# parity_resp_decoder

File: src/rtl/parity_resp_pkg.sv
// -----------------------------------------------------------------------------
// parity_resp_pkg
// Shared constants and types for the parity tester response decoder:
//   - response byte values (odd marker, three-byte even sequence)
//   - 2-bit error codes reported on the result port
//   - decoder state encoding
// -----------------------------------------------------------------------------
package parity_resp_pkg;

    localparam logic [7:0] RESP_ODD   = 8'hFF;
    localparam logic [7:0] RESP_EVEN0 = 8'hAB;
    localparam logic [7:0] RESP_EVEN1 = 8'h12;
    localparam logic [7:0] RESP_EVEN2 = 8'hDE;

    localparam logic [1:0] ERR_NONE       = 2'd0;
    localparam logic [1:0] ERR_BAD_BYTE   = 2'd1;
    localparam logic [1:0] ERR_EARLY_LAST = 2'd2;
    localparam logic [1:0] ERR_TIMEOUT    = 2'd3;

    typedef enum logic [1:0] {
        S_IDLE = 2'd0,
        S_AB   = 2'd1,
        S_12   = 2'd2
    } state_t;

endpackage

File: src/rtl/sat_counter.sv
// -----------------------------------------------------------------------------
// sat_counter
// Saturating up-counter: increments on inc, sticks at all-ones, never wraps.
// Ports:
//   clk    in   clock, rising edge
//   rst    in   synchronous reset, active-high
//   inc    in   increment request
//   count  out  current count (W bits)
// -----------------------------------------------------------------------------
module sat_counter #(
    parameter int W = 16
) (
    input  logic         clk,
    input  logic         rst,
    input  logic         inc,
    output logic [W-1:0] count
);

    logic [W-1:0] r_count;

    always_ff @(posedge clk) begin
        if (rst) begin
            r_count <= '0;
        end else if (inc && (r_count != '1)) begin
            r_count <= r_count + 1'b1;
        end
    end

    assign count = r_count;

endmodule

File: src/rtl/parity_resp_decoder.sv
// -----------------------------------------------------------------------------
// parity_resp_decoder
// Consumes the parity tester's AXI-Stream response channel, decodes each
// response (0xFF = odd; 0xAB,0x12,0xDE = even), and emits one classified
// result per response through a one-entry valid/ready result slot. Malformed
// sequences and mid-sequence upstream stalls are reported as errors.
//
// Build option: define PARITY_RESP_COUNTERS_EN to implement the saturating
// odd/even/error statistics counters; otherwise the counter ports read 0.
//
// Ports:
//   a_clk          in   clock, rising edge
//   axis_aresetn   in   synchronous reset, ACTIVE-HIGH despite the name
//   axis_s_tvalid  in   response beat valid
//   axis_s_tdata   in   response byte
//   axis_s_tready  out  decoder ready (= !res_valid || res_ready)
//   axis_s_tlast   in   response end marker, sampled on accepted beats
//   res_valid      out  result available
//   res_ready      in   result consumer ready
//   res_odd        out  1 = odd, 0 = even (valid when res_err_code = 0)
//   res_err_code   out  0 none, 1 bad byte, 2 early last, 3 timeout
//   cnt_odd        out  odd results seen (saturating)
//   cnt_even       out  even results seen (saturating)
//   cnt_err        out  error results seen (saturating)
// -----------------------------------------------------------------------------
module parity_resp_decoder
    import parity_resp_pkg::*;
#(
    parameter int CNT_W       = 16,
    parameter int TIMEOUT_CYC = 64
) (
    input  logic             a_clk,
    input  logic             axis_aresetn,
    input  logic             axis_s_tvalid,
    input  logic [7:0]       axis_s_tdata,
    output logic             axis_s_tready,
    input  logic             axis_s_tlast,
    output logic             res_valid,
    input  logic             res_ready,
    output logic             res_odd,
    output logic [1:0]       res_err_code,
    output logic [CNT_W-1:0] cnt_odd,
    output logic [CNT_W-1:0] cnt_even,
    output logic [CNT_W-1:0] cnt_err
);

    state_t      r_state;
    logic [15:0] r_to_cnt;
    logic        r_res_valid;
    logic        r_res_odd;
    logic [1:0]  r_res_err;

    logic        w_tready;
    logic        w_accept;
    logic        w_idle_cyc;
    logic        w_timeout;
    state_t      w_next_state;
    logic        w_gen;
    logic        w_gen_odd;
    logic [1:0]  w_gen_err;

    // The slot can take a new result whenever it is empty or draining now.
    assign w_tready   = !r_res_valid || res_ready;
    assign w_accept   = axis_s_tvalid && w_tready;
    // Upstream idle: we could accept but nothing is offered. Backpressure
    // cycles (w_tready = 0) are deliberately excluded.
    assign w_idle_cyc = w_tready && !axis_s_tvalid;
    // Fires on the TIMEOUT_CYC-th idle cycle; an accepted beat can never
    // coincide because w_idle_cyc requires tvalid = 0.
    assign w_timeout  = (r_state != S_IDLE) && w_idle_cyc &&
                        (r_to_cnt == 16'(TIMEOUT_CYC - 1));

    // NOTE: every signal assigned in always_comb gets a default first, so no
    // path leaves it unassigned and no latch is inferred.
    always_comb begin
        w_next_state = r_state;
        w_gen        = 1'b0;
        w_gen_odd    = 1'b0;
        w_gen_err    = ERR_NONE;
        if (w_accept) begin
            unique case (r_state)
                S_IDLE: begin
                    if (axis_s_tdata == RESP_ODD) begin
                        w_gen     = 1'b1;
                        w_gen_odd = 1'b1;
                    end else if (axis_s_tdata == RESP_EVEN0) begin
                        if (axis_s_tlast) begin
                            w_gen     = 1'b1;
                            w_gen_err = ERR_EARLY_LAST;
                        end else begin
                            w_next_state = S_AB;
                        end
                    end else begin
                        w_gen     = 1'b1;
                        w_gen_err = ERR_BAD_BYTE;
                    end
                end
                S_AB: begin
                    w_next_state = S_IDLE;
                    if (axis_s_tdata == RESP_EVEN1) begin
                        if (axis_s_tlast) begin
                            w_gen     = 1'b1;
                            w_gen_err = ERR_EARLY_LAST;
                        end else begin
                            w_next_state = S_12;
                        end
                    end else begin
                        // Offending byte is consumed, not re-decoded from idle.
                        w_gen     = 1'b1;
                        w_gen_err = ERR_BAD_BYTE;
                    end
                end
                S_12: begin
                    w_next_state = S_IDLE;
                    w_gen        = 1'b1;
                    if (axis_s_tdata != RESP_EVEN2) begin
                        w_gen_err = ERR_BAD_BYTE;
                    end
                end
                default: begin
                    w_next_state = S_IDLE;
                end
            endcase
        end else if (w_timeout) begin
            w_next_state = S_IDLE;
            w_gen        = 1'b1;
            w_gen_err    = ERR_TIMEOUT;
        end
    end

    // NOTE: state registers use non-blocking assignments so every flop samples
    // pre-edge values regardless of block ordering.
    always_ff @(posedge a_clk) begin
        if (axis_aresetn) begin
            r_state <= S_IDLE;
        end else begin
            r_state <= w_next_state;
        end
    end

    always_ff @(posedge a_clk) begin
        if (axis_aresetn) begin
            r_to_cnt <= '0;
        end else if ((r_state == S_IDLE) || (w_next_state == S_IDLE) || w_accept) begin
            r_to_cnt <= '0;
        end else if (w_idle_cyc) begin
            r_to_cnt <= r_to_cnt + 16'd1;
        end
    end

    // One-entry result slot; a new result takes priority over draining so a
    // simultaneous drain-and-load keeps res_valid high.
    always_ff @(posedge a_clk) begin
        if (axis_aresetn) begin
            r_res_valid <= 1'b0;
            r_res_odd   <= 1'b0;
            r_res_err   <= ERR_NONE;
        end else if (w_gen) begin
            r_res_valid <= 1'b1;
            r_res_odd   <= w_gen_odd;
            r_res_err   <= w_gen_err;
        end else if (r_res_valid && res_ready) begin
            r_res_valid <= 1'b0;
        end
    end

    assign axis_s_tready = w_tready;
    assign res_valid     = r_res_valid;
    assign res_odd       = r_res_odd;
    assign res_err_code  = r_res_err;

`ifdef PARITY_RESP_COUNTERS_EN
    logic w_inc_odd;
    logic w_inc_even;
    logic w_inc_err;

    assign w_inc_odd  = w_gen && (w_gen_err == ERR_NONE) &&  w_gen_odd;
    assign w_inc_even = w_gen && (w_gen_err == ERR_NONE) && !w_gen_odd;
    assign w_inc_err  = w_gen && (w_gen_err != ERR_NONE);

    sat_counter #(.W(CNT_W)) u_cnt_odd (
        .clk   (a_clk),
        .rst   (axis_aresetn),
        .inc   (w_inc_odd),
        .count (cnt_odd)
    );

    sat_counter #(.W(CNT_W)) u_cnt_even (
        .clk   (a_clk),
        .rst   (axis_aresetn),
        .inc   (w_inc_even),
        .count (cnt_even)
    );

    sat_counter #(.W(CNT_W)) u_cnt_err (
        .clk   (a_clk),
        .rst   (axis_aresetn),
        .inc   (w_inc_err),
        .count (cnt_err)
    );
`else
    assign cnt_odd  = '0;
    assign cnt_even = '0;
    assign cnt_err  = '0;
`endif

endmodule

File: config.mk
export PLATFORM = sky130hd
export DESIGN_NAME = parity_resp_decoder
export DESIGN_NICKNAME = d
export VERILOG_FILES = /design/src/rtl/parity_resp_pkg.sv /design/src/rtl/sat_counter.sv /design/src/rtl/parity_resp_decoder.sv
export SDC_FILE = /design/constraint.sdc
export NUM_CORES = 1
export LEC_CHECK = 0
export ABC_AREA = 1
export CORE_ASPECT_RATIO = 1.4
export CORE_MARGIN = 2
export CORE_UTILIZATION = 45
export CTS_BUF_LIST = sky130_fd_sc_hd__clkbuf_2 sky130_fd_sc_hd__clkbuf_4 sky130_fd_sc_hd__clkbuf_8
export DETAILED_ROUTE_END_ITERATION = 10
export HOLD_SLACK_MARGIN = 0.02
export PLACE_DENSITY = 0.82
export SLEW_MARGIN = 20
export SYNTH_ARGS = -nofsm -noshare
export SYNTH_HDL_FRONTEND = slang
export SYNTH_SLANG_ARGS = --single-unit
File: constraint.sdc
create_clock -name a_clk -period 2.12 [get_ports a_clk]
set_clock_uncertainty 0.15 [all_clocks]
set_input_delay 0.424 -clock a_clk [delete_from_list [all_inputs] [get_ports a_clk]]
set_output_delay 0.424 -clock a_clk [all_outputs]
set_load 0.005 [all_outputs]
# anita4_buffer_manager_flat

===== config.mk =====
export PLATFORM = sky130hd
export DESIGN_NAME = anita4_buffer_manager_flat
export DESIGN_NICKNAME = d
export VERILOG_FILES = /design/src/rtl/anita4_trig_pkg.sv /design/src/rtl/anita4_buffer_manager_if.sv /design/src/rtl/anita4_trig_edge.sv /design/src/rtl/anita4_buffer_manager.sv /design/src/flat_wrapper.sv
export SDC_FILE = /design/constraint.sdc
export NUM_CORES = 1
export LEC_CHECK = 0
export CORE_ASPECT_RATIO = 0.7
export CORE_MARGIN = 5
export CORE_UTILIZATION = 50
export CTS_BUF_LIST = sky130_fd_sc_hd__clkbuf_4 sky130_fd_sc_hd__clkbuf_8
export DETAILED_ROUTE_END_ITERATION = 7
export PLACE_DENSITY_LB_ADDON = 0.25
export SLEW_MARGIN = 40
export SYNTH_ARGS = -nofsm -noshare
export SYNTH_HDL_FRONTEND = slang
export SYNTH_SLANG_ARGS = --single-unit

===== constraint.sdc =====
create_clock -name clk250_i -period 2.17 [get_ports clk250_i]
set_input_delay 0.3255 -clock clk250_i [delete_from_list [all_inputs] [get_ports clk250_i]]
set_output_delay 0.3255 -clock clk250_i [all_outputs]
set_load 0.02 [all_outputs]

===== src/rtl/anita4_trig_pkg.sv =====
// Shared state encoding, default constants and index-width helper for the ANITA4 trigger path.
// The HOLDOFF state is only present when ANITA4_HOLDOFF_EN is defined.
package anita4_trig_pkg;
  localparam int DEF_LOST_W     = 16;
  localparam int DEF_HOLD_DELAY = 8;
  localparam int CNT_W          = 16;

  typedef enum logic [1:0] {
    IDLE     = 2'd0,
    HOLDING  = 2'd1,
`ifdef ANITA4_HOLDOFF_EN
    HOLDOFF  = 2'd3,
`endif
    DIGITIZE = 2'd2
  } bm_state_e;

  function automatic int clog2(input int n);
    int w;
    w = 0;
    for (int i = 0; i < 31; i++) if ((1 << i) < n) w = i + 1;
    return w;
  endfunction
endpackage


===== src/rtl/anita4_buffer_manager_if.sv =====
// Trigger-side / readout-side bundle of the buffer manager; holdoff_i exists only with ANITA4_HOLDOFF_EN.
interface anita4_buffer_manager_if #(
  parameter int NUM_BUFFERS = 4,
  parameter int NUM_SOURCES = 4,
  parameter int LOST_W      = anita4_trig_pkg::DEF_LOST_W
) ();
  import anita4_trig_pkg::*;
  localparam int BUF_W = clog2(NUM_BUFFERS);

  logic [NUM_SOURCES-1:0] trig_i;
  logic [NUM_SOURCES-1:0] trig_mask_i;
  logic                   clear_i;
  logic [BUF_W-1:0]       clear_buffer_i;
`ifdef ANITA4_HOLDOFF_EN
  logic [15:0]            holdoff_i;
`endif
  logic [NUM_BUFFERS-1:0] hold_o;
  logic                   digitize_o;
  logic [BUF_W-1:0]       digitize_buffer_o;
  logic [NUM_SOURCES-1:0] digitize_source_o;
  logic [NUM_BUFFERS-1:0] buffer_status_o;
  logic                   dead_o;
  logic [LOST_W-1:0]      lost_count_o;

  modport master (
`ifdef ANITA4_HOLDOFF_EN
    output holdoff_i,
`endif
    output trig_i, trig_mask_i, clear_i, clear_buffer_i,
    input  hold_o, digitize_o, digitize_buffer_o, digitize_source_o,
    input  buffer_status_o, dead_o, lost_count_o
  );

  modport slave (
`ifdef ANITA4_HOLDOFF_EN
    input  holdoff_i,
`endif
    input  trig_i, trig_mask_i, clear_i, clear_buffer_i,
    output hold_o, digitize_o, digitize_buffer_o, digitize_source_o,
    output buffer_status_o, dead_o, lost_count_o
  );
endinterface


===== src/rtl/anita4_trig_edge.sv =====
// Rising-edge detector over the trigger sources; masked sources never produce an edge.
module anita4_trig_edge #(
  parameter int NUM_SOURCES = 4
) (
  input  logic                   clk250_i,
  input  logic                   rst_n_i,
  input  logic [NUM_SOURCES-1:0] trig_i,
  input  logic [NUM_SOURCES-1:0] trig_mask_i,
  output logic [NUM_SOURCES-1:0] trig_edge
);
  logic [NUM_SOURCES-1:0] trig_q;

  always_ff @(posedge clk250_i or negedge rst_n_i)
    if (!rst_n_i) trig_q <= '0;
    else          trig_q <= trig_i;

  assign trig_edge = trig_i & ~trig_q & trig_mask_i;
endmodule


===== src/rtl/anita4_buffer_manager.sv =====
// Turns masked trigger edges into per-buffer HOLD plus a delayed digitize strobe and tracks occupancy.
// Optional post-digitize holdoff is enabled with ANITA4_HOLDOFF_EN.
module anita4_buffer_manager
  import anita4_trig_pkg::*;
#(
  parameter int NUM_BUFFERS = 4,
  parameter int NUM_SOURCES = 4,
  parameter int HOLD_DELAY  = DEF_HOLD_DELAY,
  parameter int LOST_W      = DEF_LOST_W
) (
  input logic                    clk250_i,
  input logic                    rst_n_i,
  anita4_buffer_manager_if.slave bus
);
  localparam int BUF_W = clog2(NUM_BUFFERS);

  logic [NUM_SOURCES-1:0] trig_edge;
  bm_state_e              state_q, state_d;
  logic [CNT_W-1:0]       cnt_q, cnt_d;
  logic [BUF_W-1:0]       wr_ptr_q, wr_ptr_d, buf_q, buf_d;
  logic [NUM_SOURCES-1:0] src_q, src_d;
  logic [NUM_BUFFERS-1:0] occ_q, occ_d;
  logic [LOST_W-1:0]      lost_q, lost_d;
  logic                   dead_q, dig_q;
  logic [BUF_W-1:0]       dig_buf_q;
  logic [NUM_SOURCES-1:0] dig_src_q;
  logic                   any_edge, accept;

  anita4_trig_edge #(.NUM_SOURCES(NUM_SOURCES)) u_edge (
    .clk250_i    (clk250_i),
    .rst_n_i     (rst_n_i),
    .trig_i      (bus.trig_i),
    .trig_mask_i (bus.trig_mask_i),
    .trig_edge   (trig_edge)
  );

  always_comb begin
    state_d  = state_q;
    cnt_d    = cnt_q;
    wr_ptr_d = wr_ptr_q;
    buf_d    = buf_q;
    src_d    = src_q;
    lost_d   = lost_q;
    occ_d    = occ_q;
    // Clear lands before acceptance so a same-cycle trigger can reuse the freed buffer.
    if (bus.clear_i) occ_d[bus.clear_buffer_i] = 1'b0;
    any_edge = |trig_edge;
    accept   = (state_q == IDLE) && any_edge && !occ_d[wr_ptr_q];
    case (state_q)
      IDLE:
        if (accept) begin
          occ_d[wr_ptr_q] = 1'b1;
          src_d           = trig_edge;
          buf_d           = wr_ptr_q;
          cnt_d           = CNT_W'(HOLD_DELAY - 1);
          state_d         = HOLDING;
        end
      HOLDING:
        if (cnt_q == '0) state_d = DIGITIZE;
        else             cnt_d   = cnt_q - CNT_W'(1);
      DIGITIZE: begin
        wr_ptr_d = wr_ptr_q + BUF_W'(1);
        state_d  = IDLE;
`ifdef ANITA4_HOLDOFF_EN
        if (bus.holdoff_i != 16'd0) begin
          cnt_d   = bus.holdoff_i - 16'd1;
          state_d = HOLDOFF;
        end
`endif
      end
`ifdef ANITA4_HOLDOFF_EN
      HOLDOFF:
        if (cnt_q == '0) state_d = IDLE;
        else             cnt_d   = cnt_q - CNT_W'(1);
`endif
      default: state_d = IDLE;
    endcase
    if (any_edge && !accept && lost_q != '1) lost_d = lost_q + LOST_W'(1);
  end

  always_ff @(posedge clk250_i or negedge rst_n_i)
    if (!rst_n_i) begin
      state_q   <= IDLE;
      cnt_q     <= '0;
      wr_ptr_q  <= '0;
      buf_q     <= '0;
      src_q     <= '0;
      occ_q     <= '0;
      lost_q    <= '0;
      dead_q    <= 1'b0;
      dig_q     <= 1'b0;
      dig_buf_q <= '0;
      dig_src_q <= '0;
    end else begin
      state_q  <= state_d;
      cnt_q    <= cnt_d;
      wr_ptr_q <= wr_ptr_d;
      buf_q    <= buf_d;
      src_q    <= src_d;
      occ_q    <= occ_d;
      lost_q   <= lost_d;
      // Registered from next-state so the flags line up with the state they describe.
      dead_q   <= (state_d != IDLE) | occ_d[wr_ptr_d];
      dig_q    <= (state_d == DIGITIZE);
      if (state_d == DIGITIZE) begin
        dig_buf_q <= buf_d;
        dig_src_q <= src_d;
      end
    end

  assign bus.hold_o            = occ_q;
  assign bus.buffer_status_o   = occ_q;
  assign bus.digitize_o        = dig_q;
  assign bus.digitize_buffer_o = dig_buf_q;
  assign bus.digitize_source_o = dig_src_q;
  assign bus.dead_o            = dead_q;
  assign bus.lost_count_o      = lost_q;
endmodule

===== src/flat_wrapper.sv =====
// flat-port wrapper written by rule: the top's interface ports become plain ports
module anita4_buffer_manager_flat import anita4_trig_pkg::*;
#(
  parameter int NUM_BUFFERS = 4,
  parameter int NUM_SOURCES = 4,
  parameter int HOLD_DELAY  = DEF_HOLD_DELAY,
  parameter int LOST_W      = DEF_LOST_W
)
  (clk250_i, rst_n_i, bus_trig_i, bus_trig_mask_i, bus_clear_i, bus_clear_buffer_i, bus_hold_o, bus_digitize_o, bus_digitize_buffer_o, bus_digitize_source_o, bus_buffer_status_o, bus_dead_o, bus_lost_count_o);
  anita4_buffer_manager_if #(.NUM_BUFFERS(NUM_BUFFERS), .NUM_SOURCES(NUM_SOURCES), .LOST_W(LOST_W)) bus_i ();
  input logic clk250_i;
  input logic rst_n_i;
  input wire logic [$bits(bus_i.trig_i)-1:0] bus_trig_i;
  input wire logic [$bits(bus_i.trig_mask_i)-1:0] bus_trig_mask_i;
  input wire logic [$bits(bus_i.clear_i)-1:0] bus_clear_i;
  input wire logic [$bits(bus_i.clear_buffer_i)-1:0] bus_clear_buffer_i;
  output wire logic [$bits(bus_i.hold_o)-1:0] bus_hold_o;
  output wire logic [$bits(bus_i.digitize_o)-1:0] bus_digitize_o;
  output wire logic [$bits(bus_i.digitize_buffer_o)-1:0] bus_digitize_buffer_o;
  output wire logic [$bits(bus_i.digitize_source_o)-1:0] bus_digitize_source_o;
  output wire logic [$bits(bus_i.buffer_status_o)-1:0] bus_buffer_status_o;
  output wire logic [$bits(bus_i.dead_o)-1:0] bus_dead_o;
  output wire logic [$bits(bus_i.lost_count_o)-1:0] bus_lost_count_o;
  assign bus_i.trig_i = bus_trig_i;
  assign bus_i.trig_mask_i = bus_trig_mask_i;
  assign bus_i.clear_i = bus_clear_i;
  assign bus_i.clear_buffer_i = bus_clear_buffer_i;
  assign bus_hold_o = bus_i.hold_o;
  assign bus_digitize_o = bus_i.digitize_o;
  assign bus_digitize_buffer_o = bus_i.digitize_buffer_o;
  assign bus_digitize_source_o = bus_i.digitize_source_o;
  assign bus_buffer_status_o = bus_i.buffer_status_o;
  assign bus_dead_o = bus_i.dead_o;
  assign bus_lost_count_o = bus_i.lost_count_o;
  anita4_buffer_manager #(.NUM_BUFFERS(NUM_BUFFERS), .NUM_SOURCES(NUM_SOURCES), .HOLD_DELAY(HOLD_DELAY), .LOST_W(LOST_W)) u_core (.clk250_i(clk250_i), .rst_n_i(rst_n_i), .bus(bus_i));
endmodule

# ex_mem_stage_buffer

## config.mk

```make
export PLATFORM = sky130hd
export DESIGN_NAME = ex_mem_stage_buffer
export DESIGN_NICKNAME = d
export VERILOG_FILES = /design/src/rtl/ex_mem_stage_buffer.sv
export SDC_FILE = /design/constraint.sdc
export NUM_CORES = 1
export LEC_CHECK = 0
export CAP_MARGIN = 20
export CORE_AREA = 2 2 186 170
export CTS_CLUSTER_SIZE = 10
export DETAILED_ROUTE_END_ITERATION = 10
export DIE_AREA = 0 0 188 172
export SLEW_MARGIN = 20
export SYNTH_ARGS = -nofsm -noshare
export SYNTH_HDL_FRONTEND = slang
export SYNTH_SLANG_ARGS = --single-unit
```

## constraint.sdc

```tcl
create_clock -name clk -period 5.46 [get_ports clk]
set_input_delay 1.638 -clock clk [delete_from_list [all_inputs] [get_ports clk]]
set_output_delay 1.638 -clock clk [all_outputs]
set_load 0.02 [all_outputs]
```

## src/rtl/ex_mem_stage_buffer.sv

```systemverilog
// EX->MEM pipeline boundary with valid/ready flow control, synchronous flush
// and an optional skid entry. The held entry count doubles as the FSM state
// (EMPTY=0, ONE=1, TWO=2) and is visible on the count output.
//
// Handshake: a transfer happens on a rising edge where valid && ready are both
// high on that side. Valid must not depend on ready; payload is sampled only
// on an accepting edge. When out_valid is low, every *_MEM output reads 0.
module ex_mem_stage_buffer #(
  parameter int DATA_W  = 32,
  parameter int ADDR_W  = 32,
  parameter int REG_AW  = 5,
  parameter int ALUOP_W = 8,
  parameter bit SKID    = 1'b1
) (
  input  logic               clk,
  input  logic               reset,
  input  logic               flush,
  input  logic               in_valid,
  output logic               in_ready,
  input  logic               is_write_EX,
  input  logic [REG_AW-1:0]  write_regAddress_EX,
  input  logic [DATA_W-1:0]  write_regValue_EX,
  input  logic [ALUOP_W-1:0] aluop_EX,
  input  logic [ADDR_W-1:0]  mem_address_EX,
  input  logic [DATA_W-1:0]  reg_operation2_value_EX,
  output logic               out_valid,
  input  logic               out_ready,
  output logic               is_write_MEM,
  output logic [REG_AW-1:0]  write_regAddress_MEM,
  output logic [DATA_W-1:0]  write_regValue_MEM,
  output logic [ALUOP_W-1:0] aluop_MEM,
  output logic [ADDR_W-1:0]  mem_address_MEM,
  output logic [DATA_W-1:0]  reg_operation2_value_MEM,
  output logic [1:0]         count
);

  typedef struct packed {
    logic               is_write;
    logic [REG_AW-1:0]  reg_addr;
    logic [DATA_W-1:0]  reg_value;
    logic [ALUOP_W-1:0] aluop;
    logic [ADDR_W-1:0]  mem_addr;
    logic [DATA_W-1:0]  store_data;
  } payload_t;

  localparam logic [1:0] EMPTY = 2'd0;
  localparam logic [1:0] ONE   = 2'd1;
  localparam logic [1:0] TWO   = 2'd2;

  payload_t   head_q, head_n;
  payload_t   skid_q, skid_n;
  payload_t   in_payload;
  logic [1:0] count_q, count_n;
  logic       rdy_q, rdy_n;
  logic       accept, pop;

  assign in_payload = '{
    is_write:   is_write_EX,
    reg_addr:   write_regAddress_EX,
    reg_value:  write_regValue_EX,
    aluop:      aluop_EX,
    mem_addr:   mem_address_EX,
    store_data: reg_operation2_value_EX
  };

  assign accept = in_valid && in_ready;
  assign pop    = out_valid && out_ready;

  // State register: entry count, head/skid payload and the registered ready.
  always_ff @(posedge clk or negedge reset) begin
    if (!reset) begin
      count_q <= EMPTY;
      head_q  <= '0;
      skid_q  <= '0;
      rdy_q   <= 1'b0;
    end else begin
      count_q <= count_n;
      head_q  <= head_n;
      skid_q  <= skid_n;
      rdy_q   <= rdy_n;
    end
  end

  // Next-state logic; vacated entries are zeroed so idle payload stays clean.
  always_comb begin
    count_n = count_q;
    head_n  = head_q;
    skid_n  = skid_q;
    if (flush) begin
      count_n = EMPTY;
      head_n  = '0;
      skid_n  = '0;
    end else begin
      case (count_q)
        EMPTY: begin
          if (accept) begin
            head_n  = in_payload;
            count_n = ONE;
          end
        end
        ONE: begin
          if (accept && pop) begin
            head_n = in_payload;
          end else if (accept) begin
            // Only reachable with the skid entry: head is stalled downstream.
            skid_n  = in_payload;
            count_n = TWO;
          end else if (pop) begin
            head_n  = '0;
            count_n = EMPTY;
          end
        end
        TWO: begin
          if (pop) begin
            head_n  = skid_q;
            skid_n  = '0;
            count_n = ONE;
          end
        end
        default: begin
          count_n = EMPTY;
          head_n  = '0;
          skid_n  = '0;
        end
      endcase
    end
    rdy_n = (count_n != TWO);
  end

  // Output decode: ready selection by build option and valid-gated payload.
  always_comb begin
    out_valid = (count_q != EMPTY);
    count     = count_q;
    if (SKID) begin
      in_ready = rdy_q;
    end else begin
      // Held low while reset is asserted so nothing is offered a false accept.
      in_ready = reset && (!out_valid || out_ready);
    end
    is_write_MEM             = out_valid & head_q.is_write;
    write_regAddress_MEM     = out_valid ? head_q.reg_addr   : '0;
    write_regValue_MEM       = out_valid ? head_q.reg_value  : '0;
    aluop_MEM                = out_valid ? head_q.aluop      : '0;
    mem_address_MEM          = out_valid ? head_q.mem_addr   : '0;
    reg_operation2_value_MEM = out_valid ? head_q.store_data : '0;
  end

endmodule

```

# demux1_4_stream

[config.mk]
export PLATFORM = sky130hd
export DESIGN_NAME = demux1_4_stream
export DESIGN_NICKNAME = d
export VERILOG_FILES = /design/src/rtl/demux1_4_stream_pkg.sv /design/src/rtl/demux1_4_stream_chan_reg.sv /design/src/rtl/demux1_4_stream.sv
export SDC_FILE = /design/constraint.sdc
export NUM_CORES = 1
export LEC_CHECK = 0
export ABC_CLOCK_PERIOD_IN_PS = 9100
export CAP_MARGIN = 20
export CORE_MARGIN = 3
export CORE_UTILIZATION = 49
export CTS_CLUSTER_DIAMETER = 100
export CTS_CLUSTER_SIZE = 12
export DETAILED_ROUTE_END_ITERATION = 7
export GPL_TIMING_DRIVEN = 1
export HOLD_SLACK_MARGIN = 0.1
export PLACE_DENSITY_LB_ADDON = 0.05
export SYNTH_ARGS = -nofsm -noshare
export SYNTH_HDL_FRONTEND = slang
export SYNTH_SLANG_ARGS = --single-unit
[constraint.sdc]
create_clock -name clk -period 9.1 [get_ports clk]
set_clock_uncertainty 0.2 [all_clocks]
set_input_delay 1.82 -clock clk [delete_from_list [all_inputs] [get_ports clk]]
set_output_delay 1.82 -clock clk [all_outputs]
set_load 0.02 [all_outputs]
[src/rtl/demux1_4_stream_pkg.sv]
// Shared constants for the 1-to-4 stream demux and its per-channel holding registers.
package demux1_4_stream_pkg;
  localparam int CHAN_NUM = 4;
  localparam int SEL_W    = 2;
  localparam int CNT_W    = 8;
endpackage

[src/rtl/demux1_4_stream_chan_reg.sv]
// One-entry channel holding register with full flag; load and drain may coincide without a bubble.
// Optional delivered-word counter compiled in with DEMUX_CNT_EN.
module demux_chan_reg
  import demux1_4_stream_pkg::*;
#(
  parameter int n = 32
) (
  input  logic             clk,
  input  logic             rst,
  input  logic             load_i,
  input  logic [n-1:0]     dat_i,
  input  logic             rdy_i,
  output logic             vld_o,
`ifdef DEMUX_CNT_EN
  output logic [CNT_W-1:0] cnt_o,
`endif
  output logic [n-1:0]     dat_o
);

  logic         full_q, full_d;
  logic [n-1:0] data_q, data_d;
  logic         drain;

  assign drain = full_q & rdy_i;

  // A drain alone leaves the stale word in place; only a load rewrites it.
  always_comb begin
    full_d = load_i | (full_q & ~rdy_i);
    data_d = load_i ? dat_i : data_q;
  end

  always_ff @(posedge clk or posedge rst) begin
    if (rst) begin
      full_q <= 1'b0;
      data_q <= '0;
    end else begin
      full_q <= full_d;
      data_q <= data_d;
    end
  end

  assign vld_o = full_q;
  assign dat_o = data_q;

`ifdef DEMUX_CNT_EN
  logic [CNT_W-1:0] cnt_q, cnt_d;

  always_comb begin
    cnt_d = cnt_q;
    if (drain) cnt_d = cnt_q + CNT_W'(1);
  end

  always_ff @(posedge clk or posedge rst) begin
    if (rst) cnt_q <= '0;
    else     cnt_q <= cnt_d;
  end

  assign cnt_o = cnt_q;
`else
  logic unused_drain;
  assign unused_drain = drain;
`endif

endmodule

[src/rtl/demux1_4_stream.sv]
// 1-to-4 valid/ready stream demux: one-cycle latency, full throughput per drained channel.
// Optional per-channel counters (cnt0..cnt3) compiled in with DEMUX_CNT_EN.
module demux1_4_stream
  import demux1_4_stream_pkg::*;
#(
  parameter int n = 32
) (
  input  logic                clk,
  input  logic                rst,
  input  logic                in_valid,
  output logic                in_ready,
  input  logic [SEL_W-1:0]    in_sel,
  input  logic [n-1:0]        in_data,
  output logic [CHAN_NUM-1:0] out_valid,
  input  logic [CHAN_NUM-1:0] out_ready,
`ifdef DEMUX_CNT_EN
  output logic [CNT_W-1:0]    cnt0,
  output logic [CNT_W-1:0]    cnt1,
  output logic [CNT_W-1:0]    cnt2,
  output logic [CNT_W-1:0]    cnt3,
`endif
  output logic [n-1:0]        out_data0,
  output logic [n-1:0]        out_data1,
  output logic [n-1:0]        out_data2,
  output logic [n-1:0]        out_data3
);

  logic [CHAN_NUM-1:0] sel_dec;
  logic [CHAN_NUM-1:0] load;
  logic [n-1:0]        chan_dat [CHAN_NUM];
`ifdef DEMUX_CNT_EN
  logic [CNT_W-1:0]    chan_cnt [CHAN_NUM];
`endif

  // Readiness looks only at the selected channel so a stalled neighbour never blocks.
  assign in_ready = ~out_valid[in_sel] | out_ready[in_sel];

  always_comb begin
    sel_dec = '0;
    sel_dec[in_sel] = 1'b1;
  end

  assign load = sel_dec & {CHAN_NUM{in_valid & in_ready}};

  for (genvar k = 0; k < CHAN_NUM; k++) begin : g_chan
    demux_chan_reg #(.n(n)) u_chan (
      .clk    (clk),
      .rst    (rst),
      .load_i (load[k]),
      .dat_i  (in_data),
      .rdy_i  (out_ready[k]),
      .vld_o  (out_valid[k]),
`ifdef DEMUX_CNT_EN
      .cnt_o  (chan_cnt[k]),
`endif
      .dat_o  (chan_dat[k])
    );
  end

  assign out_data0 = chan_dat[0];
  assign out_data1 = chan_dat[1];
  assign out_data2 = chan_dat[2];
  assign out_data3 = chan_dat[3];

`ifdef DEMUX_CNT_EN
  assign cnt0 = chan_cnt[0];
  assign cnt1 = chan_cnt[1];
  assign cnt2 = chan_cnt[2];
  assign cnt3 = chan_cnt[3];
`endif

endmodule


## Gallery

Placed cells, one colour a class.
picture 1
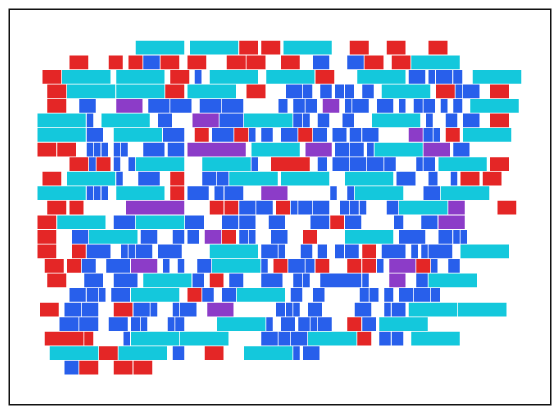
picture 2
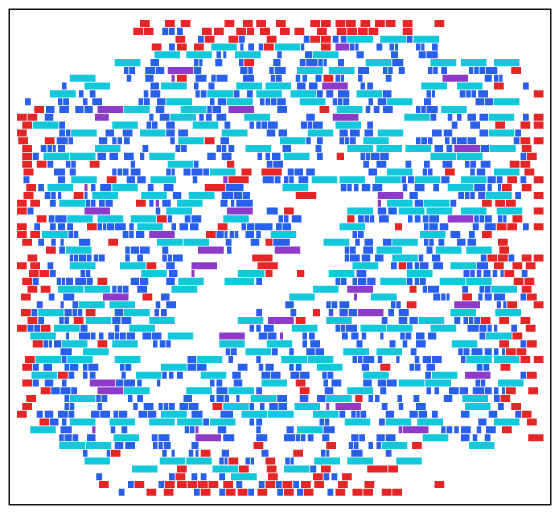
picture 3
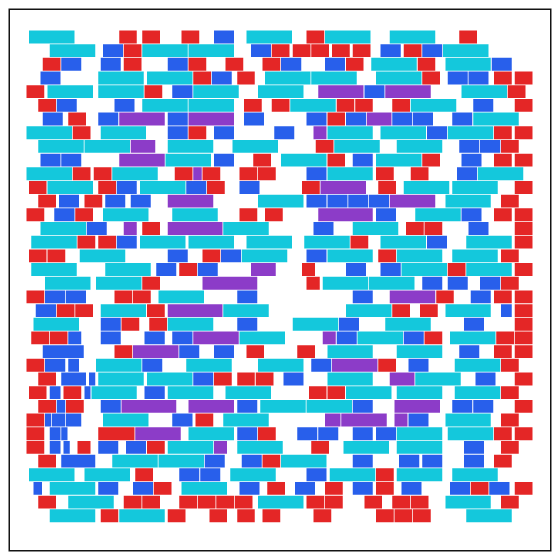
picture 4
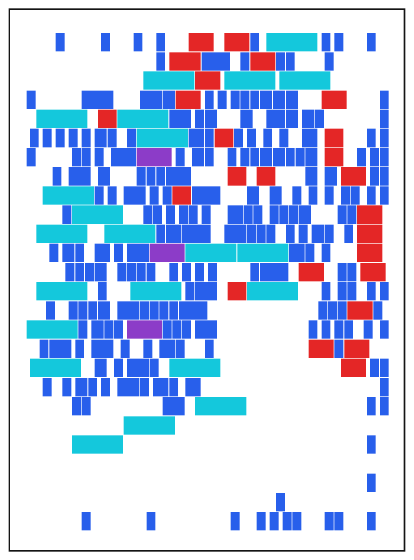
- picture 4 = parity_resp_decoder
- picture 1 = anita4_buffer_manager_flat
- picture 3 = demux1_4_stream
- picture 2 = ex_mem_stage_buffer
The one with the fewest cells is picture 4.
The one with the most sequential cells is picture 2.

Key to picture 2:
colour	class	cells	share of their area
red	other buffers and delay cells	246	17%
blue	combinational and other logic	835	39%
cyan	flops	223	38%
purple	clock drivers and dummy loads	41	5.1%

==> ex_mem_stage_buffer/power_grid.png <==
Bar = 50 µm. Pins as bars on the die edge. Tap cells in grey.
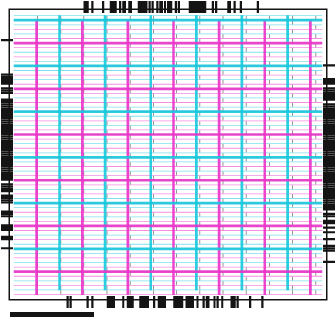
colour	net
magenta	VSS
cyan	VDD
tap cells	409
signal pins	229

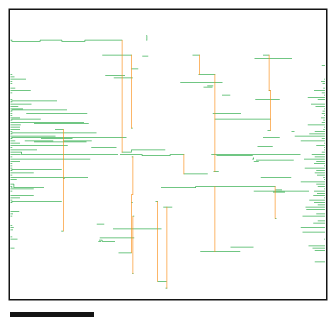
(ex_mem_stage_buffer/wires.png)
Bar = 50 µm. Only two layers are drawn.
colour	layer	wire length
green	metal 3	1970 µm
orange	metal 4	543 µm

==> impl_metrics.env, ex_mem_stage_buffer <==
# flow metrics
export IMPL_final_hold_viol_count=0
export IMPL_critical_path_top_delay_family="buffers and inverters"
export IMPL_flop_area_mm2=0.00559
export IMPL_period_used=0.881
export IMPL_grt_pass1_vias=9216
export IMPL_min_from="head_q[79]"
export IMPL_netlist_area_mm2=0.0120
export IMPL_worst_r2r_endpoint="skid_q[88]"
export IMPL_run_status="finished, final reports clean"
export IMPL_syn_to_final_growth_pct=25.8
export IMPL_endpoint_kind="primary output"
export IMPL_grtUsageMet3=0.0400
export IMPL_final_cell_area_mm2=0.0151
export IMPL_crit_arrival_ps=3170
export IMPL_grt_max_degree=121
export IMPL_setup_slack_ps=650
export IMPL_syn_area_per_cell_um2=10.2
export IMPL_clock_skew_ps=6.76
export IMPL_whs_ps=468
export IMPL_utilization=0.495
export IMPL_die_x_um=188
export IMPL_warnings=35
export IMPL_worstPathMaxFanout=58
==> ex_mem_stage_buffer: per-layer routing <==
layer / part of all wire / wire, µm / up-vias
li1: - / - / 4530
met1: 0.48 / 16300 / 4563
met2: 0.45 / 15100 / 239
met3: 0.058 / 1970 / 33
met4: 0.016 / 543 / 0
met5: 0 / 0 / -
==> ex_mem_stage_buffer: worst reg2reg max path, stage by stage, from the launching register on <==
cell and delay (ps):
dfrtp_2 350, buf_4 790, nand2b_1 320, nor2_4 630, buf_4 520, nand3_1 140, o21ai_1 100
==> ex_mem_stage_buffer: sequential cells by signal (all words and copies together) (netlist names) <==
signal	cells
count	2
in_ready	1
head_q	110
skid_q	110
==> ex_mem_stage_buffer: cell families (layout without fill, tap and decap cells) <==
family	count (synthesis)	after routing	share of synthesized area
other	0	1	0
AOI/OAI and AO/OA	338	338	0.195
muxes	110	110	0.0963
buffers and inverters	123	288	0.0607
and+or+nand+nor	386	386	0.183
DFF	223	223	0.466
==> ex_mem_stage_buffer: layout make-up <==
class,instances,share of cell area
well taps,409,0.0339
flip-flops and latches,223,0.371
inverters,1,0.000249
diodes,1,0.000166
clock buffers,40,0.0494
multi-input cells,834,0.379
repair buffers,246,0.166
clock inverters,1,0.000332
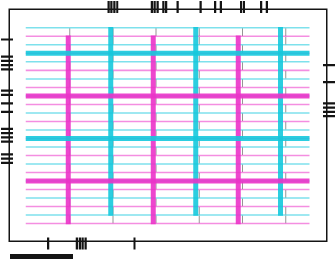
(anita4_buffer_manager_flat/power_grid.png)
Bar = 20 µm. Pins as bars on the die edge. Tap cells in grey.
colour	net
cyan	VDD
magenta	VSS
signal pins	45
tap cells	75
rows	23

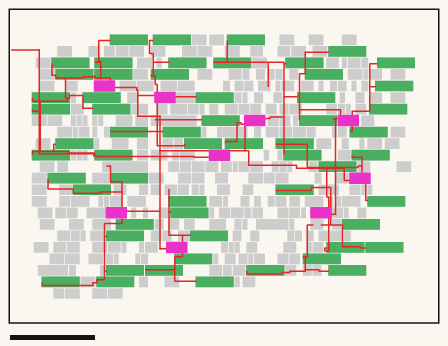
(anita4_buffer_manager_flat/clk_routes.png)
Bar = 20 µm.
[magenta] clock drivers | count: 9
[red] clock wires | length: 783 µm
[green] flip-flops | count: 58
flops lie	all over the die
routed clock nets	10

==> impl_metrics.env, anita4_buffer_manager_flat <==
# flow metrics
export IMPL_pg_seq_uw=1630
export IMPL_comb_share=0.349
export IMPL_ctsHtreeMaxLevel=3
export IMPL_ios=45
export IMPL_run_status="finished, final reports clean"
export IMPL_layout_cells_non_filler=431
export IMPL_seq_cell_count=58
export IMPL_slew_violations=0
export IMPL_met2_length_um=2890
export IMPL_syn_area_per_cell_um2=10.6
export IMPL_ff2ff_setup_slack_ps=110
export IMPL_postCtsSetupBuffers=0
export IMPL_cp_start_kind="primary input"
export IMPL_top_cell="dfrtp_1"
export IMPL_synthCells=274
export IMPL_netlist_area_mm2=0.00290
export IMPL_peakVddDrop_v=0.000518
export IMPL_yosysCellCount=274
export IMPL_place_area_mm2=0.00360
export IMPL_cts_buffer_depth=2
export IMPL_num_fill_cells=432
export IMPL_firstDrtPassIters=4
export IMPL_numClockSinks=58
export IMPL_post_cts_resize_count=0
export IMPL_min_from="bus_trig_i[3]"
export IMPL_syn_to_final_growth_pct=33.7
export IMPL_pwr_share_comb=0.363
export IMPL_cp_required_ps=2400
export IMPL_yosys_warnings=0
export IMPL_wl_met3_um=260
export IMPL_grt_pass1_vias=2262
## anita4_buffer_manager_flat: cell families after synthesis
kind of cell | count (synthesis) | share of synthesized area
adders and majority gates | 7 | 0.0302
DFF | 58 | 0.501
muxes | 14 | 0.0522
xor gates and xnor gates | 28 | 0.0846
and+or+nand+nor | 119 | 0.231
buffers and inverters | 23 | 0.0380
AOI/OAI and AO/OA | 25 | 0.0626
## anita4_buffer_manager_flat: sequential cells by signal, indices dropped and copies added (netlist names)
signal / flops
u_core.buf_q: 2
u_core.bus.buffer_status_o: 4
u_core.bus.dead_o: 1
u_core.bus.digitize_buffer_o: 2
u_core.bus.digitize_o: 1
u_core.bus.digitize_source_o: 4
u_core.bus.lost_count_o: 16
u_core.cnt_q: 16
u_core.src_q: 4
u_core.state_q: 2
u_core.u_edge.trig_q: 4
u_core.wr_ptr_q: 2
## anita4_buffer_manager_flat: critical path, stage by stage
cell and delay [ps]:
clkdlybuf4s50_1 470, or3b_2 480, a221o_1 350, a21boi_2 180, buf_4 160, nor2_1 70, a211o_1 300
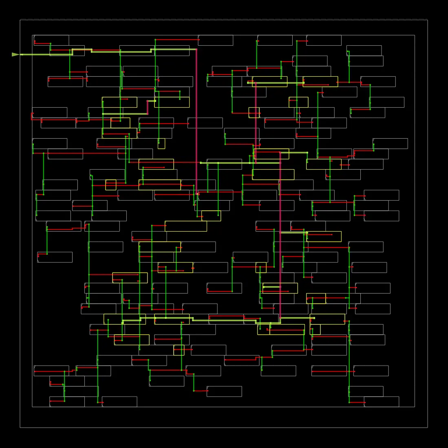
(demux1_4_stream/clocks.png)
clkbuf count: 20
flop count: 132

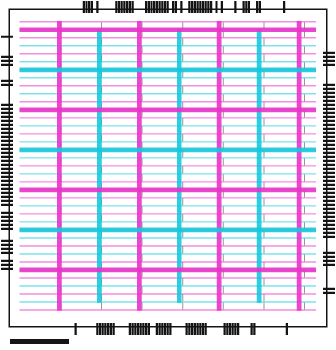
(demux1_4_stream/power_grid.png)
Bar = 20 µm. Pins as bars on the die edge. Tap cells in grey.
colour	net
cyan	VDD
magenta	VSS
met1 rails	37
rows	36
signal pins	174

==> impl_metrics.env, demux1_4_stream <==
# flow metrics
export IMPL_drive_gt1_frac=0.341
export IMPL_synth_nets=338
export IMPL_yosys_cell_types_count=18
export IMPL_worstPathCellList="clkdlybuf4s50_1 > mux4_2 > clkdlybuf4s50_1"
export IMPL_grt_pass1_vias=3372
export IMPL_lay_top_cells="173 x clkdlybuf4s50_1, 132 x dfrtp_1, 124 x mux2_2"
export IMPL_run_status="finished, final reports clean"
export IMPL_dp_slack_ps=3500
export IMPL_peakVddDrop_v=0.000130
export IMPL_r2r_start="g_chan[0].u_chan.vld_o"
export IMPL_antenna_found_initial=0
export IMPL_routed_via_count=3129
export IMPL_ios=174
export IMPL_ctsHtreeMaxLevel=4
export IMPL_place_gp_congestion=0.713
export IMPL_slowest_delay_ps=650
export IMPL_dp_cells=587
## demux1_4_stream: stage by stage
step / instance area (µm²) / utilization / hold slack [ps]
floorplan: 5030 / - / 274
global placement: 6800 / 0.690 / 266
detailed placement: 6800 / 0.690 / 282
CTS: 7460 / 0.756 / 295
global route: 7480 / 0.758 / 310
finish: 7480 / 0.758 / 288
## demux1_4_stream: cells by family (layout without fill, tap and decap cells)
kind of cell           Yosys count  count (layout)
AND/OR/NAND/NOR                 15              15
AND-OR/OR-AND                    1               1
buffers and inverters           20             210
multiplexers                   129             129
flip-flops                     132             132
## demux1_4_stream: state kept, by name, summed over array words and instances, names as in the netlist
| name | count |
|---|---|
| g_chan.u_chan.dat_o | 128 |
| g_chan.u_chan.vld_o | 4 |
## demux1_4_stream: power by group
group | leakage, µW | total (µW) | internal (µW) | switching (µW)
clock | 0.000305 | 743 | 494 | 249
sequential | 0.00157 | 772 | 709 | 62.4
combinational | 0.00126 | 589 | 313 | 276
total | 0.00313 | 2100 | 1520 | 588
## demux1_4_stream: per-layer routing
metal  GRT usage  share of wire  routed length [µm]
met5           0              0                   0
met4      0.0568         0.0093                 106
met3      0.0936          0.088                1000
met2       0.343           0.50                5700
met1       0.243           0.40                4560
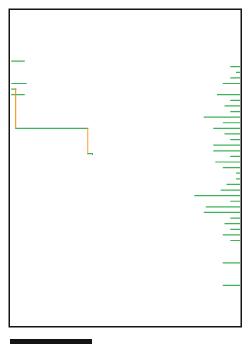
(parity_resp_decoder/wires.png)
Bar = 20 µm. Only two layers are drawn.
colour	layer	wire length
orange	metal 4	15.6 µm
green	metal 3	159 µm

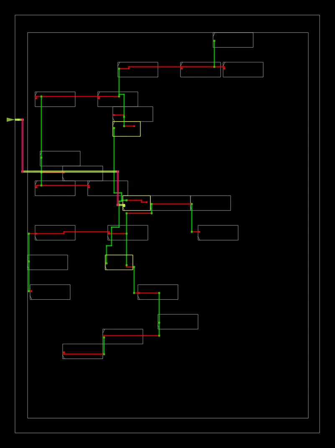
(parity_resp_decoder/clocks.png)
clk ins delay skew pair: 250 ps
flop count: 22
cts bufs inserted: 3

==> impl_metrics.env, parity_resp_decoder <==
# flow metrics
export IMPL_run_status="finished, final reports clean"
export IMPL_wire_per_inst_um=8.71
export IMPL_routed_wl_um=2830
export IMPL_crit_arrival_ps=1840
export IMPL_clkTransAtPathRegs_ps=70
export IMPL_routed_via_count=1394
export IMPL_synthAdderAreaFrac=0.00737
export IMPL_grt_max_degree=17
export IMPL_max_freq_mhz=544
export IMPL_die_x_um=55.9
export IMPL_edf_count=0
export IMPL_cts_buffer_depth=2
export IMPL_port_buffers=17
export IMPL_yosys_cell_types_count=24
export IMPL_grt_total_usage=0.135
export IMPL_cts_hold_buffers=0
export IMPL_fin_crit_ps=1840
export IMPL_num_fill_cells=389
export IMPL_n_clock_buffer=3
export IMPL_p_leak_uw=0.000875
export IMPL_path_buffers=2
export IMPL_cp_required_ps=2120
export IMPL_lay_top_count="nand2_1"
export IMPL_p_sw_frac=0.243
export IMPL_yosys_stat_area_mm2=0.00170
export IMPL_critical_path_top_delay_family="simple AND/OR/NAND/NOR gates"
export IMPL_common_cells="52 x nand2_1, 48 x buf_4, 44 x nor2_1"
export IMPL_pg_seq_uw=422
export IMPL_worstSetupPathType="in -> reg"
export IMPL_power_density_mw_per_mm2=428
export IMPL_antenna_found_initial=0
export IMPL_seq_power_share=0.539
export IMPL_yosysCellCount=257
export IMPL_nMultiInputCombCells=202
export IMPL_p_sw_uw=190
export IMPL_top_area_cell="dfxtp_1"
## parity_resp_decoder: registers in the layout, summed over array words and instances, names as in the netlist
name and flops:
r_state 2, res_odd 1, r_to_cnt 16, res_valid 1
res_err_code 2
## parity_resp_decoder: through the flow
| step | area [µm²] | setup WS, ps | utilization |
|---|---|---|---|
| final | 1830 | 283 | 0.502 |
| after global routing | 1830 | 66.1 | 0.502 |
| after CTS | 1820 | 3.04 | 0.500 |
| after detailed placement | 1780 | -15.8 | 0.489 |
| after global placement | 1780 | 12.9 | 0.489 |
| after floorplan | 1870 | 486 | - |
## parity_resp_decoder: routing by layer
layer,GRT usage,part of all wire,vias up
li1,-,-,739
met1,0.143,0.40,614
met2,0.264,0.53,37
met3,0.0219,0.056,4
met4,0.0429,0.0053,0
met5,0,0,-
## parity_resp_decoder: worst paths after layout
kind	from	end	slack, ps	cells past startpoint
hold reg to reg	res_odd	res_odd	330	2
setup reg to reg	r_to_cnt[1]	r_to_cnt[12]	450	8
setup / recovery	res_ready	r_to_cnt[12]	280	10
hold / removal	res_odd	res_odd	330	2

# rw_control_logic

==> rw_control_logic/clk_routes.png <==
Bar = 50 µm.
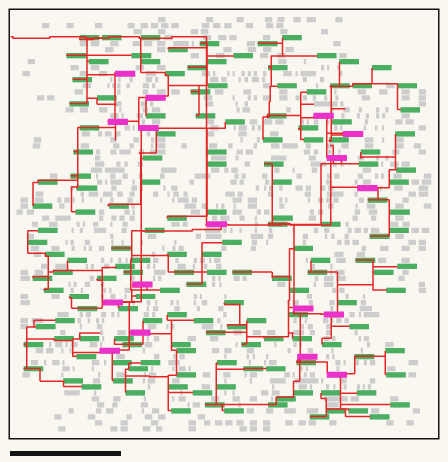

<file path="src/rtl/rw_control_logic.sv">
// 8254 bus-side control: decodes control words and count writes per counter,
// assembles initial counts with a newCount pulse, and serves latched/live reads.

module rw_cnt_slot (
    input  logic        clk,
    input  logic        rst,
    input  logic        ctrl_wr,
    input  logic        latch_cmd,
    input  logic        data_wr,
    input  logic        data_rd,
    input  logic [7:0]  data_in,
    input  logic [15:0] cur_count,
    output logic [15:0] count,
    output logic        new_count,
    output logic [2:0]  mode,
    output logic        bcd,
    output logic [7:0]  rd_byte
);
    logic [1:0]  rw_fmt;
    logic        wtog, rtog, latch_valid;
    logic [15:0] latch, src;
    logic [7:0]  lsb_stage;

    assign src = latch_valid ? latch : cur_count;

    always_comb begin
        rd_byte = 8'h00;
        case (rw_fmt)
            2'b01:   rd_byte = src[7:0];
            2'b10:   rd_byte = src[15:8];
            2'b11:   rd_byte = rtog ? src[15:8] : src[7:0];
            default: rd_byte = 8'h00;
        endcase
    end

    always_ff @(posedge clk or posedge rst) begin
        if (rst) begin
            rw_fmt      <= 2'b00;
            mode        <= 3'd0;
            bcd         <= 1'b0;
            wtog        <= 1'b0;
            rtog        <= 1'b0;
            latch_valid <= 1'b0;
            latch       <= 16'h0000;
            lsb_stage   <= 8'h00;
            count       <= 16'h0000;
            new_count   <= 1'b0;
        end else begin
            new_count <= 1'b0;
            if (ctrl_wr) begin
                rw_fmt      <= data_in[5:4];
                // modes 6/7 alias to 2/3
                mode        <= {data_in[3] & ~data_in[2], data_in[2:1]};
                bcd         <= data_in[0];
                wtog        <= 1'b0;
                rtog        <= 1'b0;
                latch_valid <= 1'b0;
            end
            if (latch_cmd && !latch_valid) begin
                latch       <= cur_count;
                latch_valid <= 1'b1;
            end
            if (data_wr) begin
                case (rw_fmt)
                    2'b01: begin
                        count     <= {8'h00, data_in};
                        new_count <= 1'b1;
                    end
                    2'b10: begin
                        count     <= {data_in, 8'h00};
                        new_count <= 1'b1;
                    end
                    2'b11: begin
                        if (!wtog) begin
                            lsb_stage <= data_in;
                            wtog      <= 1'b1;
                        end else begin
                            count     <= {data_in, lsb_stage};
                            wtog      <= 1'b0;
                            new_count <= 1'b1;
                        end
                    end
                    default: ;
                endcase
            end
            if (data_rd) begin
                if (rw_fmt == 2'b11)
                    rtog <= ~rtog;
                if (rw_fmt == 2'b01 || rw_fmt == 2'b10 || (rw_fmt == 2'b11 && rtog))
                    latch_valid <= 1'b0;
            end
        end
    end
endmodule

module rw_control_logic #(
    parameter int NUM_CNT = 3,
    parameter int CNT_W   = 16
) (
    input  logic                     clk,
    input  logic                     rst,
    input  logic                     cs,
    input  logic                     wr,
    input  logic                     rd,
    input  logic [1:0]               addr,
    input  logic [7:0]               data_in,
    input  logic [NUM_CNT*CNT_W-1:0] cur_count,
    output logic [7:0]               data_out,
    output logic [NUM_CNT*CNT_W-1:0] count,
    output logic [NUM_CNT-1:0]       newCount,
    output logic [NUM_CNT*3-1:0]     mode,
    output logic [NUM_CNT-1:0]       bcd
);
    logic                               wr_en, rd_en, ctrl;
    logic [NUM_CNT-1:0][CNT_W-1:0]      cnt_arr;
    logic [NUM_CNT-1:0][2:0]            mode_arr;
    logic [NUM_CNT-1:0][7:0]            rd_byte;
    logic [7:0]                         rd_sel;

    // write has priority; a simultaneous read is dropped
    assign wr_en = cs & wr;
    assign rd_en = cs & rd & ~wr;
    assign ctrl  = wr_en && (addr == 2'b11);

    genvar i;
    generate
        for (i = 0; i < NUM_CNT; i++) begin : g_cnt
            logic sel_ctrl;
            assign sel_ctrl = ctrl && (data_in[7:6] == 2'(i));
            rw_cnt_slot u_slot (
                .clk       (clk),
                .rst       (rst),
                .ctrl_wr   (sel_ctrl && (data_in[5:4] != 2'b00)),
                .latch_cmd (sel_ctrl && (data_in[5:4] == 2'b00)),
                .data_wr   (wr_en && (addr == 2'(i))),
                .data_rd   (rd_en && (addr == 2'(i))),
                .data_in   (data_in),
                .cur_count (cur_count[CNT_W*i +: CNT_W]),
                .count     (cnt_arr[i]),
                .new_count (newCount[i]),
                .mode      (mode_arr[i]),
                .bcd       (bcd[i]),
                .rd_byte   (rd_byte[i])
            );
        end
    endgenerate

    assign count = cnt_arr;
    assign mode  = mode_arr;

    // absent counters and the control address read as zero
    always_comb begin
        rd_sel = 8'h00;
        for (int k = 0; k < NUM_CNT; k++)
            if (addr == 2'(k))
                rd_sel = rd_byte[k];
    end

    always_ff @(posedge clk or posedge rst) begin
        if (rst)
            data_out <= 8'h00;
        else if (rd_en)
            data_out <= rd_sel;
    end
endmodule

</file>
<file path="config.mk">
export PLATFORM = sky130hd
export DESIGN_NAME = rw_control_logic
export DESIGN_NICKNAME = d
export VERILOG_FILES = /design/src/rtl/rw_control_logic.sv
export SDC_FILE = /design/constraint.sdc
export NUM_CORES = 1
export LEC_CHECK = 0
export CELL_PAD_IN_SITES_DETAIL_PLACEMENT = 1
export CELL_PAD_IN_SITES_GLOBAL_PLACEMENT = 1
export CORE_MARGIN = 2
export CORE_UTILIZATION = 23
export CTS_CLUSTER_DIAMETER = 80
export DETAILED_ROUTE_END_ITERATION = 10
export PLACE_DENSITY_LB_ADDON = 0.1
export SLEW_MARGIN = 40
export SYNTH_ARGS = -nofsm -noshare
export SYNTH_HDL_FRONTEND = slang
export SYNTH_HIERARCHICAL = 1
export SYNTH_SLANG_ARGS = --single-unit
</file>
<file path="constraint.sdc">
create_clock -name clk -period 1.95 [get_ports clk]
set_input_delay 0.39 -clock clk [delete_from_list [all_inputs] [get_ports clk]]
set_output_delay 0.39 -clock clk [all_outputs]
set_load 0.03 [all_outputs]
</file>
# accelerator_matrix_vector_feeder

==> src/rtl/accelerator_matrix_vector_feeder.sv <==
// accelerator_matrix_vector_feeder: streams a row-major matrix and then a vector from one source onto strobed A/B outputs
// ports: clk, rst_n (asynchronous, active-low); start/ready = transfer request and one-cycle completion pulse;
//   size_a_i/size_a_j/size_b = matrix rows, matrix columns and vector length, latched on an accepted start;
//   src_valid/src_ready/src_data = upstream word stream; data_a_i_enable = matrix word opens a new row;
//   data_a_j_enable/data_a = matrix word strobe and data; data_b_enable/data_b = vector word strobe and data
module accelerator_matrix_vector_feeder #(
   parameter int DATA_SIZE    = 64,
   parameter int CONTROL_SIZE = 64
) (
   input  logic                 clk,
   input  logic                 rst_n,
   input  logic                 start,
   output logic                 ready,
   input  logic [DATA_SIZE-1:0] size_a_i,
   input  logic [DATA_SIZE-1:0] size_a_j,
   input  logic [DATA_SIZE-1:0] size_b,
   input  logic                 src_valid,
   output logic                 src_ready,
   input  logic [DATA_SIZE-1:0] src_data,
   output logic                 data_a_i_enable,
   output logic                 data_a_j_enable,
   output logic                 data_b_enable,
   output logic [DATA_SIZE-1:0] data_a,
   output logic [DATA_SIZE-1:0] data_b
);
   typedef enum logic [1:0] {IDLE, MATRIX, VECTOR} state_t;
   localparam logic [DATA_SIZE-1:0] ONE = 1;
   state_t state;
   logic [DATA_SIZE-1:0] si, sj, sb, i, j, b;
   // CONTROL_SIZE carries no logic; it only has to describe a real width
   if (CONTROL_SIZE < 1) begin : g_control_size_invalid
   end
   assign src_ready = state != IDLE;
   always_ff @(posedge clk or negedge rst_n) begin
      if (!rst_n) begin
         state           <= IDLE;
         si              <= '0;
         sj              <= '0;
         sb              <= '0;
         i               <= '0;
         j               <= '0;
         b               <= '0;
         ready           <= 1'b0;
         data_a_i_enable <= 1'b0;
         data_a_j_enable <= 1'b0;
         data_b_enable   <= 1'b0;
         data_a          <= '0;
         data_b          <= '0;
      end else begin
         ready           <= 1'b0;
         data_a_i_enable <= 1'b0;
         data_a_j_enable <= 1'b0;
         data_b_enable   <= 1'b0;
         case (state)
            IDLE: if (start) begin
               si    <= size_a_i;
               sj    <= size_a_j;
               sb    <= size_b;
               i     <= '0;
               j     <= '0;
               b     <= '0;
               state <= (size_a_i != '0 && size_a_j != '0) ? MATRIX : (size_b != '0) ? VECTOR : IDLE;
               // an empty transfer completes immediately
               ready <= (size_a_i == '0 || size_a_j == '0) && size_b == '0;
            end
            MATRIX: if (src_valid) begin
               data_a          <= src_data;
               data_a_j_enable <= 1'b1;
               data_a_i_enable <= j == '0;
               j               <= (j == sj - ONE) ? '0 : j + ONE;
               if (j == sj - ONE) begin
                  i <= i + ONE;
                  if (i == si - ONE) begin
                     state <= (sb != '0) ? VECTOR : IDLE;
                     ready <= sb == '0;
                  end
               end
            end
            VECTOR: if (src_valid) begin
               data_b        <= src_data;
               data_b_enable <= 1'b1;
               b             <= b + ONE;
               if (b == sb - ONE) begin
                  state <= IDLE;
                  ready <= 1'b1;
               end
            end
            default: state <= IDLE;
         endcase
      end
   end
endmodule
==> config.mk <==
export PLATFORM = sky130hd
export DESIGN_NAME = accelerator_matrix_vector_feeder
export DESIGN_NICKNAME = d
export VERILOG_FILES = /design/src/rtl/accelerator_matrix_vector_feeder.sv
export SDC_FILE = /design/constraint.sdc
export NUM_CORES = 1
export LEC_CHECK = 0
export ABC_AREA = 0
export CAP_MARGIN = 25
export CORE_ASPECT_RATIO = 1.25
export CORE_MARGIN = 2
export CORE_UTILIZATION = 56
export CTS_CLUSTER_SIZE = 12
export DETAILED_ROUTE_END_ITERATION = 10
export PLACE_DENSITY = 0.81
export SYNTH_ARGS = -nofsm -noshare
export SYNTH_HDL_FRONTEND = slang
export SYNTH_SLANG_ARGS = --single-unit
==> constraint.sdc <==
create_clock -name clk -period 9.4 [get_ports clk]
set_input_delay 2.35 -clock clk [delete_from_list [all_inputs] [get_ports clk]]
set_output_delay 2.35 -clock clk [all_outputs]
set_load 0.02 [all_outputs]
# cache_mem_arbiter

===== src/rtl/cache_mem_arbiter_pkg.sv =====
// rtl/cache_mem_arbiter_pkg.sv - shared types for the I/D cache memory-port arbiter
package cache_mem_arbiter_pkg;

  typedef logic [127:0] lc3b_line;

  typedef enum logic [1:0] {
    IDLE,
    SERVE_I,
    SERVE_D,
    DRAIN
  } arb_state_t;

  localparam logic GRANT_I = 1'b0;
  localparam logic GRANT_D = 1'b1;

endpackage


===== src/rtl/cache_mem_arbiter_sat_counter.sv =====
// rtl/cache_mem_arbiter_sat_counter.sv - saturating event counter with synchronous clear
module sat_counter #(
  parameter int WIDTH = 16
) (
  input  logic             clk,
  input  logic             reset,
  input  logic             clear,
  input  logic             inc,
  output logic [WIDTH-1:0] count
);

  logic [WIDTH-1:0] count_q;
  logic [WIDTH-1:0] count_d;

  // Clear wins over a same-cycle increment; the count sticks at all-ones.
  always_comb begin
    count_d = count_q;
    if (clear) begin
      count_d = '0;
    end else if (inc && (count_q != '1)) begin
      count_d = count_q + 1'b1;
    end
  end

  always_ff @(posedge clk or posedge reset) begin
    if (reset) begin
      count_q <= '0;
    end else begin
      count_q <= count_d;
    end
  end

  assign count = count_q;

endmodule


===== src/rtl/cache_mem_arbiter.sv =====
// rtl/cache_mem_arbiter.sv - round-robin owner of the single memory port for I- and D-cache line transactions
module cache_mem_arbiter
  import cache_mem_arbiter_pkg::*;
#(
  parameter int LINE_WIDTH = 128,
  parameter int CNT_WIDTH  = 16
) (
  input  logic                  clk,
  input  logic                  reset,
  input  logic                  i_read,
  input  logic [15:0]           i_address,
  output logic [LINE_WIDTH-1:0] i_rdata,
  output logic                  i_resp,
  input  logic                  d_read,
  input  logic                  d_write,
  input  logic [15:0]           d_address,
  input  logic [LINE_WIDTH-1:0] d_wdata,
  output logic [LINE_WIDTH-1:0] d_rdata,
  output logic                  d_resp,
  output logic                  mem_read,
  output logic                  mem_write,
  output logic [15:0]           mem_address,
  output logic [LINE_WIDTH-1:0] mem_wdata,
  input  logic [LINE_WIDTH-1:0] mem_rdata,
  input  logic                  mem_resp,
  input  logic                  cnt_clear,
  output logic [CNT_WIDTH-1:0]  i_grant_cnt,
  output logic [CNT_WIDTH-1:0]  d_grant_cnt
);

  arb_state_t state_q, state_d;
  logic       last_grant_q, last_grant_d;
  logic       i_pend, d_pend;
  logic       i_inc, d_inc;

  assign i_pend    = i_read;
  assign d_pend    = d_read | d_write;
  assign i_rdata   = mem_rdata;
  assign d_rdata   = mem_rdata;
  assign mem_wdata = d_wdata;

  always_comb begin
    state_d      = state_q;
    last_grant_d = last_grant_q;
    i_inc        = 1'b0;
    d_inc        = 1'b0;
    mem_read     = 1'b0;
    mem_write    = 1'b0;
    mem_address  = '0;
    i_resp       = 1'b0;
    d_resp       = 1'b0;

    case (state_q)
      IDLE: begin
        // On a tie the port that did not win last time is served.
        if (i_pend && (!d_pend || (last_grant_q == GRANT_D))) begin
          state_d      = SERVE_I;
          last_grant_d = GRANT_I;
          i_inc        = 1'b1;
        end else if (d_pend) begin
          state_d      = SERVE_D;
          last_grant_d = GRANT_D;
          d_inc        = 1'b1;
        end
      end
      SERVE_I: begin
        mem_read    = i_read;
        mem_address = i_address;
        i_resp      = mem_resp;
        if (mem_resp) begin
          state_d = DRAIN;
        end
      end
      SERVE_D: begin
        mem_read    = d_read & ~d_write;
        mem_write   = d_write;
        mem_address = d_address;
        d_resp      = mem_resp;
        if (mem_resp) begin
          state_d = DRAIN;
        end
      end
      // One dead cycle so the finished cache can drop its request before IDLE samples it.
      DRAIN: begin
        state_d = IDLE;
      end
      default: begin
        state_d = IDLE;
      end
    endcase
  end

  always_ff @(posedge clk or posedge reset) begin
    if (reset) begin
      state_q      <= IDLE;
      last_grant_q <= GRANT_D;
    end else begin
      state_q      <= state_d;
      last_grant_q <= last_grant_d;
    end
  end

  sat_counter #(.WIDTH(CNT_WIDTH)) u_i_cnt (
    .clk   (clk),
    .reset (reset),
    .clear (cnt_clear),
    .inc   (i_inc),
    .count (i_grant_cnt)
  );

  sat_counter #(.WIDTH(CNT_WIDTH)) u_d_cnt (
    .clk   (clk),
    .reset (reset),
    .clear (cnt_clear),
    .inc   (d_inc),
    .count (d_grant_cnt)
  );

endmodule


===== config.mk =====
export PLATFORM = sky130hd
export DESIGN_NAME = cache_mem_arbiter
export DESIGN_NICKNAME = d
export VERILOG_FILES = /design/src/rtl/cache_mem_arbiter_pkg.sv /design/src/rtl/cache_mem_arbiter_sat_counter.sv /design/src/rtl/cache_mem_arbiter.sv
export SDC_FILE = /design/constraint.sdc
export NUM_CORES = 1
export LEC_CHECK = 0
export CAP_MARGIN = 0
export CORE_AREA = 4 4 281 283
export CTS_BUF_LIST = sky130_fd_sc_hd__clkbuf_8
export DETAILED_ROUTE_END_ITERATION = 8
export DIE_AREA = 0 0 285 287
export SLEW_MARGIN = 20
export SYNTH_ARGS = -nofsm -noshare
export SYNTH_HDL_FRONTEND = slang
export SYNTH_HIERARCHICAL = 1
export SYNTH_SLANG_ARGS = --single-unit

===== constraint.sdc =====
create_clock -name clk -period 3.4 [get_ports clk]
set_input_delay 0.68 -clock clk [delete_from_list [all_inputs] [get_ports clk]]
set_output_delay 0.68 -clock clk [all_outputs]
set_load 0.01 [all_outputs]

# matrix_op_sequencer

## config.mk

```make
export PLATFORM = sky130hd
export DESIGN_NAME = matrix_op_sequencer
export DESIGN_NICKNAME = d
export VERILOG_FILES = /design/src/rtl/matrix_op_sequencer.sv
export SDC_FILE = /design/constraint.sdc
export NUM_CORES = 1
export LEC_CHECK = 0
export ABC_AREA = 0
export CAP_MARGIN = 20
export CORE_MARGIN = 3
export CORE_UTILIZATION = 42
export CTS_BUF_LIST = sky130_fd_sc_hd__clkbuf_2 sky130_fd_sc_hd__clkbuf_4 sky130_fd_sc_hd__clkbuf_8
export DETAILED_ROUTE_END_ITERATION = 7
export GPL_TIMING_DRIVEN = 0
export PLACE_DENSITY = 0.72
export SLEW_MARGIN = 20
export SYNTH_ARGS = -nofsm -noshare
export SYNTH_HDL_FRONTEND = slang
export SYNTH_SLANG_ARGS = --single-unit
```

## constraint.sdc

```tcl
create_clock -name clk -period 3.18 [get_ports clk]
set_input_delay 0.636 -clock clk [delete_from_list [all_inputs] [get_ports clk]]
set_output_delay 0.636 -clock clk [all_outputs]
set_load 0.005 [all_outputs]
```

## src/rtl/matrix_op_sequencer.sv

```systemverilog
// Byte-serial front end for the 4x4 element-wise compute units: loads A and B,
// pulses op_start, captures the 16-bit result matrix and streams it back out.
module matrix_op_sequencer #(
    parameter int TIMEOUT = 64
) (
    input  logic                  clk,
    input  logic                  rst,
    input  logic                  in_valid,
    output logic                  in_ready,
    input  logic [7:0]            in_data,
    output logic                  op_start,
    output logic [0:3][0:3][7:0]  op_a,
    output logic [0:3][0:3][7:0]  op_b,
    input  logic [0:3][0:3][15:0] op_c,
    input  logic                  op_done,
    output logic                  out_valid,
    input  logic                  out_ready,
    output logic [15:0]           out_data,
    output logic                  out_last,
    output logic                  busy,
    output logic                  err,
    output logic [1:0]            dbg_state
);

    // Handshakes: a transfer occurs on a rising edge where valid and ready are
    // both high; ready and valid are decoded from registered state only, so
    // neither side's ready/valid depends combinationally on the other side.

    localparam logic [1:0] S_LOAD  = 2'd0;
    localparam logic [1:0] S_START = 2'd1;
    localparam logic [1:0] S_WAIT  = 2'd2;
    localparam logic [1:0] S_DRAIN = 2'd3;

    localparam int              CW      = $clog2(TIMEOUT) + 1;
    localparam logic [CW-1:0]   TO_LAST = CW'(TIMEOUT - 1);

    logic [1:0]            state_q, state_d;
    logic [4:0]            load_cnt_q, load_cnt_d;
    logic [CW-1:0]         wait_cnt_q, wait_cnt_d;
    logic [3:0]            idx_q, idx_d;
    logic                  err_q, err_d;
    logic                  done_prev_q, done_prev_d;
    logic [0:3][0:3][7:0]  op_a_q, op_a_d;
    logic [0:3][0:3][7:0]  op_b_q, op_b_d;
    logic [0:15][15:0]     res_q, res_d;

    logic in_fire;
    logic out_fire;
    logic done_edge;

    assign in_ready  = (state_q == S_LOAD) && !rst;
    assign op_start  = (state_q == S_START);
    assign busy      = (state_q != S_LOAD);
    assign out_valid = (state_q == S_DRAIN);
    assign out_data  = out_valid ? res_q[idx_q] : 16'd0;
    assign out_last  = out_valid && (idx_q == 4'd15);
    assign err       = err_q;
    assign op_a      = op_a_q;
    assign op_b      = op_b_q;
    assign dbg_state = state_q;

    assign in_fire   = in_valid && in_ready;
    assign out_fire  = out_valid && out_ready;
    // A done flag that is already high when WAIT begins is not a completion.
    assign done_edge = op_done && !done_prev_q;

    always_comb begin
        state_d     = state_q;
        load_cnt_d  = load_cnt_q;
        wait_cnt_d  = wait_cnt_q;
        idx_d       = idx_q;
        err_d       = err_q;
        done_prev_d = op_done;
        op_a_d      = op_a_q;
        op_b_d      = op_b_q;
        res_d       = res_q;

        case (state_q)
            S_LOAD: begin
                if (in_fire) begin
                    if (load_cnt_q[4]) begin
                        op_b_d[load_cnt_q[3:2]][load_cnt_q[1:0]] = in_data;
                    end else begin
                        op_a_d[load_cnt_q[3:2]][load_cnt_q[1:0]] = in_data;
                    end
                    load_cnt_d = load_cnt_q + 5'd1;
                    if (load_cnt_q == 5'd31) begin
                        load_cnt_d = 5'd0;
                        state_d    = S_START;
                    end
                end
            end
            S_START: begin
                wait_cnt_d = '0;
                state_d    = S_WAIT;
            end
            S_WAIT: begin
                if (done_edge) begin
                    res_d   = op_c;
                    state_d = S_DRAIN;
                end else if (wait_cnt_q == TO_LAST) begin
                    // Forced completion: whatever op_c holds is drained anyway.
                    err_d   = 1'b1;
                    res_d   = op_c;
                    state_d = S_DRAIN;
                end else begin
                    wait_cnt_d = wait_cnt_q + CW'(1);
                end
            end
            S_DRAIN: begin
                if (out_fire) begin
                    idx_d = idx_q + 4'd1;
                    if (idx_q == 4'd15) begin
                        idx_d   = 4'd0;
                        state_d = S_LOAD;
                    end
                end
            end
            default: begin
                state_d = S_LOAD;
            end
        endcase
    end

    always_ff @(posedge clk) begin
        if (rst) begin
            state_q     <= S_LOAD;
            load_cnt_q  <= '0;
            wait_cnt_q  <= '0;
            idx_q       <= '0;
            err_q       <= 1'b0;
            done_prev_q <= 1'b0;
            op_a_q      <= '0;
            op_b_q      <= '0;
            res_q       <= '0;
        end else begin
            state_q     <= state_d;
            load_cnt_q  <= load_cnt_d;
            wait_cnt_q  <= wait_cnt_d;
            idx_q       <= idx_d;
            err_q       <= err_d;
            done_prev_q <= done_prev_d;
            op_a_q      <= op_a_d;
            op_b_q      <= op_b_d;
            res_q       <= res_d;
        end
    end

endmodule
```


==> notes/layouts.md <==
Pictures saved along the way, in no particular order.

Metal layers overlaid.
shot_01.png
Bar = 50 µm. Only two layers are drawn.
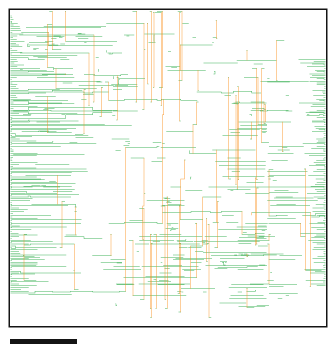
shot_02.png
Bar = 50 µm. Only two layers are drawn.
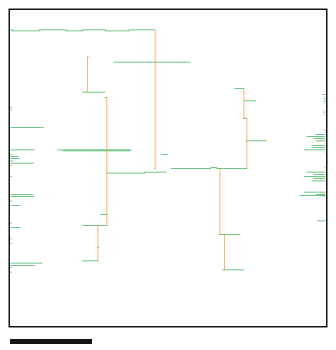
shot_03.png
Bar = 100 µm. Only two layers are drawn.
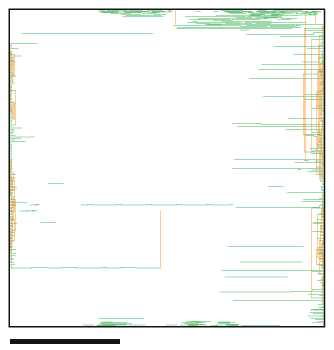
shot_04.png
Bar = 50 µm. Only two layers are drawn.
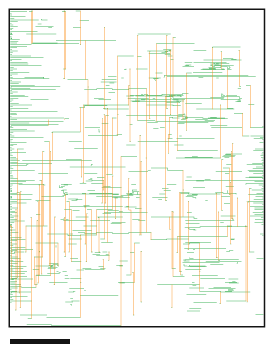
shot_01.png comes from matrix_op_sequencer.
shot_03.png comes from cache_mem_arbiter.
shot_02.png comes from rw_control_logic.
shot_04.png comes from accelerator_matrix_vector_feeder.
- smallest die: shot_02.png
- largest die: shot_03.png

Key to shot_02.png:
colour	layer	wire length
orange	metal 4	318 µm
green	metal 3	699 µm

==> accelerator_matrix_vector_feeder/clk_routes.png <==
Bar = 50 µm.
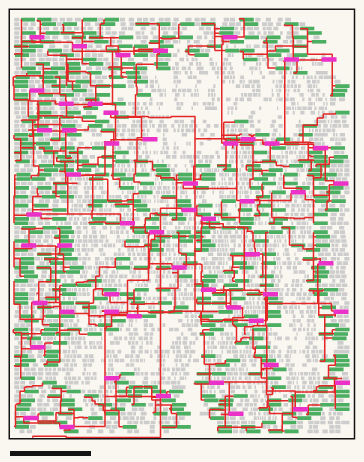
[red] clock wires | length: 6740 µm
[green] flip-flops | count: 518
[magenta] clock drivers | count: 54
routed clock nets	55

==> impl_metrics.env, accelerator_matrix_vector_feeder <==
# flow metrics
export IMPL_via_per_inst=6.37
export IMPL_wl_met3_um=6560
export IMPL_die_x_um=211
export IMPL_highest_signal_layer="met5"
export IMPL_fin_crit_ps=5870
export IMPL_utilization=0.687
export IMPL_hold_depth=1
export IMPL_ctsHtreeMaxLevel=2
export IMPL_area_leaders="dfrtp_1 43%, mux2_2 12%, xnor2_1 6.8%, xor2_1 4.8%, nor4_1 3.4%"
export IMPL_simple_gate_share=0.234
export IMPL_p_total_uw=10400
export IMPL_hp_class="reg -> reg"
export IMPL_place_area_mm2=0.0345
export IMPL_firstDrtPassIters=5
export IMPL_ios=393
export IMPL_final_nets=3644
export IMPL_max_freq_mhz=170
export IMPL_clock_skew_ps=18.4
export IMPL_endpoint_kind="flop"
export IMPL_yosys_area_share_aoi=0.0647
export IMPL_syn_area_per_cell_um2=9.91
export IMPL_port_buffers=392
export IMPL_synth_seq_cells=518
export IMPL_grt_util_met1=0.423
export IMPL_run_status="finished, final reports clean"
export IMPL_cp_start_kind="primary input"
export IMPL_dp_hpwl_um=74900
export IMPL_cts_buffer_depth=3
export IMPL_crit_top_cell="nor2_1"
export IMPL_rr_worst_depth=13
export IMPL_top_cell="dfrtp_1"
==> accelerator_matrix_vector_feeder: where the power goes <==
part | leakage (µW) | internal [µW] | switching (µW) | total [µW]
Combinational | 0.00670 | 2050 | 2230 | 4280
Sequential | 0.00653 | 2960 | 1000 | 3960
Clock | 0.000826 | 1210 | 909 | 2120
Total | 0.0141 | 6220 | 4150 | 10400
==> accelerator_matrix_vector_feeder: area by class of cell <==
class | count | area (µm²)
antenna | 2 | 5.00
inverter | 54 | 203
tap | 672 | 841
fill | 4042 | 16500
sequential | 518 | 13000
timing repair buffer | 415 | 4150
clock inverter | 10 | 130
clock buffer | 78 | 1570
multi-input combinational | 2330 | 16400
==> accelerator_matrix_vector_feeder: placed cells by master (no fill, tap or decap), types with 16 or more instances in the layout <==
cell,instances
nor2_1,252
and2_1,16
nor4b_1,17
mux2i_1,21
nor4_1,163
nand2_1,203
or3_1,57
buf_4,20
nor3_1,91
nand3_1,110
inv_1,52
o21ai_0,91
mux2_2,313
clkbuf_16,55
nand4_1,96
clkdlybuf4s50_1,391
or4_1,60
dfrtp_1,518
xnor2_1,235
and3_1,61
or2_2,17
a21oi_1,86
and4_1,20
xor2_1,164
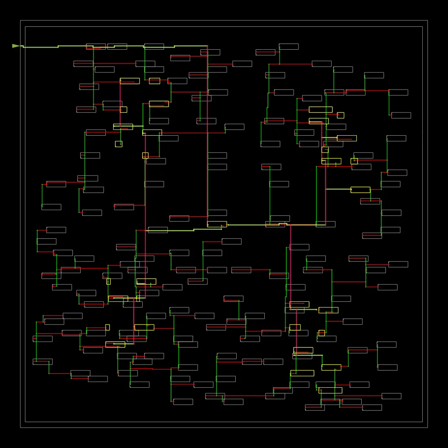
(rw_control_logic/clocks.png)
flop count: 158
clock sink count: 158

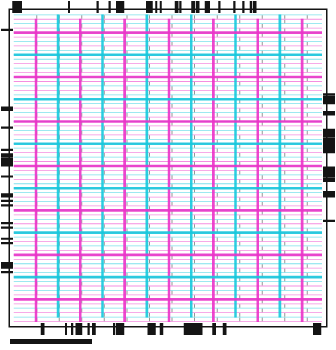
(rw_control_logic/power_grid.png)
Bar = 50 µm. Pins as bars on the die edge. Tap cells in grey.
colour	net
magenta	VSS
cyan	VDD
met1 rails	70
tap cells	461
met4 straps	13

Notes on rw_control_logic/clk_routes.png above:
[green] flip-flops | count: 158
[magenta] clock drivers | count: 17
[red] clock wires | length: 2740 µm
flops lie	all over the die

==> impl_metrics.env, rw_control_logic <==
# flow metrics
export IMPL_max_freq_mhz=525
export IMPL_slowest_delay_ps=720
export IMPL_area_leaders="dfrtp_1 48%, mux2_2 16%, o21ai_0 4.6%, nand2_1 3.6%, mux2i_1 3.5%"
export IMPL_tns_ps=0
export IMPL_maxSlewHeadroom=0.741
export IMPL_crit_slowest_cell="clkdlybuf4s50_1"
export IMPL_run_status="finished, final reports clean"
export IMPL_rr_worst_depth=6
export IMPL_final_nets=1036
export IMPL_crit_end="data_out[7]"
export IMPL_clock_skew_ps=8.43
export IMPL_grtUsageMet3=0.0256
export IMPL_hp_class="in -> async"
export IMPL_yosys_cell_types_count=40
export IMPL_cts_hold_buffers=0
export IMPL_ys_sh_xor=0
export IMPL_yosys_stat_area_mm2=0.00825
export IMPL_worstSetupPathType="reg -> out"
export IMPL_grt_max_degree=51
rw_control_logic: power breakdown:
group	internal (µW)	switching (µW)
combinational	2400	2980
sequential	4160	597
clock	2090	1490
total	8660	5060
rw_control_logic: final cells by class:
class / count / area [µm²]
fill: 3928 / 24000
sequential: 158 / 3960
multi-input combinational: 503 / 3830
timing repair buffer: 216 / 2150
tap: 461 / 577
clock buffer: 20 / 457
inverter: 59 / 221
clock inverter: 12 / 159
antenna: 1 / 2.50
rw_control_logic: state kept, by name, indices dropped and copies added (netlist names):
register	count
data_out	8
g_cnt.u_slot/bcd	3
g_cnt.u_slot/count	48
g_cnt.u_slot/latch	48
g_cnt.u_slot/latch_valid	3
g_cnt.u_slot/lsb_stage	24
g_cnt.u_slot/mode	9
g_cnt.u_slot/new_count	3
g_cnt.u_slot/rtog	3
g_cnt.u_slot/rw_fmt	6
g_cnt.u_slot/wtog	3
rw_control_logic: per-stage QoR:
step	cell area (µm²)	std cells	setup slack, ps	utilization
finish	11300	1430	46.5	0.321
global route	11300	1429	0.0655	0.321
CTS	11300	1427	1.06	0.318
detailed placement	10600	1395	-466	0.301
global placement	10600	1395	-441	0.301
floorplan	8250	763	31.0	-
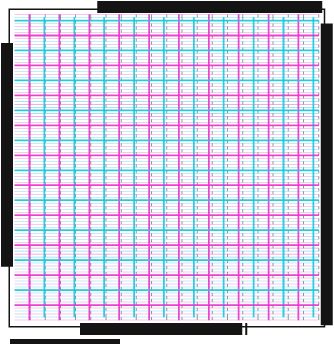
(cache_mem_arbiter/power_grid.png)
Bar = 100 µm. Pins as bars on the die edge. Tap cells in grey.
colour	net
cyan	VDD
magenta	VSS
met1 rails	103
signal pins	731

==> impl_metrics.env, cache_mem_arbiter <==
# flow metrics
export IMPL_firstDrtPassIters=5
export IMPL_placementRows=102
export IMPL_drive_gt1_frac=0.0879
export IMPL_run_status="finished, final reports clean"
export IMPL_yosysTopAreaCellShare=0.555
export IMPL_worst_pin_slew_ps=694
export IMPL_top_area_cell="buf_4"
export IMPL_dieArea_mm2=0.0818
export IMPL_buf_share=0.204
export IMPL_endpoint_kind="flop"
export IMPL_utilization=0.0608
export IMPL_hold_depth=2
export IMPL_buffers=97
export IMPL_layout_cells_non_filler=1405
export IMPL_p_sw_uw=689
export IMPL_cts_tree="yes"
export IMPL_num_fill_cells=9043
export IMPL_postCtsSetupBuffers=0
export IMPL_warnings=29
export IMPL_drt_initial_drc_count=118
export IMPL_netlist_area_mm2=0.00525
export IMPL_cp_required_ps=3640
export IMPL_syn_area_per_cell_um2=8.01
export IMPL_ff2ff_setup_slack_ps=880
export IMPL_power_group_top="combinational cells"
export IMPL_synthAdderAreaFrac=0.0143
export IMPL_final_cell_area_mm2=0.00466
export IMPL_routed_wl_um=23500
export IMPL_cp_start_kind="primary input"
[cache_mem_arbiter: routing by layer]
metal | GRT usage | up-vias | wire, µm
li1 | - | 1213 | -
met1 | 0.0353 | 1332 | 5480
met2 | 0.0825 | 464 | 10400
met3 | 0.0580 | 152 | 5490
met4 | 0.0416 | 2 | 2010
met5 | 0.0131 | - | 126
[cache_mem_arbiter: cell usage after synthesis, types with 3 or more instances]
cell	number
or3_1	12
nand2b_1	6
nand2_1	15
a22oi_1	16
o21ai_0	11
or4_1	12
o31ai_1	10
nor4_1	6
o41ai_1	4
a21oi_1	26
dfrtp_1	34
nand3_1	14
mux2_2	4
buf_2	3
mux2i_1	3
nand4_1	8
ha_1	6
inv_1	9
nor2b_1	7
nor3_1	8
nor2_1	24
and2_1	3
buf_4	388
[cache_mem_arbiter: sequential cells by signal, summed over array words and instances (netlist names)]
signal         count
last_grant_q       1
u_i_cnt/count     16
u_d_cnt/count     16
state_q            2
[cache_mem_arbiter: worst max-delay path, delay by kind of cell]
family | cells | cell delay [ps]
buf+inv | 2 | 760
compound gates | 1 | 150
simple gates | 6 | 1470
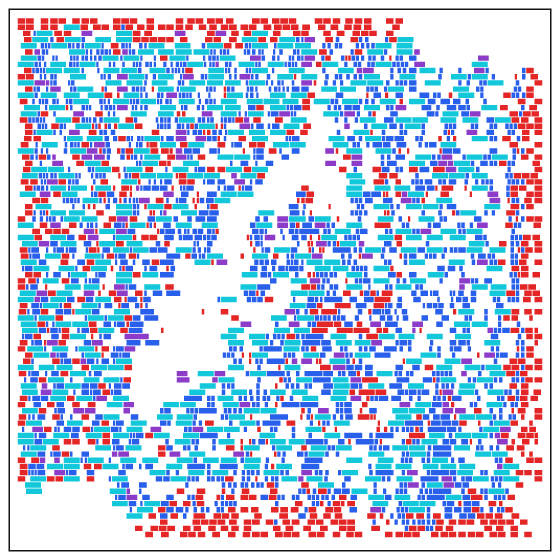
(matrix_op_sequencer/placement_by_type.png)
colour	class	cells	share of their area
red	other buffers and delay cells	819	23%
cyan	flops	532	35%
blue	combinational and other logic	1749	36%
purple	clock drivers and dummy loads	158	6.4%

==> impl_metrics.env, matrix_op_sequencer <==
# flow metrics
export IMPL_slowest_delay_ps=560
export IMPL_initCoreUtil=0.426
export IMPL_crit_top_cell="buf_12"
export IMPL_grt_overflow=0
export IMPL_met2_usage=0.540
export IMPL_top_cell="dfxtp_1"
export IMPL_drt_initial_drc_count=1939
export IMPL_grt_total_usage=0.324
export IMPL_setup_slack_ps=21.7
export IMPL_routed_wl_um=94600
export IMPL_worstPathCellList="buf_12 > buf_12 > buf_6 > mux4_2 > a22oi_2 > o21ai_4 > buf_2"
export IMPL_wl_met1_um=38100
export IMPL_run_status="finished, final reports clean"
export IMPL_yosys_cell_types_count=56
export IMPL_yosys_warnings=0
export IMPL_grtUsageMet3=0.0957
export IMPL_clock_skew_ps=31.3
export IMPL_syn_area_per_cell_um2=8.86
export IMPL_flop_area_mm2=0.0107
export IMPL_grt_util_met1=0.405
export IMPL_yosysCellCount=2539
export IMPL_routed_via_count=22222
export IMPL_maxSlewHeadroom=0.255
==> matrix_op_sequencer: registers in the layout (all words and copies together), names as in the netlist <==
name	count
op_b	128
op_a	128
err	1
res_q	256
load_cnt_q	5
wait_cnt_q	7
dbg_state	2
done_prev_q	1
idx_q	4
==> matrix_op_sequencer: worst paths after layout <==
path / cells after the start / endpoint / slack, ps
hold / removal: 1 / wait_cnt_q[6] / 450
setup reg to reg: 8 / res_q[80] / 590
hold reg to reg: 1 / wait_cnt_q[6] / 450
setup / recovery: 7 / out_data[1] / 20
==> matrix_op_sequencer: power by group <==
| part | total (µW) | internal (µW) | switching (µW) |
|---|---|---|---|
| combinational | 1660 | 652 | 1010 |
| clock | 6610 | 3710 | 2900 |
| sequential | 6810 | 6750 | 61.4 |
| total | 15100 | 11100 | 3970 |
==> matrix_op_sequencer: cell type report <==
type                       instances  area share
buffer                           254      0.0473
sequential                       532       0.339
clock inverter                    15     0.00465
clock buffer                     143      0.0576
tap                              688      0.0274
timing repair buffer             565       0.179
multi-input combinational       1740       0.344
inverter                           9     0.00107
antenna                            4    0.000318

# riscv_v_twos_comp_seq_flat

==> config.mk <==
export PLATFORM = sky130hd
export DESIGN_NAME = riscv_v_twos_comp_seq_flat
export DESIGN_NICKNAME = d
export VERILOG_FILES = /design/src/rtl/riscv_v_twos_comp_seq_if.sv /design/src/rtl/riscv_v_twos_comp_seq.sv /design/src/flat_wrapper.sv
export SDC_FILE = /design/constraint.sdc
export NUM_CORES = 1
export LEC_CHECK = 0
export ABC_AREA = 1
export CAP_MARGIN = 25
export CELL_PAD_IN_SITES_DETAIL_PLACEMENT = 1
export CELL_PAD_IN_SITES_GLOBAL_PLACEMENT = 1
export CORE_MARGIN = 2
export CORE_UTILIZATION = 39
export DETAILED_ROUTE_END_ITERATION = 10
export GPL_TIMING_DRIVEN = 0
export HOLD_SLACK_MARGIN = 0.12
export PLACE_DENSITY_LB_ADDON = 0.05
export SLEW_MARGIN = 10
export SYNTH_ARGS = -nofsm -noshare
export SYNTH_HDL_FRONTEND = slang
export SYNTH_HIERARCHICAL = 1
export SYNTH_SLANG_ARGS = --single-unit
export TNS_END_PERCENT = 100
==> constraint.sdc <==
create_clock -name clk -period 50 [get_ports clk]
set_input_delay 10 -clock clk [delete_from_list [all_inputs] [get_ports clk]]
set_output_delay 10 -clock clk [all_outputs]
set_load 0.01 [all_outputs]
==> src/rtl/riscv_v_twos_comp_seq_if.sv <==
// Bus bundle for the vector two's-complement sequencer: issue request,
// VRF read port and write-back port. The optional v0 mask input is present
// only when RISCV_V_TWOS_COMP_MASK_EN is defined.
//
// Handshake rules: a request transfers on a rising edge where
// req_valid & req_ready; a write-back transfers on a rising edge where
// wb_valid & wb_ready. Once wb_valid is raised, wb_data/wb_addr/wb_last stay
// stable and wb_valid stays high until that transfer happens. rd_data is not
// handshaked: it must be valid exactly one cycle after rd_en.
interface riscv_v_twos_comp_seq_if #(
    parameter int DATA_WIDTH = 128
);
    logic                  req_valid;
    logic                  req_ready;
    logic                  req_op;
    logic [4:0]            req_osize;
    logic [3:0]            req_lmul;
    logic [4:0]            req_vs2;
    logic [4:0]            req_vd;
`ifdef RISCV_V_TWOS_COMP_MASK_EN
    logic [DATA_WIDTH-1:0] req_mask;
`endif
    logic                  rd_en;
    logic [4:0]            rd_addr;
    logic [DATA_WIDTH-1:0] rd_data;
    logic                  wb_valid;
    logic                  wb_ready;
    logic [4:0]            wb_addr;
    logic [DATA_WIDTH-1:0] wb_data;
    logic                  wb_last;
    logic                  busy;

    // Sequencer side
    modport slave (
        input  req_valid, req_op, req_osize, req_lmul, req_vs2, req_vd,
        input  rd_data, wb_ready,
        output req_ready, rd_en, rd_addr, wb_valid, wb_addr, wb_data,
        output wb_last, busy
`ifdef RISCV_V_TWOS_COMP_MASK_EN
        , input req_mask
`endif
    );

    // Issue / VRF / write-back arbiter side
    modport master (
        output req_valid, req_op, req_osize, req_lmul, req_vs2, req_vd,
        output rd_data, wb_ready,
        input  req_ready, rd_en, rd_addr, wb_valid, wb_addr, wb_data,
        input  wb_last, busy
`ifdef RISCV_V_TWOS_COMP_MASK_EN
        , output req_mask
`endif
    );
endinterface

==> src/rtl/riscv_v_twos_comp_seq.sv <==
// Vector negate / absolute-value sequencer. Walks an LMUL register group:
// read source register from the VRF, complement elements through the
// byte-sliced riscv_v_twos_comp_sel datapath, return the result on the
// write-back port. Optional feature macro: RISCV_V_TWOS_COMP_MASK_EN
// (v0 mask gates the per-element complement).

// Byte-sliced two's-complement datapath. complement_i marks the LSB byte of
// each element that must be negated; merge_i[j] lets the carry run from byte
// j into byte j+1 (clear on an element's top byte). osize_i == 0 bypasses.
module riscv_v_twos_comp_sel #(
    parameter int DATA_WIDTH = 128
) (
    input  logic [DATA_WIDTH-1:0]   data_i,
    input  logic [DATA_WIDTH/8-1:0] complement_i,
    input  logic [DATA_WIDTH/8-1:0] merge_i,
    input  logic [4:0]              osize_i,
    output logic [DATA_WIDTH-1:0]   result_o
);
    localparam int NB = DATA_WIDTH / 8;

    logic       neg;
    logic       cy;
    logic       prev_merge;
    logic [8:0] sum;

    // Invert-and-increment with a carry chain that restarts at element boundaries
    always_comb begin
        result_o   = data_i;
        neg        = 1'b0;
        cy         = 1'b0;
        prev_merge = 1'b0;
        sum        = '0;
        if (osize_i != 5'd0) begin
            for (int j = 0; j < NB; j++) begin
                if (!prev_merge) begin
                    neg = complement_i[j];
                    cy  = complement_i[j];
                end
                sum = {1'b0, data_i[8*j +: 8] ^ {8{neg}}} + {8'd0, neg & cy};
                result_o[8*j +: 8] = sum[7:0];
                cy = sum[8];
                prev_merge = merge_i[j];
            end
        end
    end
endmodule

module riscv_v_twos_comp_seq #(
    parameter int DATA_WIDTH = 128,
    parameter int MAX_LMUL   = 8
) (
    input  logic                    clk,
    input  logic                    rst_n,
    riscv_v_twos_comp_seq_if.slave  bus,
    output logic [1:0]              dbg_state_o
);
    localparam int NB = DATA_WIDTH / 8;

    localparam logic [1:0] S_IDLE = 2'd0;
    localparam logic [1:0] S_RD   = 2'd1;
    localparam logic [1:0] S_EX   = 2'd2;
    localparam logic [1:0] S_WB   = 2'd3;

    localparam logic [3:0] MAX_L = 4'(MAX_LMUL);

    logic [1:0]            state_q, state_d;
    logic [3:0]            k_q, k_d;
    logic                  op_q;
    logic [4:0]            osize_q;
    logic [4:0]            vs2_q;
    logic [4:0]            vd_q;
    logic [3:0]            lmul_q;
    logic [3:0]            lmul_eff;
    logic [DATA_WIDTH-1:0] wb_data_q;
    logic [4:0]            wb_addr_q;
    logic                  wb_last_q;
`ifdef RISCV_V_TWOS_COMP_MASK_EN
    logic [DATA_WIDTH-1:0] mask_q;
    int                    bit_idx;
`endif

    logic                  accept;
    logic                  last_k;
    logic                  osize_nz;
    int                    lg;
    int                    emask;
    int                    top_idx;
    logic                  act;
    logic [NB-1:0]         cmp;
    logic [NB-1:0]         mrg;
    logic [DATA_WIDTH-1:0] sel_res;

    assign accept   = (state_q == S_IDLE) && bus.req_valid;
    assign last_k   = (k_q == (lmul_q - 4'd1));
    assign osize_nz = (osize_q != 5'd0);

    // Group length: zero means one register, oversize clamps to MAX_LMUL
    always_comb begin
        if (bus.req_lmul == 4'd0)
            lmul_eff = 4'd1;
        else if (bus.req_lmul > MAX_L)
            lmul_eff = MAX_L;
        else
            lmul_eff = bus.req_lmul;
    end

    // Next-state and register-counter logic
    always_comb begin
        state_d = state_q;
        k_d     = k_q;
        case (state_q)
            S_IDLE: begin
                if (accept) begin
                    state_d = S_RD;
                    k_d     = '0;
                end
            end
            S_RD: state_d = S_EX;
            S_EX: state_d = S_WB;
            S_WB: begin
                if (bus.wb_ready) begin
                    if (last_k) begin
                        state_d = S_IDLE;
                    end else begin
                        state_d = S_RD;
                        k_d     = k_q + 4'd1;
                    end
                end
            end
            default: state_d = S_IDLE;
        endcase
    end

    // FSM state and register index
    always_ff @(posedge clk or negedge rst_n) begin
        if (!rst_n) begin
            state_q <= S_IDLE;
            k_q     <= '0;
        end else begin
            state_q <= state_d;
            k_q     <= k_d;
        end
    end

    // Capture the request fields on accept
    always_ff @(posedge clk or negedge rst_n) begin
        if (!rst_n) begin
            op_q    <= 1'b0;
            osize_q <= '0;
            vs2_q   <= '0;
            vd_q    <= '0;
            lmul_q  <= 4'd1;
        end else if (accept) begin
            op_q    <= bus.req_op;
            osize_q <= bus.req_osize;
            vs2_q   <= bus.req_vs2;
            vd_q    <= bus.req_vd;
            lmul_q  <= lmul_eff;
        end
    end

`ifdef RISCV_V_TWOS_COMP_MASK_EN
    // Capture the v0 mask on accept
    always_ff @(posedge clk or negedge rst_n) begin
        if (!rst_n)
            mask_q <= '0;
        else if (accept)
            mask_q <= bus.req_mask;
    end
`endif

    // Effective element size: lowest set bit of osize, as log2(bytes)
    always_comb begin
        lg = 0;
        if (osize_q[0])
            lg = 0;
        else if (osize_q[1])
            lg = 1;
        else if (osize_q[2])
            lg = 2;
        else if (osize_q[3])
            lg = 3;
        else if (osize_q[4])
            lg = 4;
    end

    // Per-byte merge/complement controls from element geometry and sign bits
    always_comb begin
        cmp     = '0;
        mrg     = '0;
        emask   = (1 << lg) - 1;
        top_idx = 0;
        act     = 1'b0;
`ifdef RISCV_V_TWOS_COMP_MASK_EN
        bit_idx = 0;
`endif
        for (int j = 0; j < NB; j++) begin
            top_idx = j | emask;
            if (top_idx > NB - 1)
                top_idx = NB - 1;
            mrg[j] = osize_nz && ((j & emask) != emask) && (j != NB - 1);
            if (osize_nz && ((j & emask) == 0)) begin
                act = op_q ? bus.rd_data[8*top_idx + 7] : 1'b1;
`ifdef RISCV_V_TWOS_COMP_MASK_EN
                bit_idx = (int'(k_q) * NB + j) >> lg;
                if (bit_idx >= DATA_WIDTH || !mask_q[bit_idx])
                    act = 1'b0;
`endif
                cmp[j] = act;
            end
        end
    end

    riscv_v_twos_comp_sel #(
        .DATA_WIDTH (DATA_WIDTH)
    ) u_sel (
        .data_i       (bus.rd_data),
        .complement_i (cmp),
        .merge_i      (mrg),
        .osize_i      (osize_q),
        .result_o     (sel_res)
    );

    // Register the write-back beat in EX so it is stable throughout WB
    always_ff @(posedge clk or negedge rst_n) begin
        if (!rst_n) begin
            wb_data_q <= '0;
            wb_addr_q <= '0;
            wb_last_q <= 1'b0;
        end else if (state_q == S_EX) begin
            wb_data_q <= sel_res;
            wb_addr_q <= vd_q + {1'b0, k_q};
            wb_last_q <= last_k;
        end
    end

    assign bus.req_ready = (state_q == S_IDLE);
    assign bus.busy      = (state_q != S_IDLE);
    assign bus.rd_en     = (state_q == S_RD);
    assign bus.rd_addr   = (state_q == S_RD) ? (vs2_q + {1'b0, k_q}) : 5'd0;
    assign bus.wb_valid  = (state_q == S_WB);
    assign bus.wb_data   = wb_data_q;
    assign bus.wb_addr   = wb_addr_q;
    assign bus.wb_last   = wb_last_q;
    assign dbg_state_o   = state_q;
endmodule

==> src/flat_wrapper.sv <==
// flat-port wrapper written by rule: the top's interface ports become plain ports
module riscv_v_twos_comp_seq_flat 
#(
    parameter int DATA_WIDTH = 128,
    parameter int MAX_LMUL   = 8
)
  (clk, rst_n, dbg_state_o, bus_req_valid, bus_req_op, bus_req_osize, bus_req_lmul, bus_req_vs2, bus_req_vd, bus_rd_data, bus_wb_ready, bus_req_ready, bus_rd_en, bus_rd_addr, bus_wb_valid, bus_wb_addr, bus_wb_data, bus_wb_last, bus_busy);
  riscv_v_twos_comp_seq_if #(.DATA_WIDTH(DATA_WIDTH)) bus_i ();
  input  logic clk;
  input  logic rst_n;
  output logic [1:0] dbg_state_o;
  input wire logic [$bits(bus_i.req_valid)-1:0] bus_req_valid;
  input wire logic [$bits(bus_i.req_op)-1:0] bus_req_op;
  input wire logic [$bits(bus_i.req_osize)-1:0] bus_req_osize;
  input wire logic [$bits(bus_i.req_lmul)-1:0] bus_req_lmul;
  input wire logic [$bits(bus_i.req_vs2)-1:0] bus_req_vs2;
  input wire logic [$bits(bus_i.req_vd)-1:0] bus_req_vd;
  input wire logic [$bits(bus_i.rd_data)-1:0] bus_rd_data;
  input wire logic [$bits(bus_i.wb_ready)-1:0] bus_wb_ready;
  output wire logic [$bits(bus_i.req_ready)-1:0] bus_req_ready;
  output wire logic [$bits(bus_i.rd_en)-1:0] bus_rd_en;
  output wire logic [$bits(bus_i.rd_addr)-1:0] bus_rd_addr;
  output wire logic [$bits(bus_i.wb_valid)-1:0] bus_wb_valid;
  output wire logic [$bits(bus_i.wb_addr)-1:0] bus_wb_addr;
  output wire logic [$bits(bus_i.wb_data)-1:0] bus_wb_data;
  output wire logic [$bits(bus_i.wb_last)-1:0] bus_wb_last;
  output wire logic [$bits(bus_i.busy)-1:0] bus_busy;
  assign bus_i.req_valid = bus_req_valid;
  assign bus_i.req_op = bus_req_op;
  assign bus_i.req_osize = bus_req_osize;
  assign bus_i.req_lmul = bus_req_lmul;
  assign bus_i.req_vs2 = bus_req_vs2;
  assign bus_i.req_vd = bus_req_vd;
  assign bus_i.rd_data = bus_rd_data;
  assign bus_i.wb_ready = bus_wb_ready;
  assign bus_req_ready = bus_i.req_ready;
  assign bus_rd_en = bus_i.rd_en;
  assign bus_rd_addr = bus_i.rd_addr;
  assign bus_wb_valid = bus_i.wb_valid;
  assign bus_wb_addr = bus_i.wb_addr;
  assign bus_wb_data = bus_i.wb_data;
  assign bus_wb_last = bus_i.wb_last;
  assign bus_busy = bus_i.busy;
  riscv_v_twos_comp_seq #(.DATA_WIDTH(DATA_WIDTH), .MAX_LMUL(MAX_LMUL)) u_core (.clk(clk), .rst_n(rst_n), .bus(bus_i), .dbg_state_o(dbg_state_o));
endmodule
# pcm_sample_fifo_flat

`src/rtl/pcm_sample_fifo_if.sv`:
```
// Handshake/status bundle between the CIC3 decimator, the PCM sample FIFO and the register block.
// LW must equal $clog2(DEPTH)+1 of the attached FIFO.
interface pcm_sample_fifo_if #(
    parameter int unsigned WIDTH = 16,
    parameter int unsigned LW    = 4
);
    logic             in_valid;
    logic [WIDTH-1:0] in_data;
    logic             rd_en;
    logic             flush;
    logic             flag_clr;
    logic [LW-1:0]    threshold;
    logic [WIDTH-1:0] rd_data;
    logic [LW-1:0]    level;
    logic             empty;
    logic             full;
    logic             irq;
    logic             overflow;
    logic             underflow;

    modport master (
        output in_valid, in_data, rd_en, flush, flag_clr, threshold,
        input  rd_data, level, empty, full, irq, overflow, underflow
    );

    modport slave (
        input  in_valid, in_data, rd_en, flush, flag_clr, threshold,
        output rd_data, level, empty, full, irq, overflow, underflow
    );
endinterface

```
`src/rtl/pcm_sample_fifo.sv`:
```
// PCM sample FIFO: buffers decimated audio words for burst CPU reads, with a level
// threshold interrupt and sticky overflow/underflow flags.
module pcm_sample_fifo #(
    parameter int unsigned DEPTH = 8,
    parameter int unsigned WIDTH = 16
) (
    input  logic               clk,
    input  logic               rst,
    pcm_sample_fifo_if.slave   s_bus
);
    localparam int unsigned PW = $clog2(DEPTH);
    localparam int unsigned LW = $clog2(DEPTH) + 1;

    logic [WIDTH-1:0] r_mem [DEPTH];
    logic [PW-1:0]    r_wptr;
    logic [PW-1:0]    r_rptr;
    logic [LW-1:0]    r_level;
    logic             r_overflow;
    logic             r_underflow;

    logic w_empty;
    logic w_full;
    logic w_pop;
    logic w_push;
    logic w_ovf_set;
    logic w_udf_set;
    logic w_clear;

    assign w_empty   = (r_level == '0);
    assign w_full    = (r_level == LW'(DEPTH));
    assign w_clear   = rst | s_bus.flush;
    assign w_pop     = s_bus.rd_en & ~w_empty;
    // A full FIFO still accepts a sample when a pop frees a slot in the same cycle.
    assign w_push    = s_bus.in_valid & (~w_full | w_pop);
    assign w_ovf_set = s_bus.in_valid & ~w_push;
    assign w_udf_set = s_bus.rd_en & w_empty;

    // Pointers, level and sticky flags; reset and flush share one clear path.
    always_ff @(posedge clk) begin
        if (w_clear) begin
            r_wptr      <= '0;
            r_rptr      <= '0;
            r_level     <= '0;
            r_overflow  <= 1'b0;
            r_underflow <= 1'b0;
        end else begin
            if (w_push) r_wptr <= r_wptr + PW'(1);
            if (w_pop)  r_rptr <= r_rptr + PW'(1);
            case ({w_push, w_pop})
                2'b10:   r_level <= r_level + LW'(1);
                2'b01:   r_level <= r_level - LW'(1);
                default: r_level <= r_level;
            endcase
            r_overflow  <= w_ovf_set | (r_overflow  & ~s_bus.flag_clr);
            r_underflow <= w_udf_set | (r_underflow & ~s_bus.flag_clr);
        end
    end

    // Sample storage is never cleared; emptiness masks stale contents.
    always_ff @(posedge clk) begin
        if (!w_clear && w_push) begin
            r_mem[r_wptr] <= s_bus.in_data;
        end
    end

    assign s_bus.rd_data   = w_empty ? '0 : r_mem[r_rptr];
    assign s_bus.level     = r_level;
    assign s_bus.empty     = w_empty;
    assign s_bus.full      = w_full;
    assign s_bus.irq       = (s_bus.threshold != '0) && (r_level >= s_bus.threshold);
    assign s_bus.overflow  = r_overflow;
    assign s_bus.underflow = r_underflow;
endmodule

```
`src/flat_wrapper.sv`:
```
// flat-port wrapper written by rule: the top's interface ports become plain ports
module pcm_sample_fifo_flat 
#(
    parameter int unsigned DEPTH = 8,
    parameter int unsigned WIDTH = 16
)
  (clk, rst, s_bus_in_valid, s_bus_in_data, s_bus_rd_en, s_bus_flush, s_bus_flag_clr, s_bus_threshold, s_bus_rd_data, s_bus_level, s_bus_empty, s_bus_full, s_bus_irq, s_bus_overflow, s_bus_underflow);
  pcm_sample_fifo_if #(.WIDTH(WIDTH), .LW((4))) s_bus_i ();
  input  logic clk;
  input  logic rst;
  input wire logic [$bits(s_bus_i.in_valid)-1:0] s_bus_in_valid;
  input wire logic [$bits(s_bus_i.in_data)-1:0] s_bus_in_data;
  input wire logic [$bits(s_bus_i.rd_en)-1:0] s_bus_rd_en;
  input wire logic [$bits(s_bus_i.flush)-1:0] s_bus_flush;
  input wire logic [$bits(s_bus_i.flag_clr)-1:0] s_bus_flag_clr;
  input wire logic [$bits(s_bus_i.threshold)-1:0] s_bus_threshold;
  output wire logic [$bits(s_bus_i.rd_data)-1:0] s_bus_rd_data;
  output wire logic [$bits(s_bus_i.level)-1:0] s_bus_level;
  output wire logic [$bits(s_bus_i.empty)-1:0] s_bus_empty;
  output wire logic [$bits(s_bus_i.full)-1:0] s_bus_full;
  output wire logic [$bits(s_bus_i.irq)-1:0] s_bus_irq;
  output wire logic [$bits(s_bus_i.overflow)-1:0] s_bus_overflow;
  output wire logic [$bits(s_bus_i.underflow)-1:0] s_bus_underflow;
  assign s_bus_i.in_valid = s_bus_in_valid;
  assign s_bus_i.in_data = s_bus_in_data;
  assign s_bus_i.rd_en = s_bus_rd_en;
  assign s_bus_i.flush = s_bus_flush;
  assign s_bus_i.flag_clr = s_bus_flag_clr;
  assign s_bus_i.threshold = s_bus_threshold;
  assign s_bus_rd_data = s_bus_i.rd_data;
  assign s_bus_level = s_bus_i.level;
  assign s_bus_empty = s_bus_i.empty;
  assign s_bus_full = s_bus_i.full;
  assign s_bus_irq = s_bus_i.irq;
  assign s_bus_overflow = s_bus_i.overflow;
  assign s_bus_underflow = s_bus_i.underflow;
  pcm_sample_fifo #(.DEPTH(DEPTH), .WIDTH(WIDTH)) u_core (.clk(clk), .rst(rst), .s_bus(s_bus_i));
endmodule
```
`config.mk`:
```
export PLATFORM = sky130hd
export DESIGN_NAME = pcm_sample_fifo_flat
export DESIGN_NICKNAME = d
export VERILOG_FILES = /design/src/rtl/pcm_sample_fifo_if.sv /design/src/rtl/pcm_sample_fifo.sv /design/src/flat_wrapper.sv
export SDC_FILE = /design/constraint.sdc
export NUM_CORES = 1
export LEC_CHECK = 0
export CAP_MARGIN = 30
export CORE_MARGIN = 3
export CORE_UTILIZATION = 57
export DETAILED_ROUTE_END_ITERATION = 10
export DONT_BUFFER_PORTS = 1
export GPL_ROUTABILITY_DRIVEN = 0
export PLACE_DENSITY = 0.75
export SLEW_MARGIN = 20
export SYNTH_ARGS = -nofsm -noshare
export SYNTH_HDL_FRONTEND = slang
export SYNTH_SLANG_ARGS = --single-unit
```
`constraint.sdc`:
```
create_clock -name clk -period 2.81 [get_ports clk]
set_input_delay 0.281 -clock clk [delete_from_list [all_inputs] [get_ports clk]]
set_output_delay 0.281 -clock clk [all_outputs]
set_load 0.1 [all_outputs]
```
# wiper_motor_sequencer

### src/rtl/wiper_pkg.sv
// Shared wiper types: speed encoding (also emitted by the speed-selector FSM)
// and the sweep sequencer state set.
package wiper_pkg;
  typedef enum logic [1:0] {MODE_OFF = 2'b00, MODE_SLOW = 2'b01, MODE_FAST = 2'b10} wiper_mode_t;
  typedef enum logic [1:0] {PARKED, SWEEP_OUT, SWEEP_BACK, DWELL} sweep_state_t;

  function automatic int max3(input int a, input int b, input int c);
    int m;
    m = (a > b) ? a : b;
    return (m > c) ? m : c;
  endfunction
endpackage

### src/rtl/wiper_step_timer.sv
// Arm step prescaler: counts while enabled and emits a one-cycle step_tick
// when the count reaches the selected period minus one.
module wiper_step_timer #(
  parameter int SLOW_DIV = 4,
  parameter int FAST_DIV = 2,
  parameter int CNT_W    = 4
) (
  input  logic clk_2,
  input  logic reset,
  input  logic en_i,
  input  logic clr_i,
  input  logic fast_i,
  output logic step_tick_o
);
  logic [CNT_W-1:0] tmr_q, tmr_d, last;

  assign last        = fast_i ? CNT_W'(FAST_DIV - 1) : CNT_W'(SLOW_DIV - 1);
  assign step_tick_o = en_i && (tmr_q == last);

  always_comb begin
    tmr_d = tmr_q;
    if (clr_i || step_tick_o) tmr_d = '0;
    else if (en_i)            tmr_d = tmr_q + CNT_W'(1);
  end

  always_ff @(posedge clk_2) begin
    if (reset) tmr_q <= '0;
    else       tmr_q <= tmr_d;
  end
endmodule

### src/rtl/wiper_motor_sequencer.sv
// Wiper arm sequencer: full out/back sweeps at the latched speed; speed and
// stop requests are only honoured with the arm at park.
module wiper_motor_sequencer
  import wiper_pkg::*;
#(
  parameter int  POS_MAX      = 7,
  parameter int  SLOW_DIV     = 4,
  parameter int  FAST_DIV     = 2,
  parameter int  DWELL_CYCLES = 8,
  localparam int POS_W        = $clog2(POS_MAX + 1)
) (
  input  logic             clk_2,
  input  logic             reset,
  input  logic [1:0]       mode_req_i,
  output logic [1:0]       mode_active_o,
  output logic [POS_W-1:0] arm_pos_o,
  output logic             motor_on_o,
  output logic             motor_dir_o,
  output logic             parked_o,
  output logic             sweep_done_o,
  output logic [7:0]       sweep_cnt_o
);
  localparam int CNT_W = $clog2(max3(SLOW_DIV, FAST_DIV, DWELL_CYCLES) + 1);
  localparam logic [POS_W-1:0] POS_TOP  = POS_W'(POS_MAX);
  localparam logic [POS_W-1:0] POS_LAST = POS_W'(POS_MAX - 1);
  localparam logic [CNT_W-1:0] DW_LAST  = CNT_W'(DWELL_CYCLES - 1);

  sweep_state_t     state_q, state_d;
  wiper_mode_t      mode_q, mode_d;
  logic [POS_W-1:0] pos_q;
  logic [CNT_W-1:0] dwell_q;
  logic [7:0]       cnt_q;
  logic             done_q;
  logic             step_tick, tmr_clr, sweep_end, req_slow, req_fast;

  assign req_slow  = (mode_req_i == MODE_SLOW);
  assign req_fast  = (mode_req_i == MODE_FAST);
  assign sweep_end = (state_q == SWEEP_BACK) && step_tick && (pos_q == POS_W'(1));
  assign tmr_clr   = (state_d == SWEEP_OUT) && (state_q != SWEEP_OUT);

  wiper_step_timer #(
    .SLOW_DIV(SLOW_DIV), .FAST_DIV(FAST_DIV), .CNT_W(CNT_W)
  ) u_step_timer (
    .clk_2      (clk_2),
    .reset      (reset),
    .en_i       ((state_q == SWEEP_OUT) || (state_q == SWEEP_BACK)),
    .clr_i      (tmr_clr),
    .fast_i     (mode_q == MODE_FAST),
    .step_tick_o(step_tick)
  );

  always_ff @(posedge clk_2) begin
    if (reset) begin
      state_q <= PARKED;
      mode_q  <= MODE_OFF;
    end else begin
      state_q <= state_d;
      mode_q  <= mode_d;
    end
  end

  // Reserved 2'b11 falls through every branch as "off".
  always_comb begin
    state_d = state_q;
    mode_d  = mode_q;
    case (state_q)
      PARKED: begin
        if (req_fast)      begin state_d = SWEEP_OUT; mode_d = MODE_FAST; end
        else if (req_slow) begin state_d = SWEEP_OUT; mode_d = MODE_SLOW; end
        else               mode_d = MODE_OFF;
      end
      SWEEP_OUT: if (step_tick && pos_q == POS_LAST) state_d = SWEEP_BACK;
      SWEEP_BACK: begin
        if (sweep_end) begin
          if (req_fast)      begin state_d = SWEEP_OUT; mode_d = MODE_FAST; end
          else if (req_slow) begin state_d = DWELL;     mode_d = MODE_SLOW; end
          else               begin state_d = PARKED;    mode_d = MODE_OFF;  end
        end
      end
      DWELL: begin
        if (req_fast)               begin state_d = SWEEP_OUT; mode_d = MODE_FAST; end
        else if (!req_slow)         begin state_d = PARKED;    mode_d = MODE_OFF;  end
        else if (dwell_q == DW_LAST) state_d = SWEEP_OUT;
      end
      default: state_d = PARKED;
    endcase
  end

  always_ff @(posedge clk_2) begin
    if (reset) begin
      pos_q   <= '0;
      dwell_q <= '0;
      cnt_q   <= '0;
      done_q  <= 1'b0;
    end else begin
      done_q <= sweep_end;
      if (sweep_end) cnt_q <= cnt_q + 8'd1;
      if (step_tick && state_q == SWEEP_OUT && pos_q != POS_TOP)
        pos_q <= pos_q + POS_W'(1);
      else if (step_tick && state_q == SWEEP_BACK && pos_q != '0)
        pos_q <= pos_q - POS_W'(1);
      dwell_q <= (state_q == DWELL && state_d == DWELL) ? dwell_q + CNT_W'(1) : '0;
    end
  end

  always_comb begin
    motor_on_o  = (state_q == SWEEP_OUT) || (state_q == SWEEP_BACK);
    motor_dir_o = (state_q == SWEEP_OUT);
    parked_o    = (state_q == PARKED) || (state_q == DWELL);
  end

  assign mode_active_o = mode_q;
  assign arm_pos_o     = pos_q;
  assign sweep_done_o  = done_q;
  assign sweep_cnt_o   = cnt_q;
endmodule

### config.mk
export PLATFORM = sky130hd
export DESIGN_NAME = wiper_motor_sequencer
export DESIGN_NICKNAME = d
export VERILOG_FILES = /design/src/rtl/wiper_pkg.sv /design/src/rtl/wiper_step_timer.sv /design/src/rtl/wiper_motor_sequencer.sv
export SDC_FILE = /design/constraint.sdc
export NUM_CORES = 1
export LEC_CHECK = 0
export CORE_MARGIN = 5
export CORE_UTILIZATION = 58
export CTS_CLUSTER_DIAMETER = 50
export DETAILED_ROUTE_END_ITERATION = 10
export PLACE_DENSITY = 0.82
export SLEW_MARGIN = 40
export SYNTH_ARGS = -nofsm -noshare
export SYNTH_HDL_FRONTEND = slang
export SYNTH_SLANG_ARGS = --single-unit
### constraint.sdc
create_clock -name clk_2 -period 3.2 [get_ports clk_2]
set_clock_uncertainty 0.15 [all_clocks]
set_input_delay 0.64 -clock clk_2 [delete_from_list [all_inputs] [get_ports clk_2]]
set_output_delay 0.64 -clock clk_2 [all_outputs]
set_load 0.02 [all_outputs]
==> pcm_sample_fifo_flat/clocks.png <==
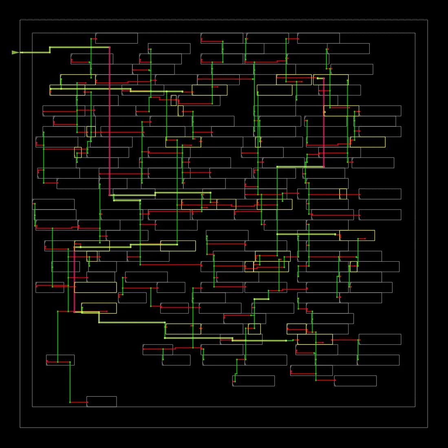
clock sink count: 143
flop count: 143
cts bufs inserted: 17
clk ins delay skew pair: 520 ps

==> impl_metrics.env, pcm_sample_fifo_flat <==
# flow metrics
export IMPL_grt_max_degree=33
export IMPL_logic_family="multiplexers"
export IMPL_run_status="finished, final reports clean"
export IMPL_clk_root_buffer_cell="clkbuf_8"
export IMPL_crit_arrival_ps=2350
export IMPL_crit_top_cell="buf_4"
export IMPL_lay_top_cells="128 x edfxtp_1, 36 x buf_4, 32 x mux4_2"
export IMPL_top_cell="edfxtp_1"
export IMPL_yosys_stat_area_mm2=0.00579
export IMPL_buf_share=0.0812
export IMPL_grt_pass1_vias=3282
export IMPL_simple_gate_share=0.0543
export IMPL_edf_count=128
export IMPL_num_fill_cells=625
export IMPL_antenna_found_initial=0
export IMPL_grt_busiest_layer="met2"
export IMPL_antenna_left=0
export IMPL_synthAdderAreaFrac=0.0208
export IMPL_cp_required_ps=2530
export IMPL_n_clock_buffer=24
export IMPL_setup_slack_ps=176
export IMPL_synth_async_reset_ratio=0
export IMPL_path_buffers=2
-- pcm_sample_fifo_flat: registers in the layout, summed over array words and instances, names as in the netlist, named ones only --
name,count
u_core.s_bus.overflow,1
u_core.r_wptr,3
u_core.s_bus.level,4
u_core.r_mem,128
u_core.s_bus.underflow,1
u_core.r_rptr,3
-- pcm_sample_fifo_flat: worst paths after layout --
check                          end                  start  slack [ps]  cells past startpoint
max                      s_bus_irq  u_core.s_bus.level[1]         180                      6
min               u_core.r_wptr[1]                    rst          50                      3
max reg2reg  u_core.s_bus.level[3]  u_core.s_bus.level[0]         510                      9
min reg2reg       u_core.r_wptr[0]       u_core.r_wptr[0]         510                      2
-- pcm_sample_fifo_flat: stage by stage --
stage	TNS, ps	cells	hold slack, ps	cell area (µm²)
6_report	0	523	54.5	7120
5_1_grt	0	523	53.0	7120
4_1_cts	0	523	28.6	7120
3_5_place_dp	0	471	380	6330
3_3_place_gp	0	471	380	6330
2_1_floorplan	-2280	312	380	5840
-- pcm_sample_fifo_flat: what timing repair did --
action                                  in CTS  in global routing
endpoints found under the setup margin       0                 11
resized                                      0                  1
hold buffers                                20                  0
setup buffers                                0                  0
hold endpoints to repair                   134                  0
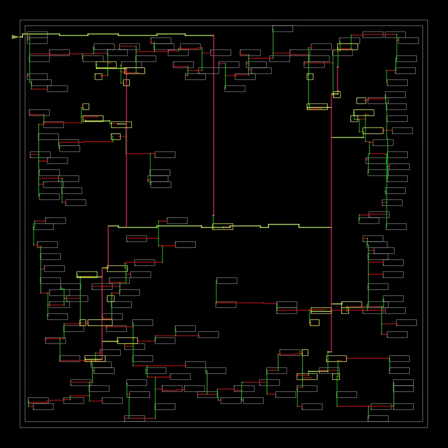
(riscv_v_twos_comp_seq_flat/clocks.png)
Clock Skew: 12.6 ps
clock sink count: 160
cts bufs inserted: 17

==> impl_metrics.env, riscv_v_twos_comp_seq_flat <==
# flow metrics
export IMPL_final_cell_area_mm2=0.0169
export IMPL_flop_area_mm2=0.00401
export IMPL_seq_cell_count=160
export IMPL_routed_wl_um=46000
export IMPL_lay_top_count="nand2_1"
export IMPL_buf_share=0.192
export IMPL_yosysCellCount=1844
export IMPL_period_used=0.621
export IMPL_slowest_delay_ps=670
export IMPL_grt_overflow=0
export IMPL_synthCells=1844
export IMPL_grt_pass1_wl_um=72400
export IMPL_endpoint_kind="flop"
export IMPL_clkTransAtPathRegs_ps=70
export IMPL_dp_cells=2584
export IMPL_ys_sh_xor=0.114
export IMPL_final_hold_viol_count=0
export IMPL_syn_to_final_growth_pct=32.6
export IMPL_place_area_mm2=0.0163
export IMPL_met2_length_um=22300
export IMPL_cts_hold_buffers=0
export IMPL_run_status="finished, final reports clean"
export IMPL_syn_area_per_cell_um2=6.92
export IMPL_postCtsSetupBuffers=0
export IMPL_synth_nets=2049
export IMPL_tns_ps=0
export IMPL_critical_path_top_delay_family="simple AND/OR/NAND/NOR gates"
export IMPL_grt_pass1_vias=13887
export IMPL_initCoreUtil=0.394
export IMPL_setup_slack_ps=18940
export IMPL_dominant_cell_class="logic gates"
export IMPL_n_clock_buffer=17
export IMPL_yosys_cell_types_count=54
export IMPL_yosys_stat_area_mm2=0.0128
export IMPL_top_cell="nand2_1"
export IMPL_yosys_area_share_aoi=0.0869
export IMPL_warnings=33
[riscv_v_twos_comp_seq_flat: path summary, 6_finish.rpt]
| path | start | end | cells past startpoint | slack, ps |
|---|---|---|---|---|
| min | u_core/bus.wb_data[113] | u_core/bus.wb_data[113] | 2 | 470 |
| max reg2reg | u_core/osize_q[0] | u_core/bus.wb_data[123] | 122 | 27130 |
| max | bus_rd_data[95] | u_core/bus.wb_data[123] | 117 | 18940 |
| min reg2reg | u_core/bus.wb_data[113] | u_core/bus.wb_data[113] | 2 | 470 |
| max in group asynchronous | rst_n | u_core/bus.wb_data[60] | 2 | 39650 |
| min in group asynchronous | rst_n | u_core/bus.wb_data[113] | 1 | 9460 |
[riscv_v_twos_comp_seq_flat: tightest hold or removal path, cell delays in order, from the launching register on]
cell and delay (ps):
dfrtp_1 340, nand2_1 50, nand2_1 40
[riscv_v_twos_comp_seq_flat: sequential cells by signal (all words and copies together) (netlist names)]
signal and cells:
u_core/op_q 1, u_core/bus.wb_data 128, u_core/vs2_q 5, u_core/osize_q 5, u_core/bus.wb_last 1, u_core/bus.wb_addr 5, u_core/vd_q 5, u_core/lmul_q 4
u_core/k_q 4, u_core/dbg_state_o 2
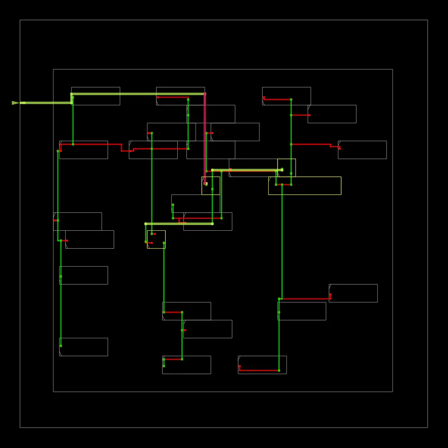
(wiper_motor_sequencer/clocks.png)
cts bufs inserted: 3

==> impl_metrics.env, wiper_motor_sequencer <==
# flow metrics
export IMPL_worst_pin_slew_ps=592
export IMPL_synthAdderAreaFrac=0.136
export IMPL_ff_type="dfxtp_1"
export IMPL_final_nets=211
export IMPL_netlist_area_mm2=0.00156
export IMPL_grt_util_met1=0.218
export IMPL_run_status="finished, final reports clean"
export IMPL_grt_total_usage=0.190
export IMPL_mux_share=0.0192
export IMPL_wl_met3_um=107
export IMPL_routed_via_count=1284
export IMPL_cp_required_ps=2410
export IMPL_final_cell_area_mm2=0.00183
export IMPL_flop_area_um2=480
export IMPL_hold_depth=1
export IMPL_max_freq_mhz=342
export IMPL_worstSetupPathType="reg -> out"
export IMPL_setup_violations=0
export IMPL_drc=0
export IMPL_die_x_um=61.9
export IMPL_period_used=0.914
export IMPL_cts_tree="yes"
export IMPL_yosysTopAreaCellShare=0.308
export IMPL_min_from="dwell_q[0]"
export IMPL_warnings=36
export IMPL_clkTransAtPathRegs_ps=130
export IMPL_maxSlewHeadroom=0.601
export IMPL_utilization=0.725
export IMPL_startpoint="state_q[0]"
wiper_motor_sequencer: cell usage after synthesis, drive strengths merged, types with 2 or more instances:
cell and count:
dfxtp 24, nor2 18, ha 17, inv 13, nand2 12, a21oi 8, nor3 8, xnor2 7
nand3 6, nor4 6, o21ai 6, xor2 6, nand4 4, a211oi 3, buf 3, mux2i 3
nor2b 3, a31oi 2, and2 2, clkbuf 2, nand2b 2, o211ai 2, or3 2
wiper_motor_sequencer: area by class of cell:
| cell class | instances | share of cell area |
|---|---|---|
| multi-input cells | 127 | 0.548 |
| clock buffers | 3 | 0.0123 |
| flip-flops and latches | 24 | 0.263 |
| inverters | 13 | 0.0267 |
| well taps | 30 | 0.0205 |
| repair buffers | 21 | 0.114 |
| clock inverters | 1 | 0.0164 |
wiper_motor_sequencer: sequential cells by signal, summed over array words and instances, names as in the netlist:
register	count
sweep_cnt_o	8
mode_active_o	2
state_q	2
dwell_q	4
arm_pos_o	3
sweep_done_o	1
u_step_timer.tmr_q	4
wiper_motor_sequencer: critical path: stages, from the launching register on:
cell and delay [ps]:
dfxtp_1 550, inv_1 110, ha_1 490, clkdlybuf4s50_1 670

==> screenshots <==
Metal layers overlaid.
(a)
Bar = 20 µm. Only two layers are drawn.
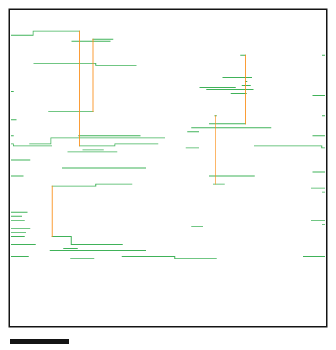
(b)
Bar = 50 µm. Only two layers are drawn.
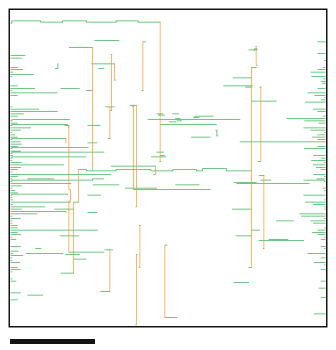
(c)
Bar = 20 µm. Only two layers are drawn.
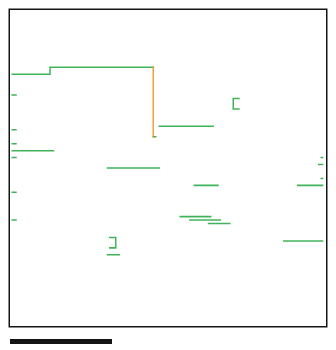
Of these, largest die: (b)
Of these, least wire: (c)
(b) comes from riscv_v_twos_comp_seq_flat.
(a) comes from pcm_sample_fifo_flat.
(c) comes from wiper_motor_sequencer.



==> gallery <==
Routed clock nets over the placement.
Plate I
Bar = 50 µm.
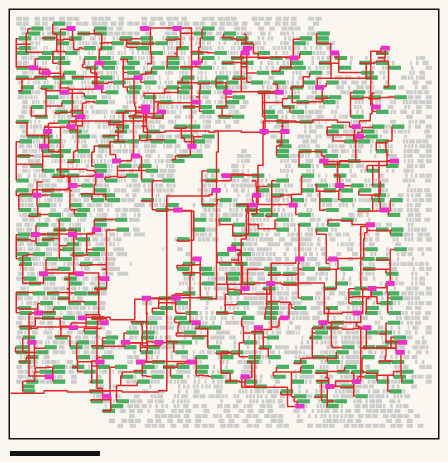
Plate II
Bar = 20 µm.
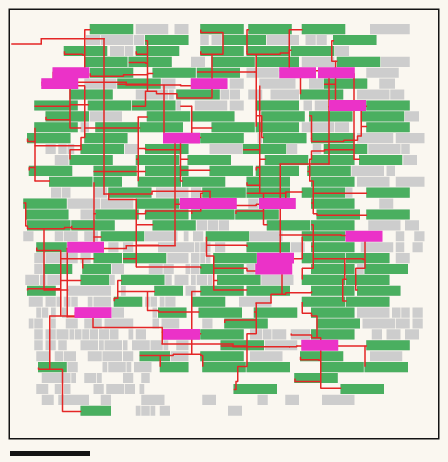
Plate III
Bar = 20 µm.
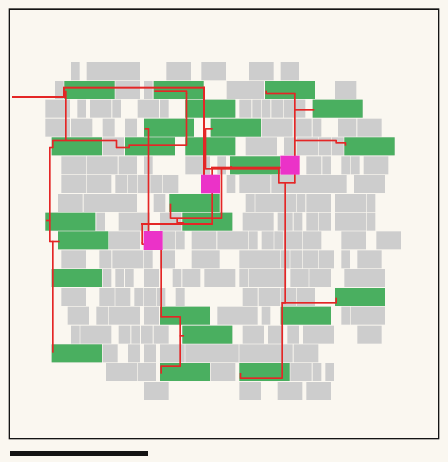
Plate IV
Bar = 50 µm.
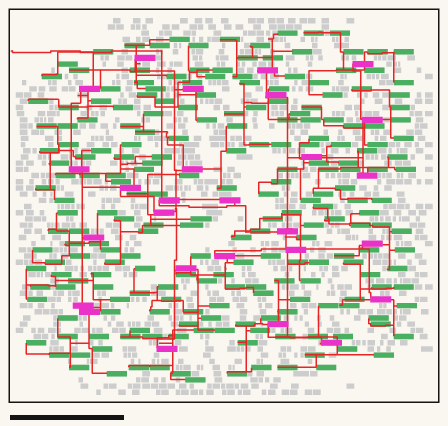
Plate V
Bar = 20 µm.
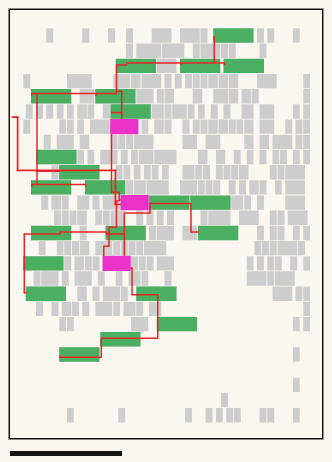
Plate VI
Bar = 50 µm.
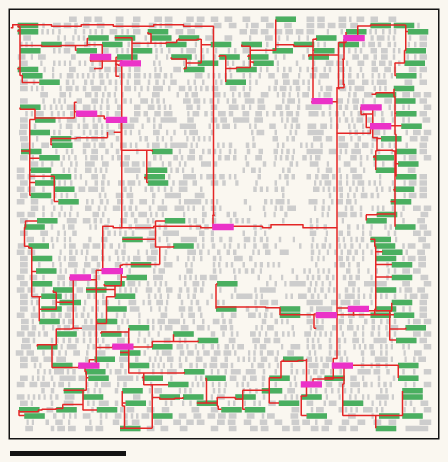
parity_resp_decoder is Plate V.
wiper_motor_sequencer is Plate III.
ex_mem_stage_buffer is Plate IV.
riscv_v_twos_comp_seq_flat is Plate VI.
pcm_sample_fifo_flat is Plate II.
matrix_op_sequencer is Plate I.
- most sequential cells: Plate I

Key to Plate IV:
[magenta] clock drivers | count: 27
[red] clock wires | length: 3270 µm
[green] flip-flops | count: 223
flops lie	all over the die


==> notes/layouts.md <==
Pictures saved along the way, in no particular order.

PDN straps and rails.
panel A
Bar = 50 µm. Pins as bars on the die edge. Tap cells in grey.
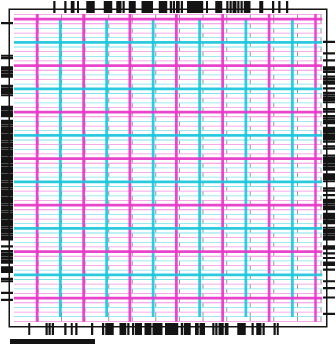
panel B
Bar = 20 µm. Pins as bars on the die edge. Tap cells in grey.
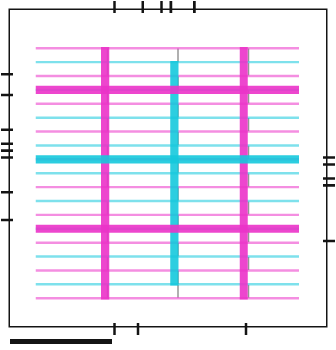
panel C
Bar = 20 µm. Pins as bars on the die edge. Tap cells in grey.
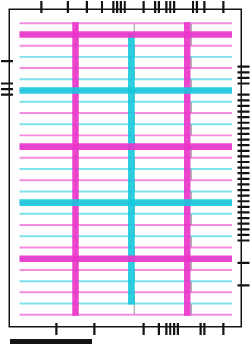
panel D
Bar = 50 µm. Pins as bars on the die edge. Tap cells in grey.
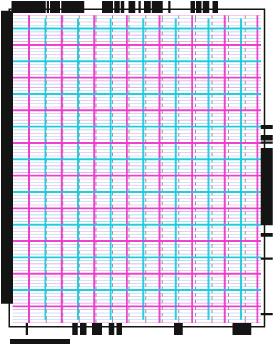
panel E
Bar = 20 µm. Pins as bars on the die edge. Tap cells in grey.
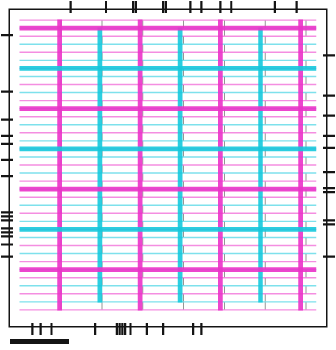
panel F
Bar = 50 µm. Pins as bars on the die edge. Tap cells in grey.
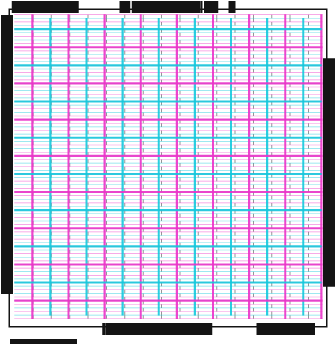
panel B -> wiper_motor_sequencer
panel F -> matrix_op_sequencer
panel A -> riscv_v_twos_comp_seq_flat
panel C -> parity_resp_decoder
panel D -> accelerator_matrix_vector_feeder
panel E -> pcm_sample_fifo_flat
- most pins: panel F
- fewest pins: panel B

Power figures rest on the tool's default switching activity, not on a simulated workload.
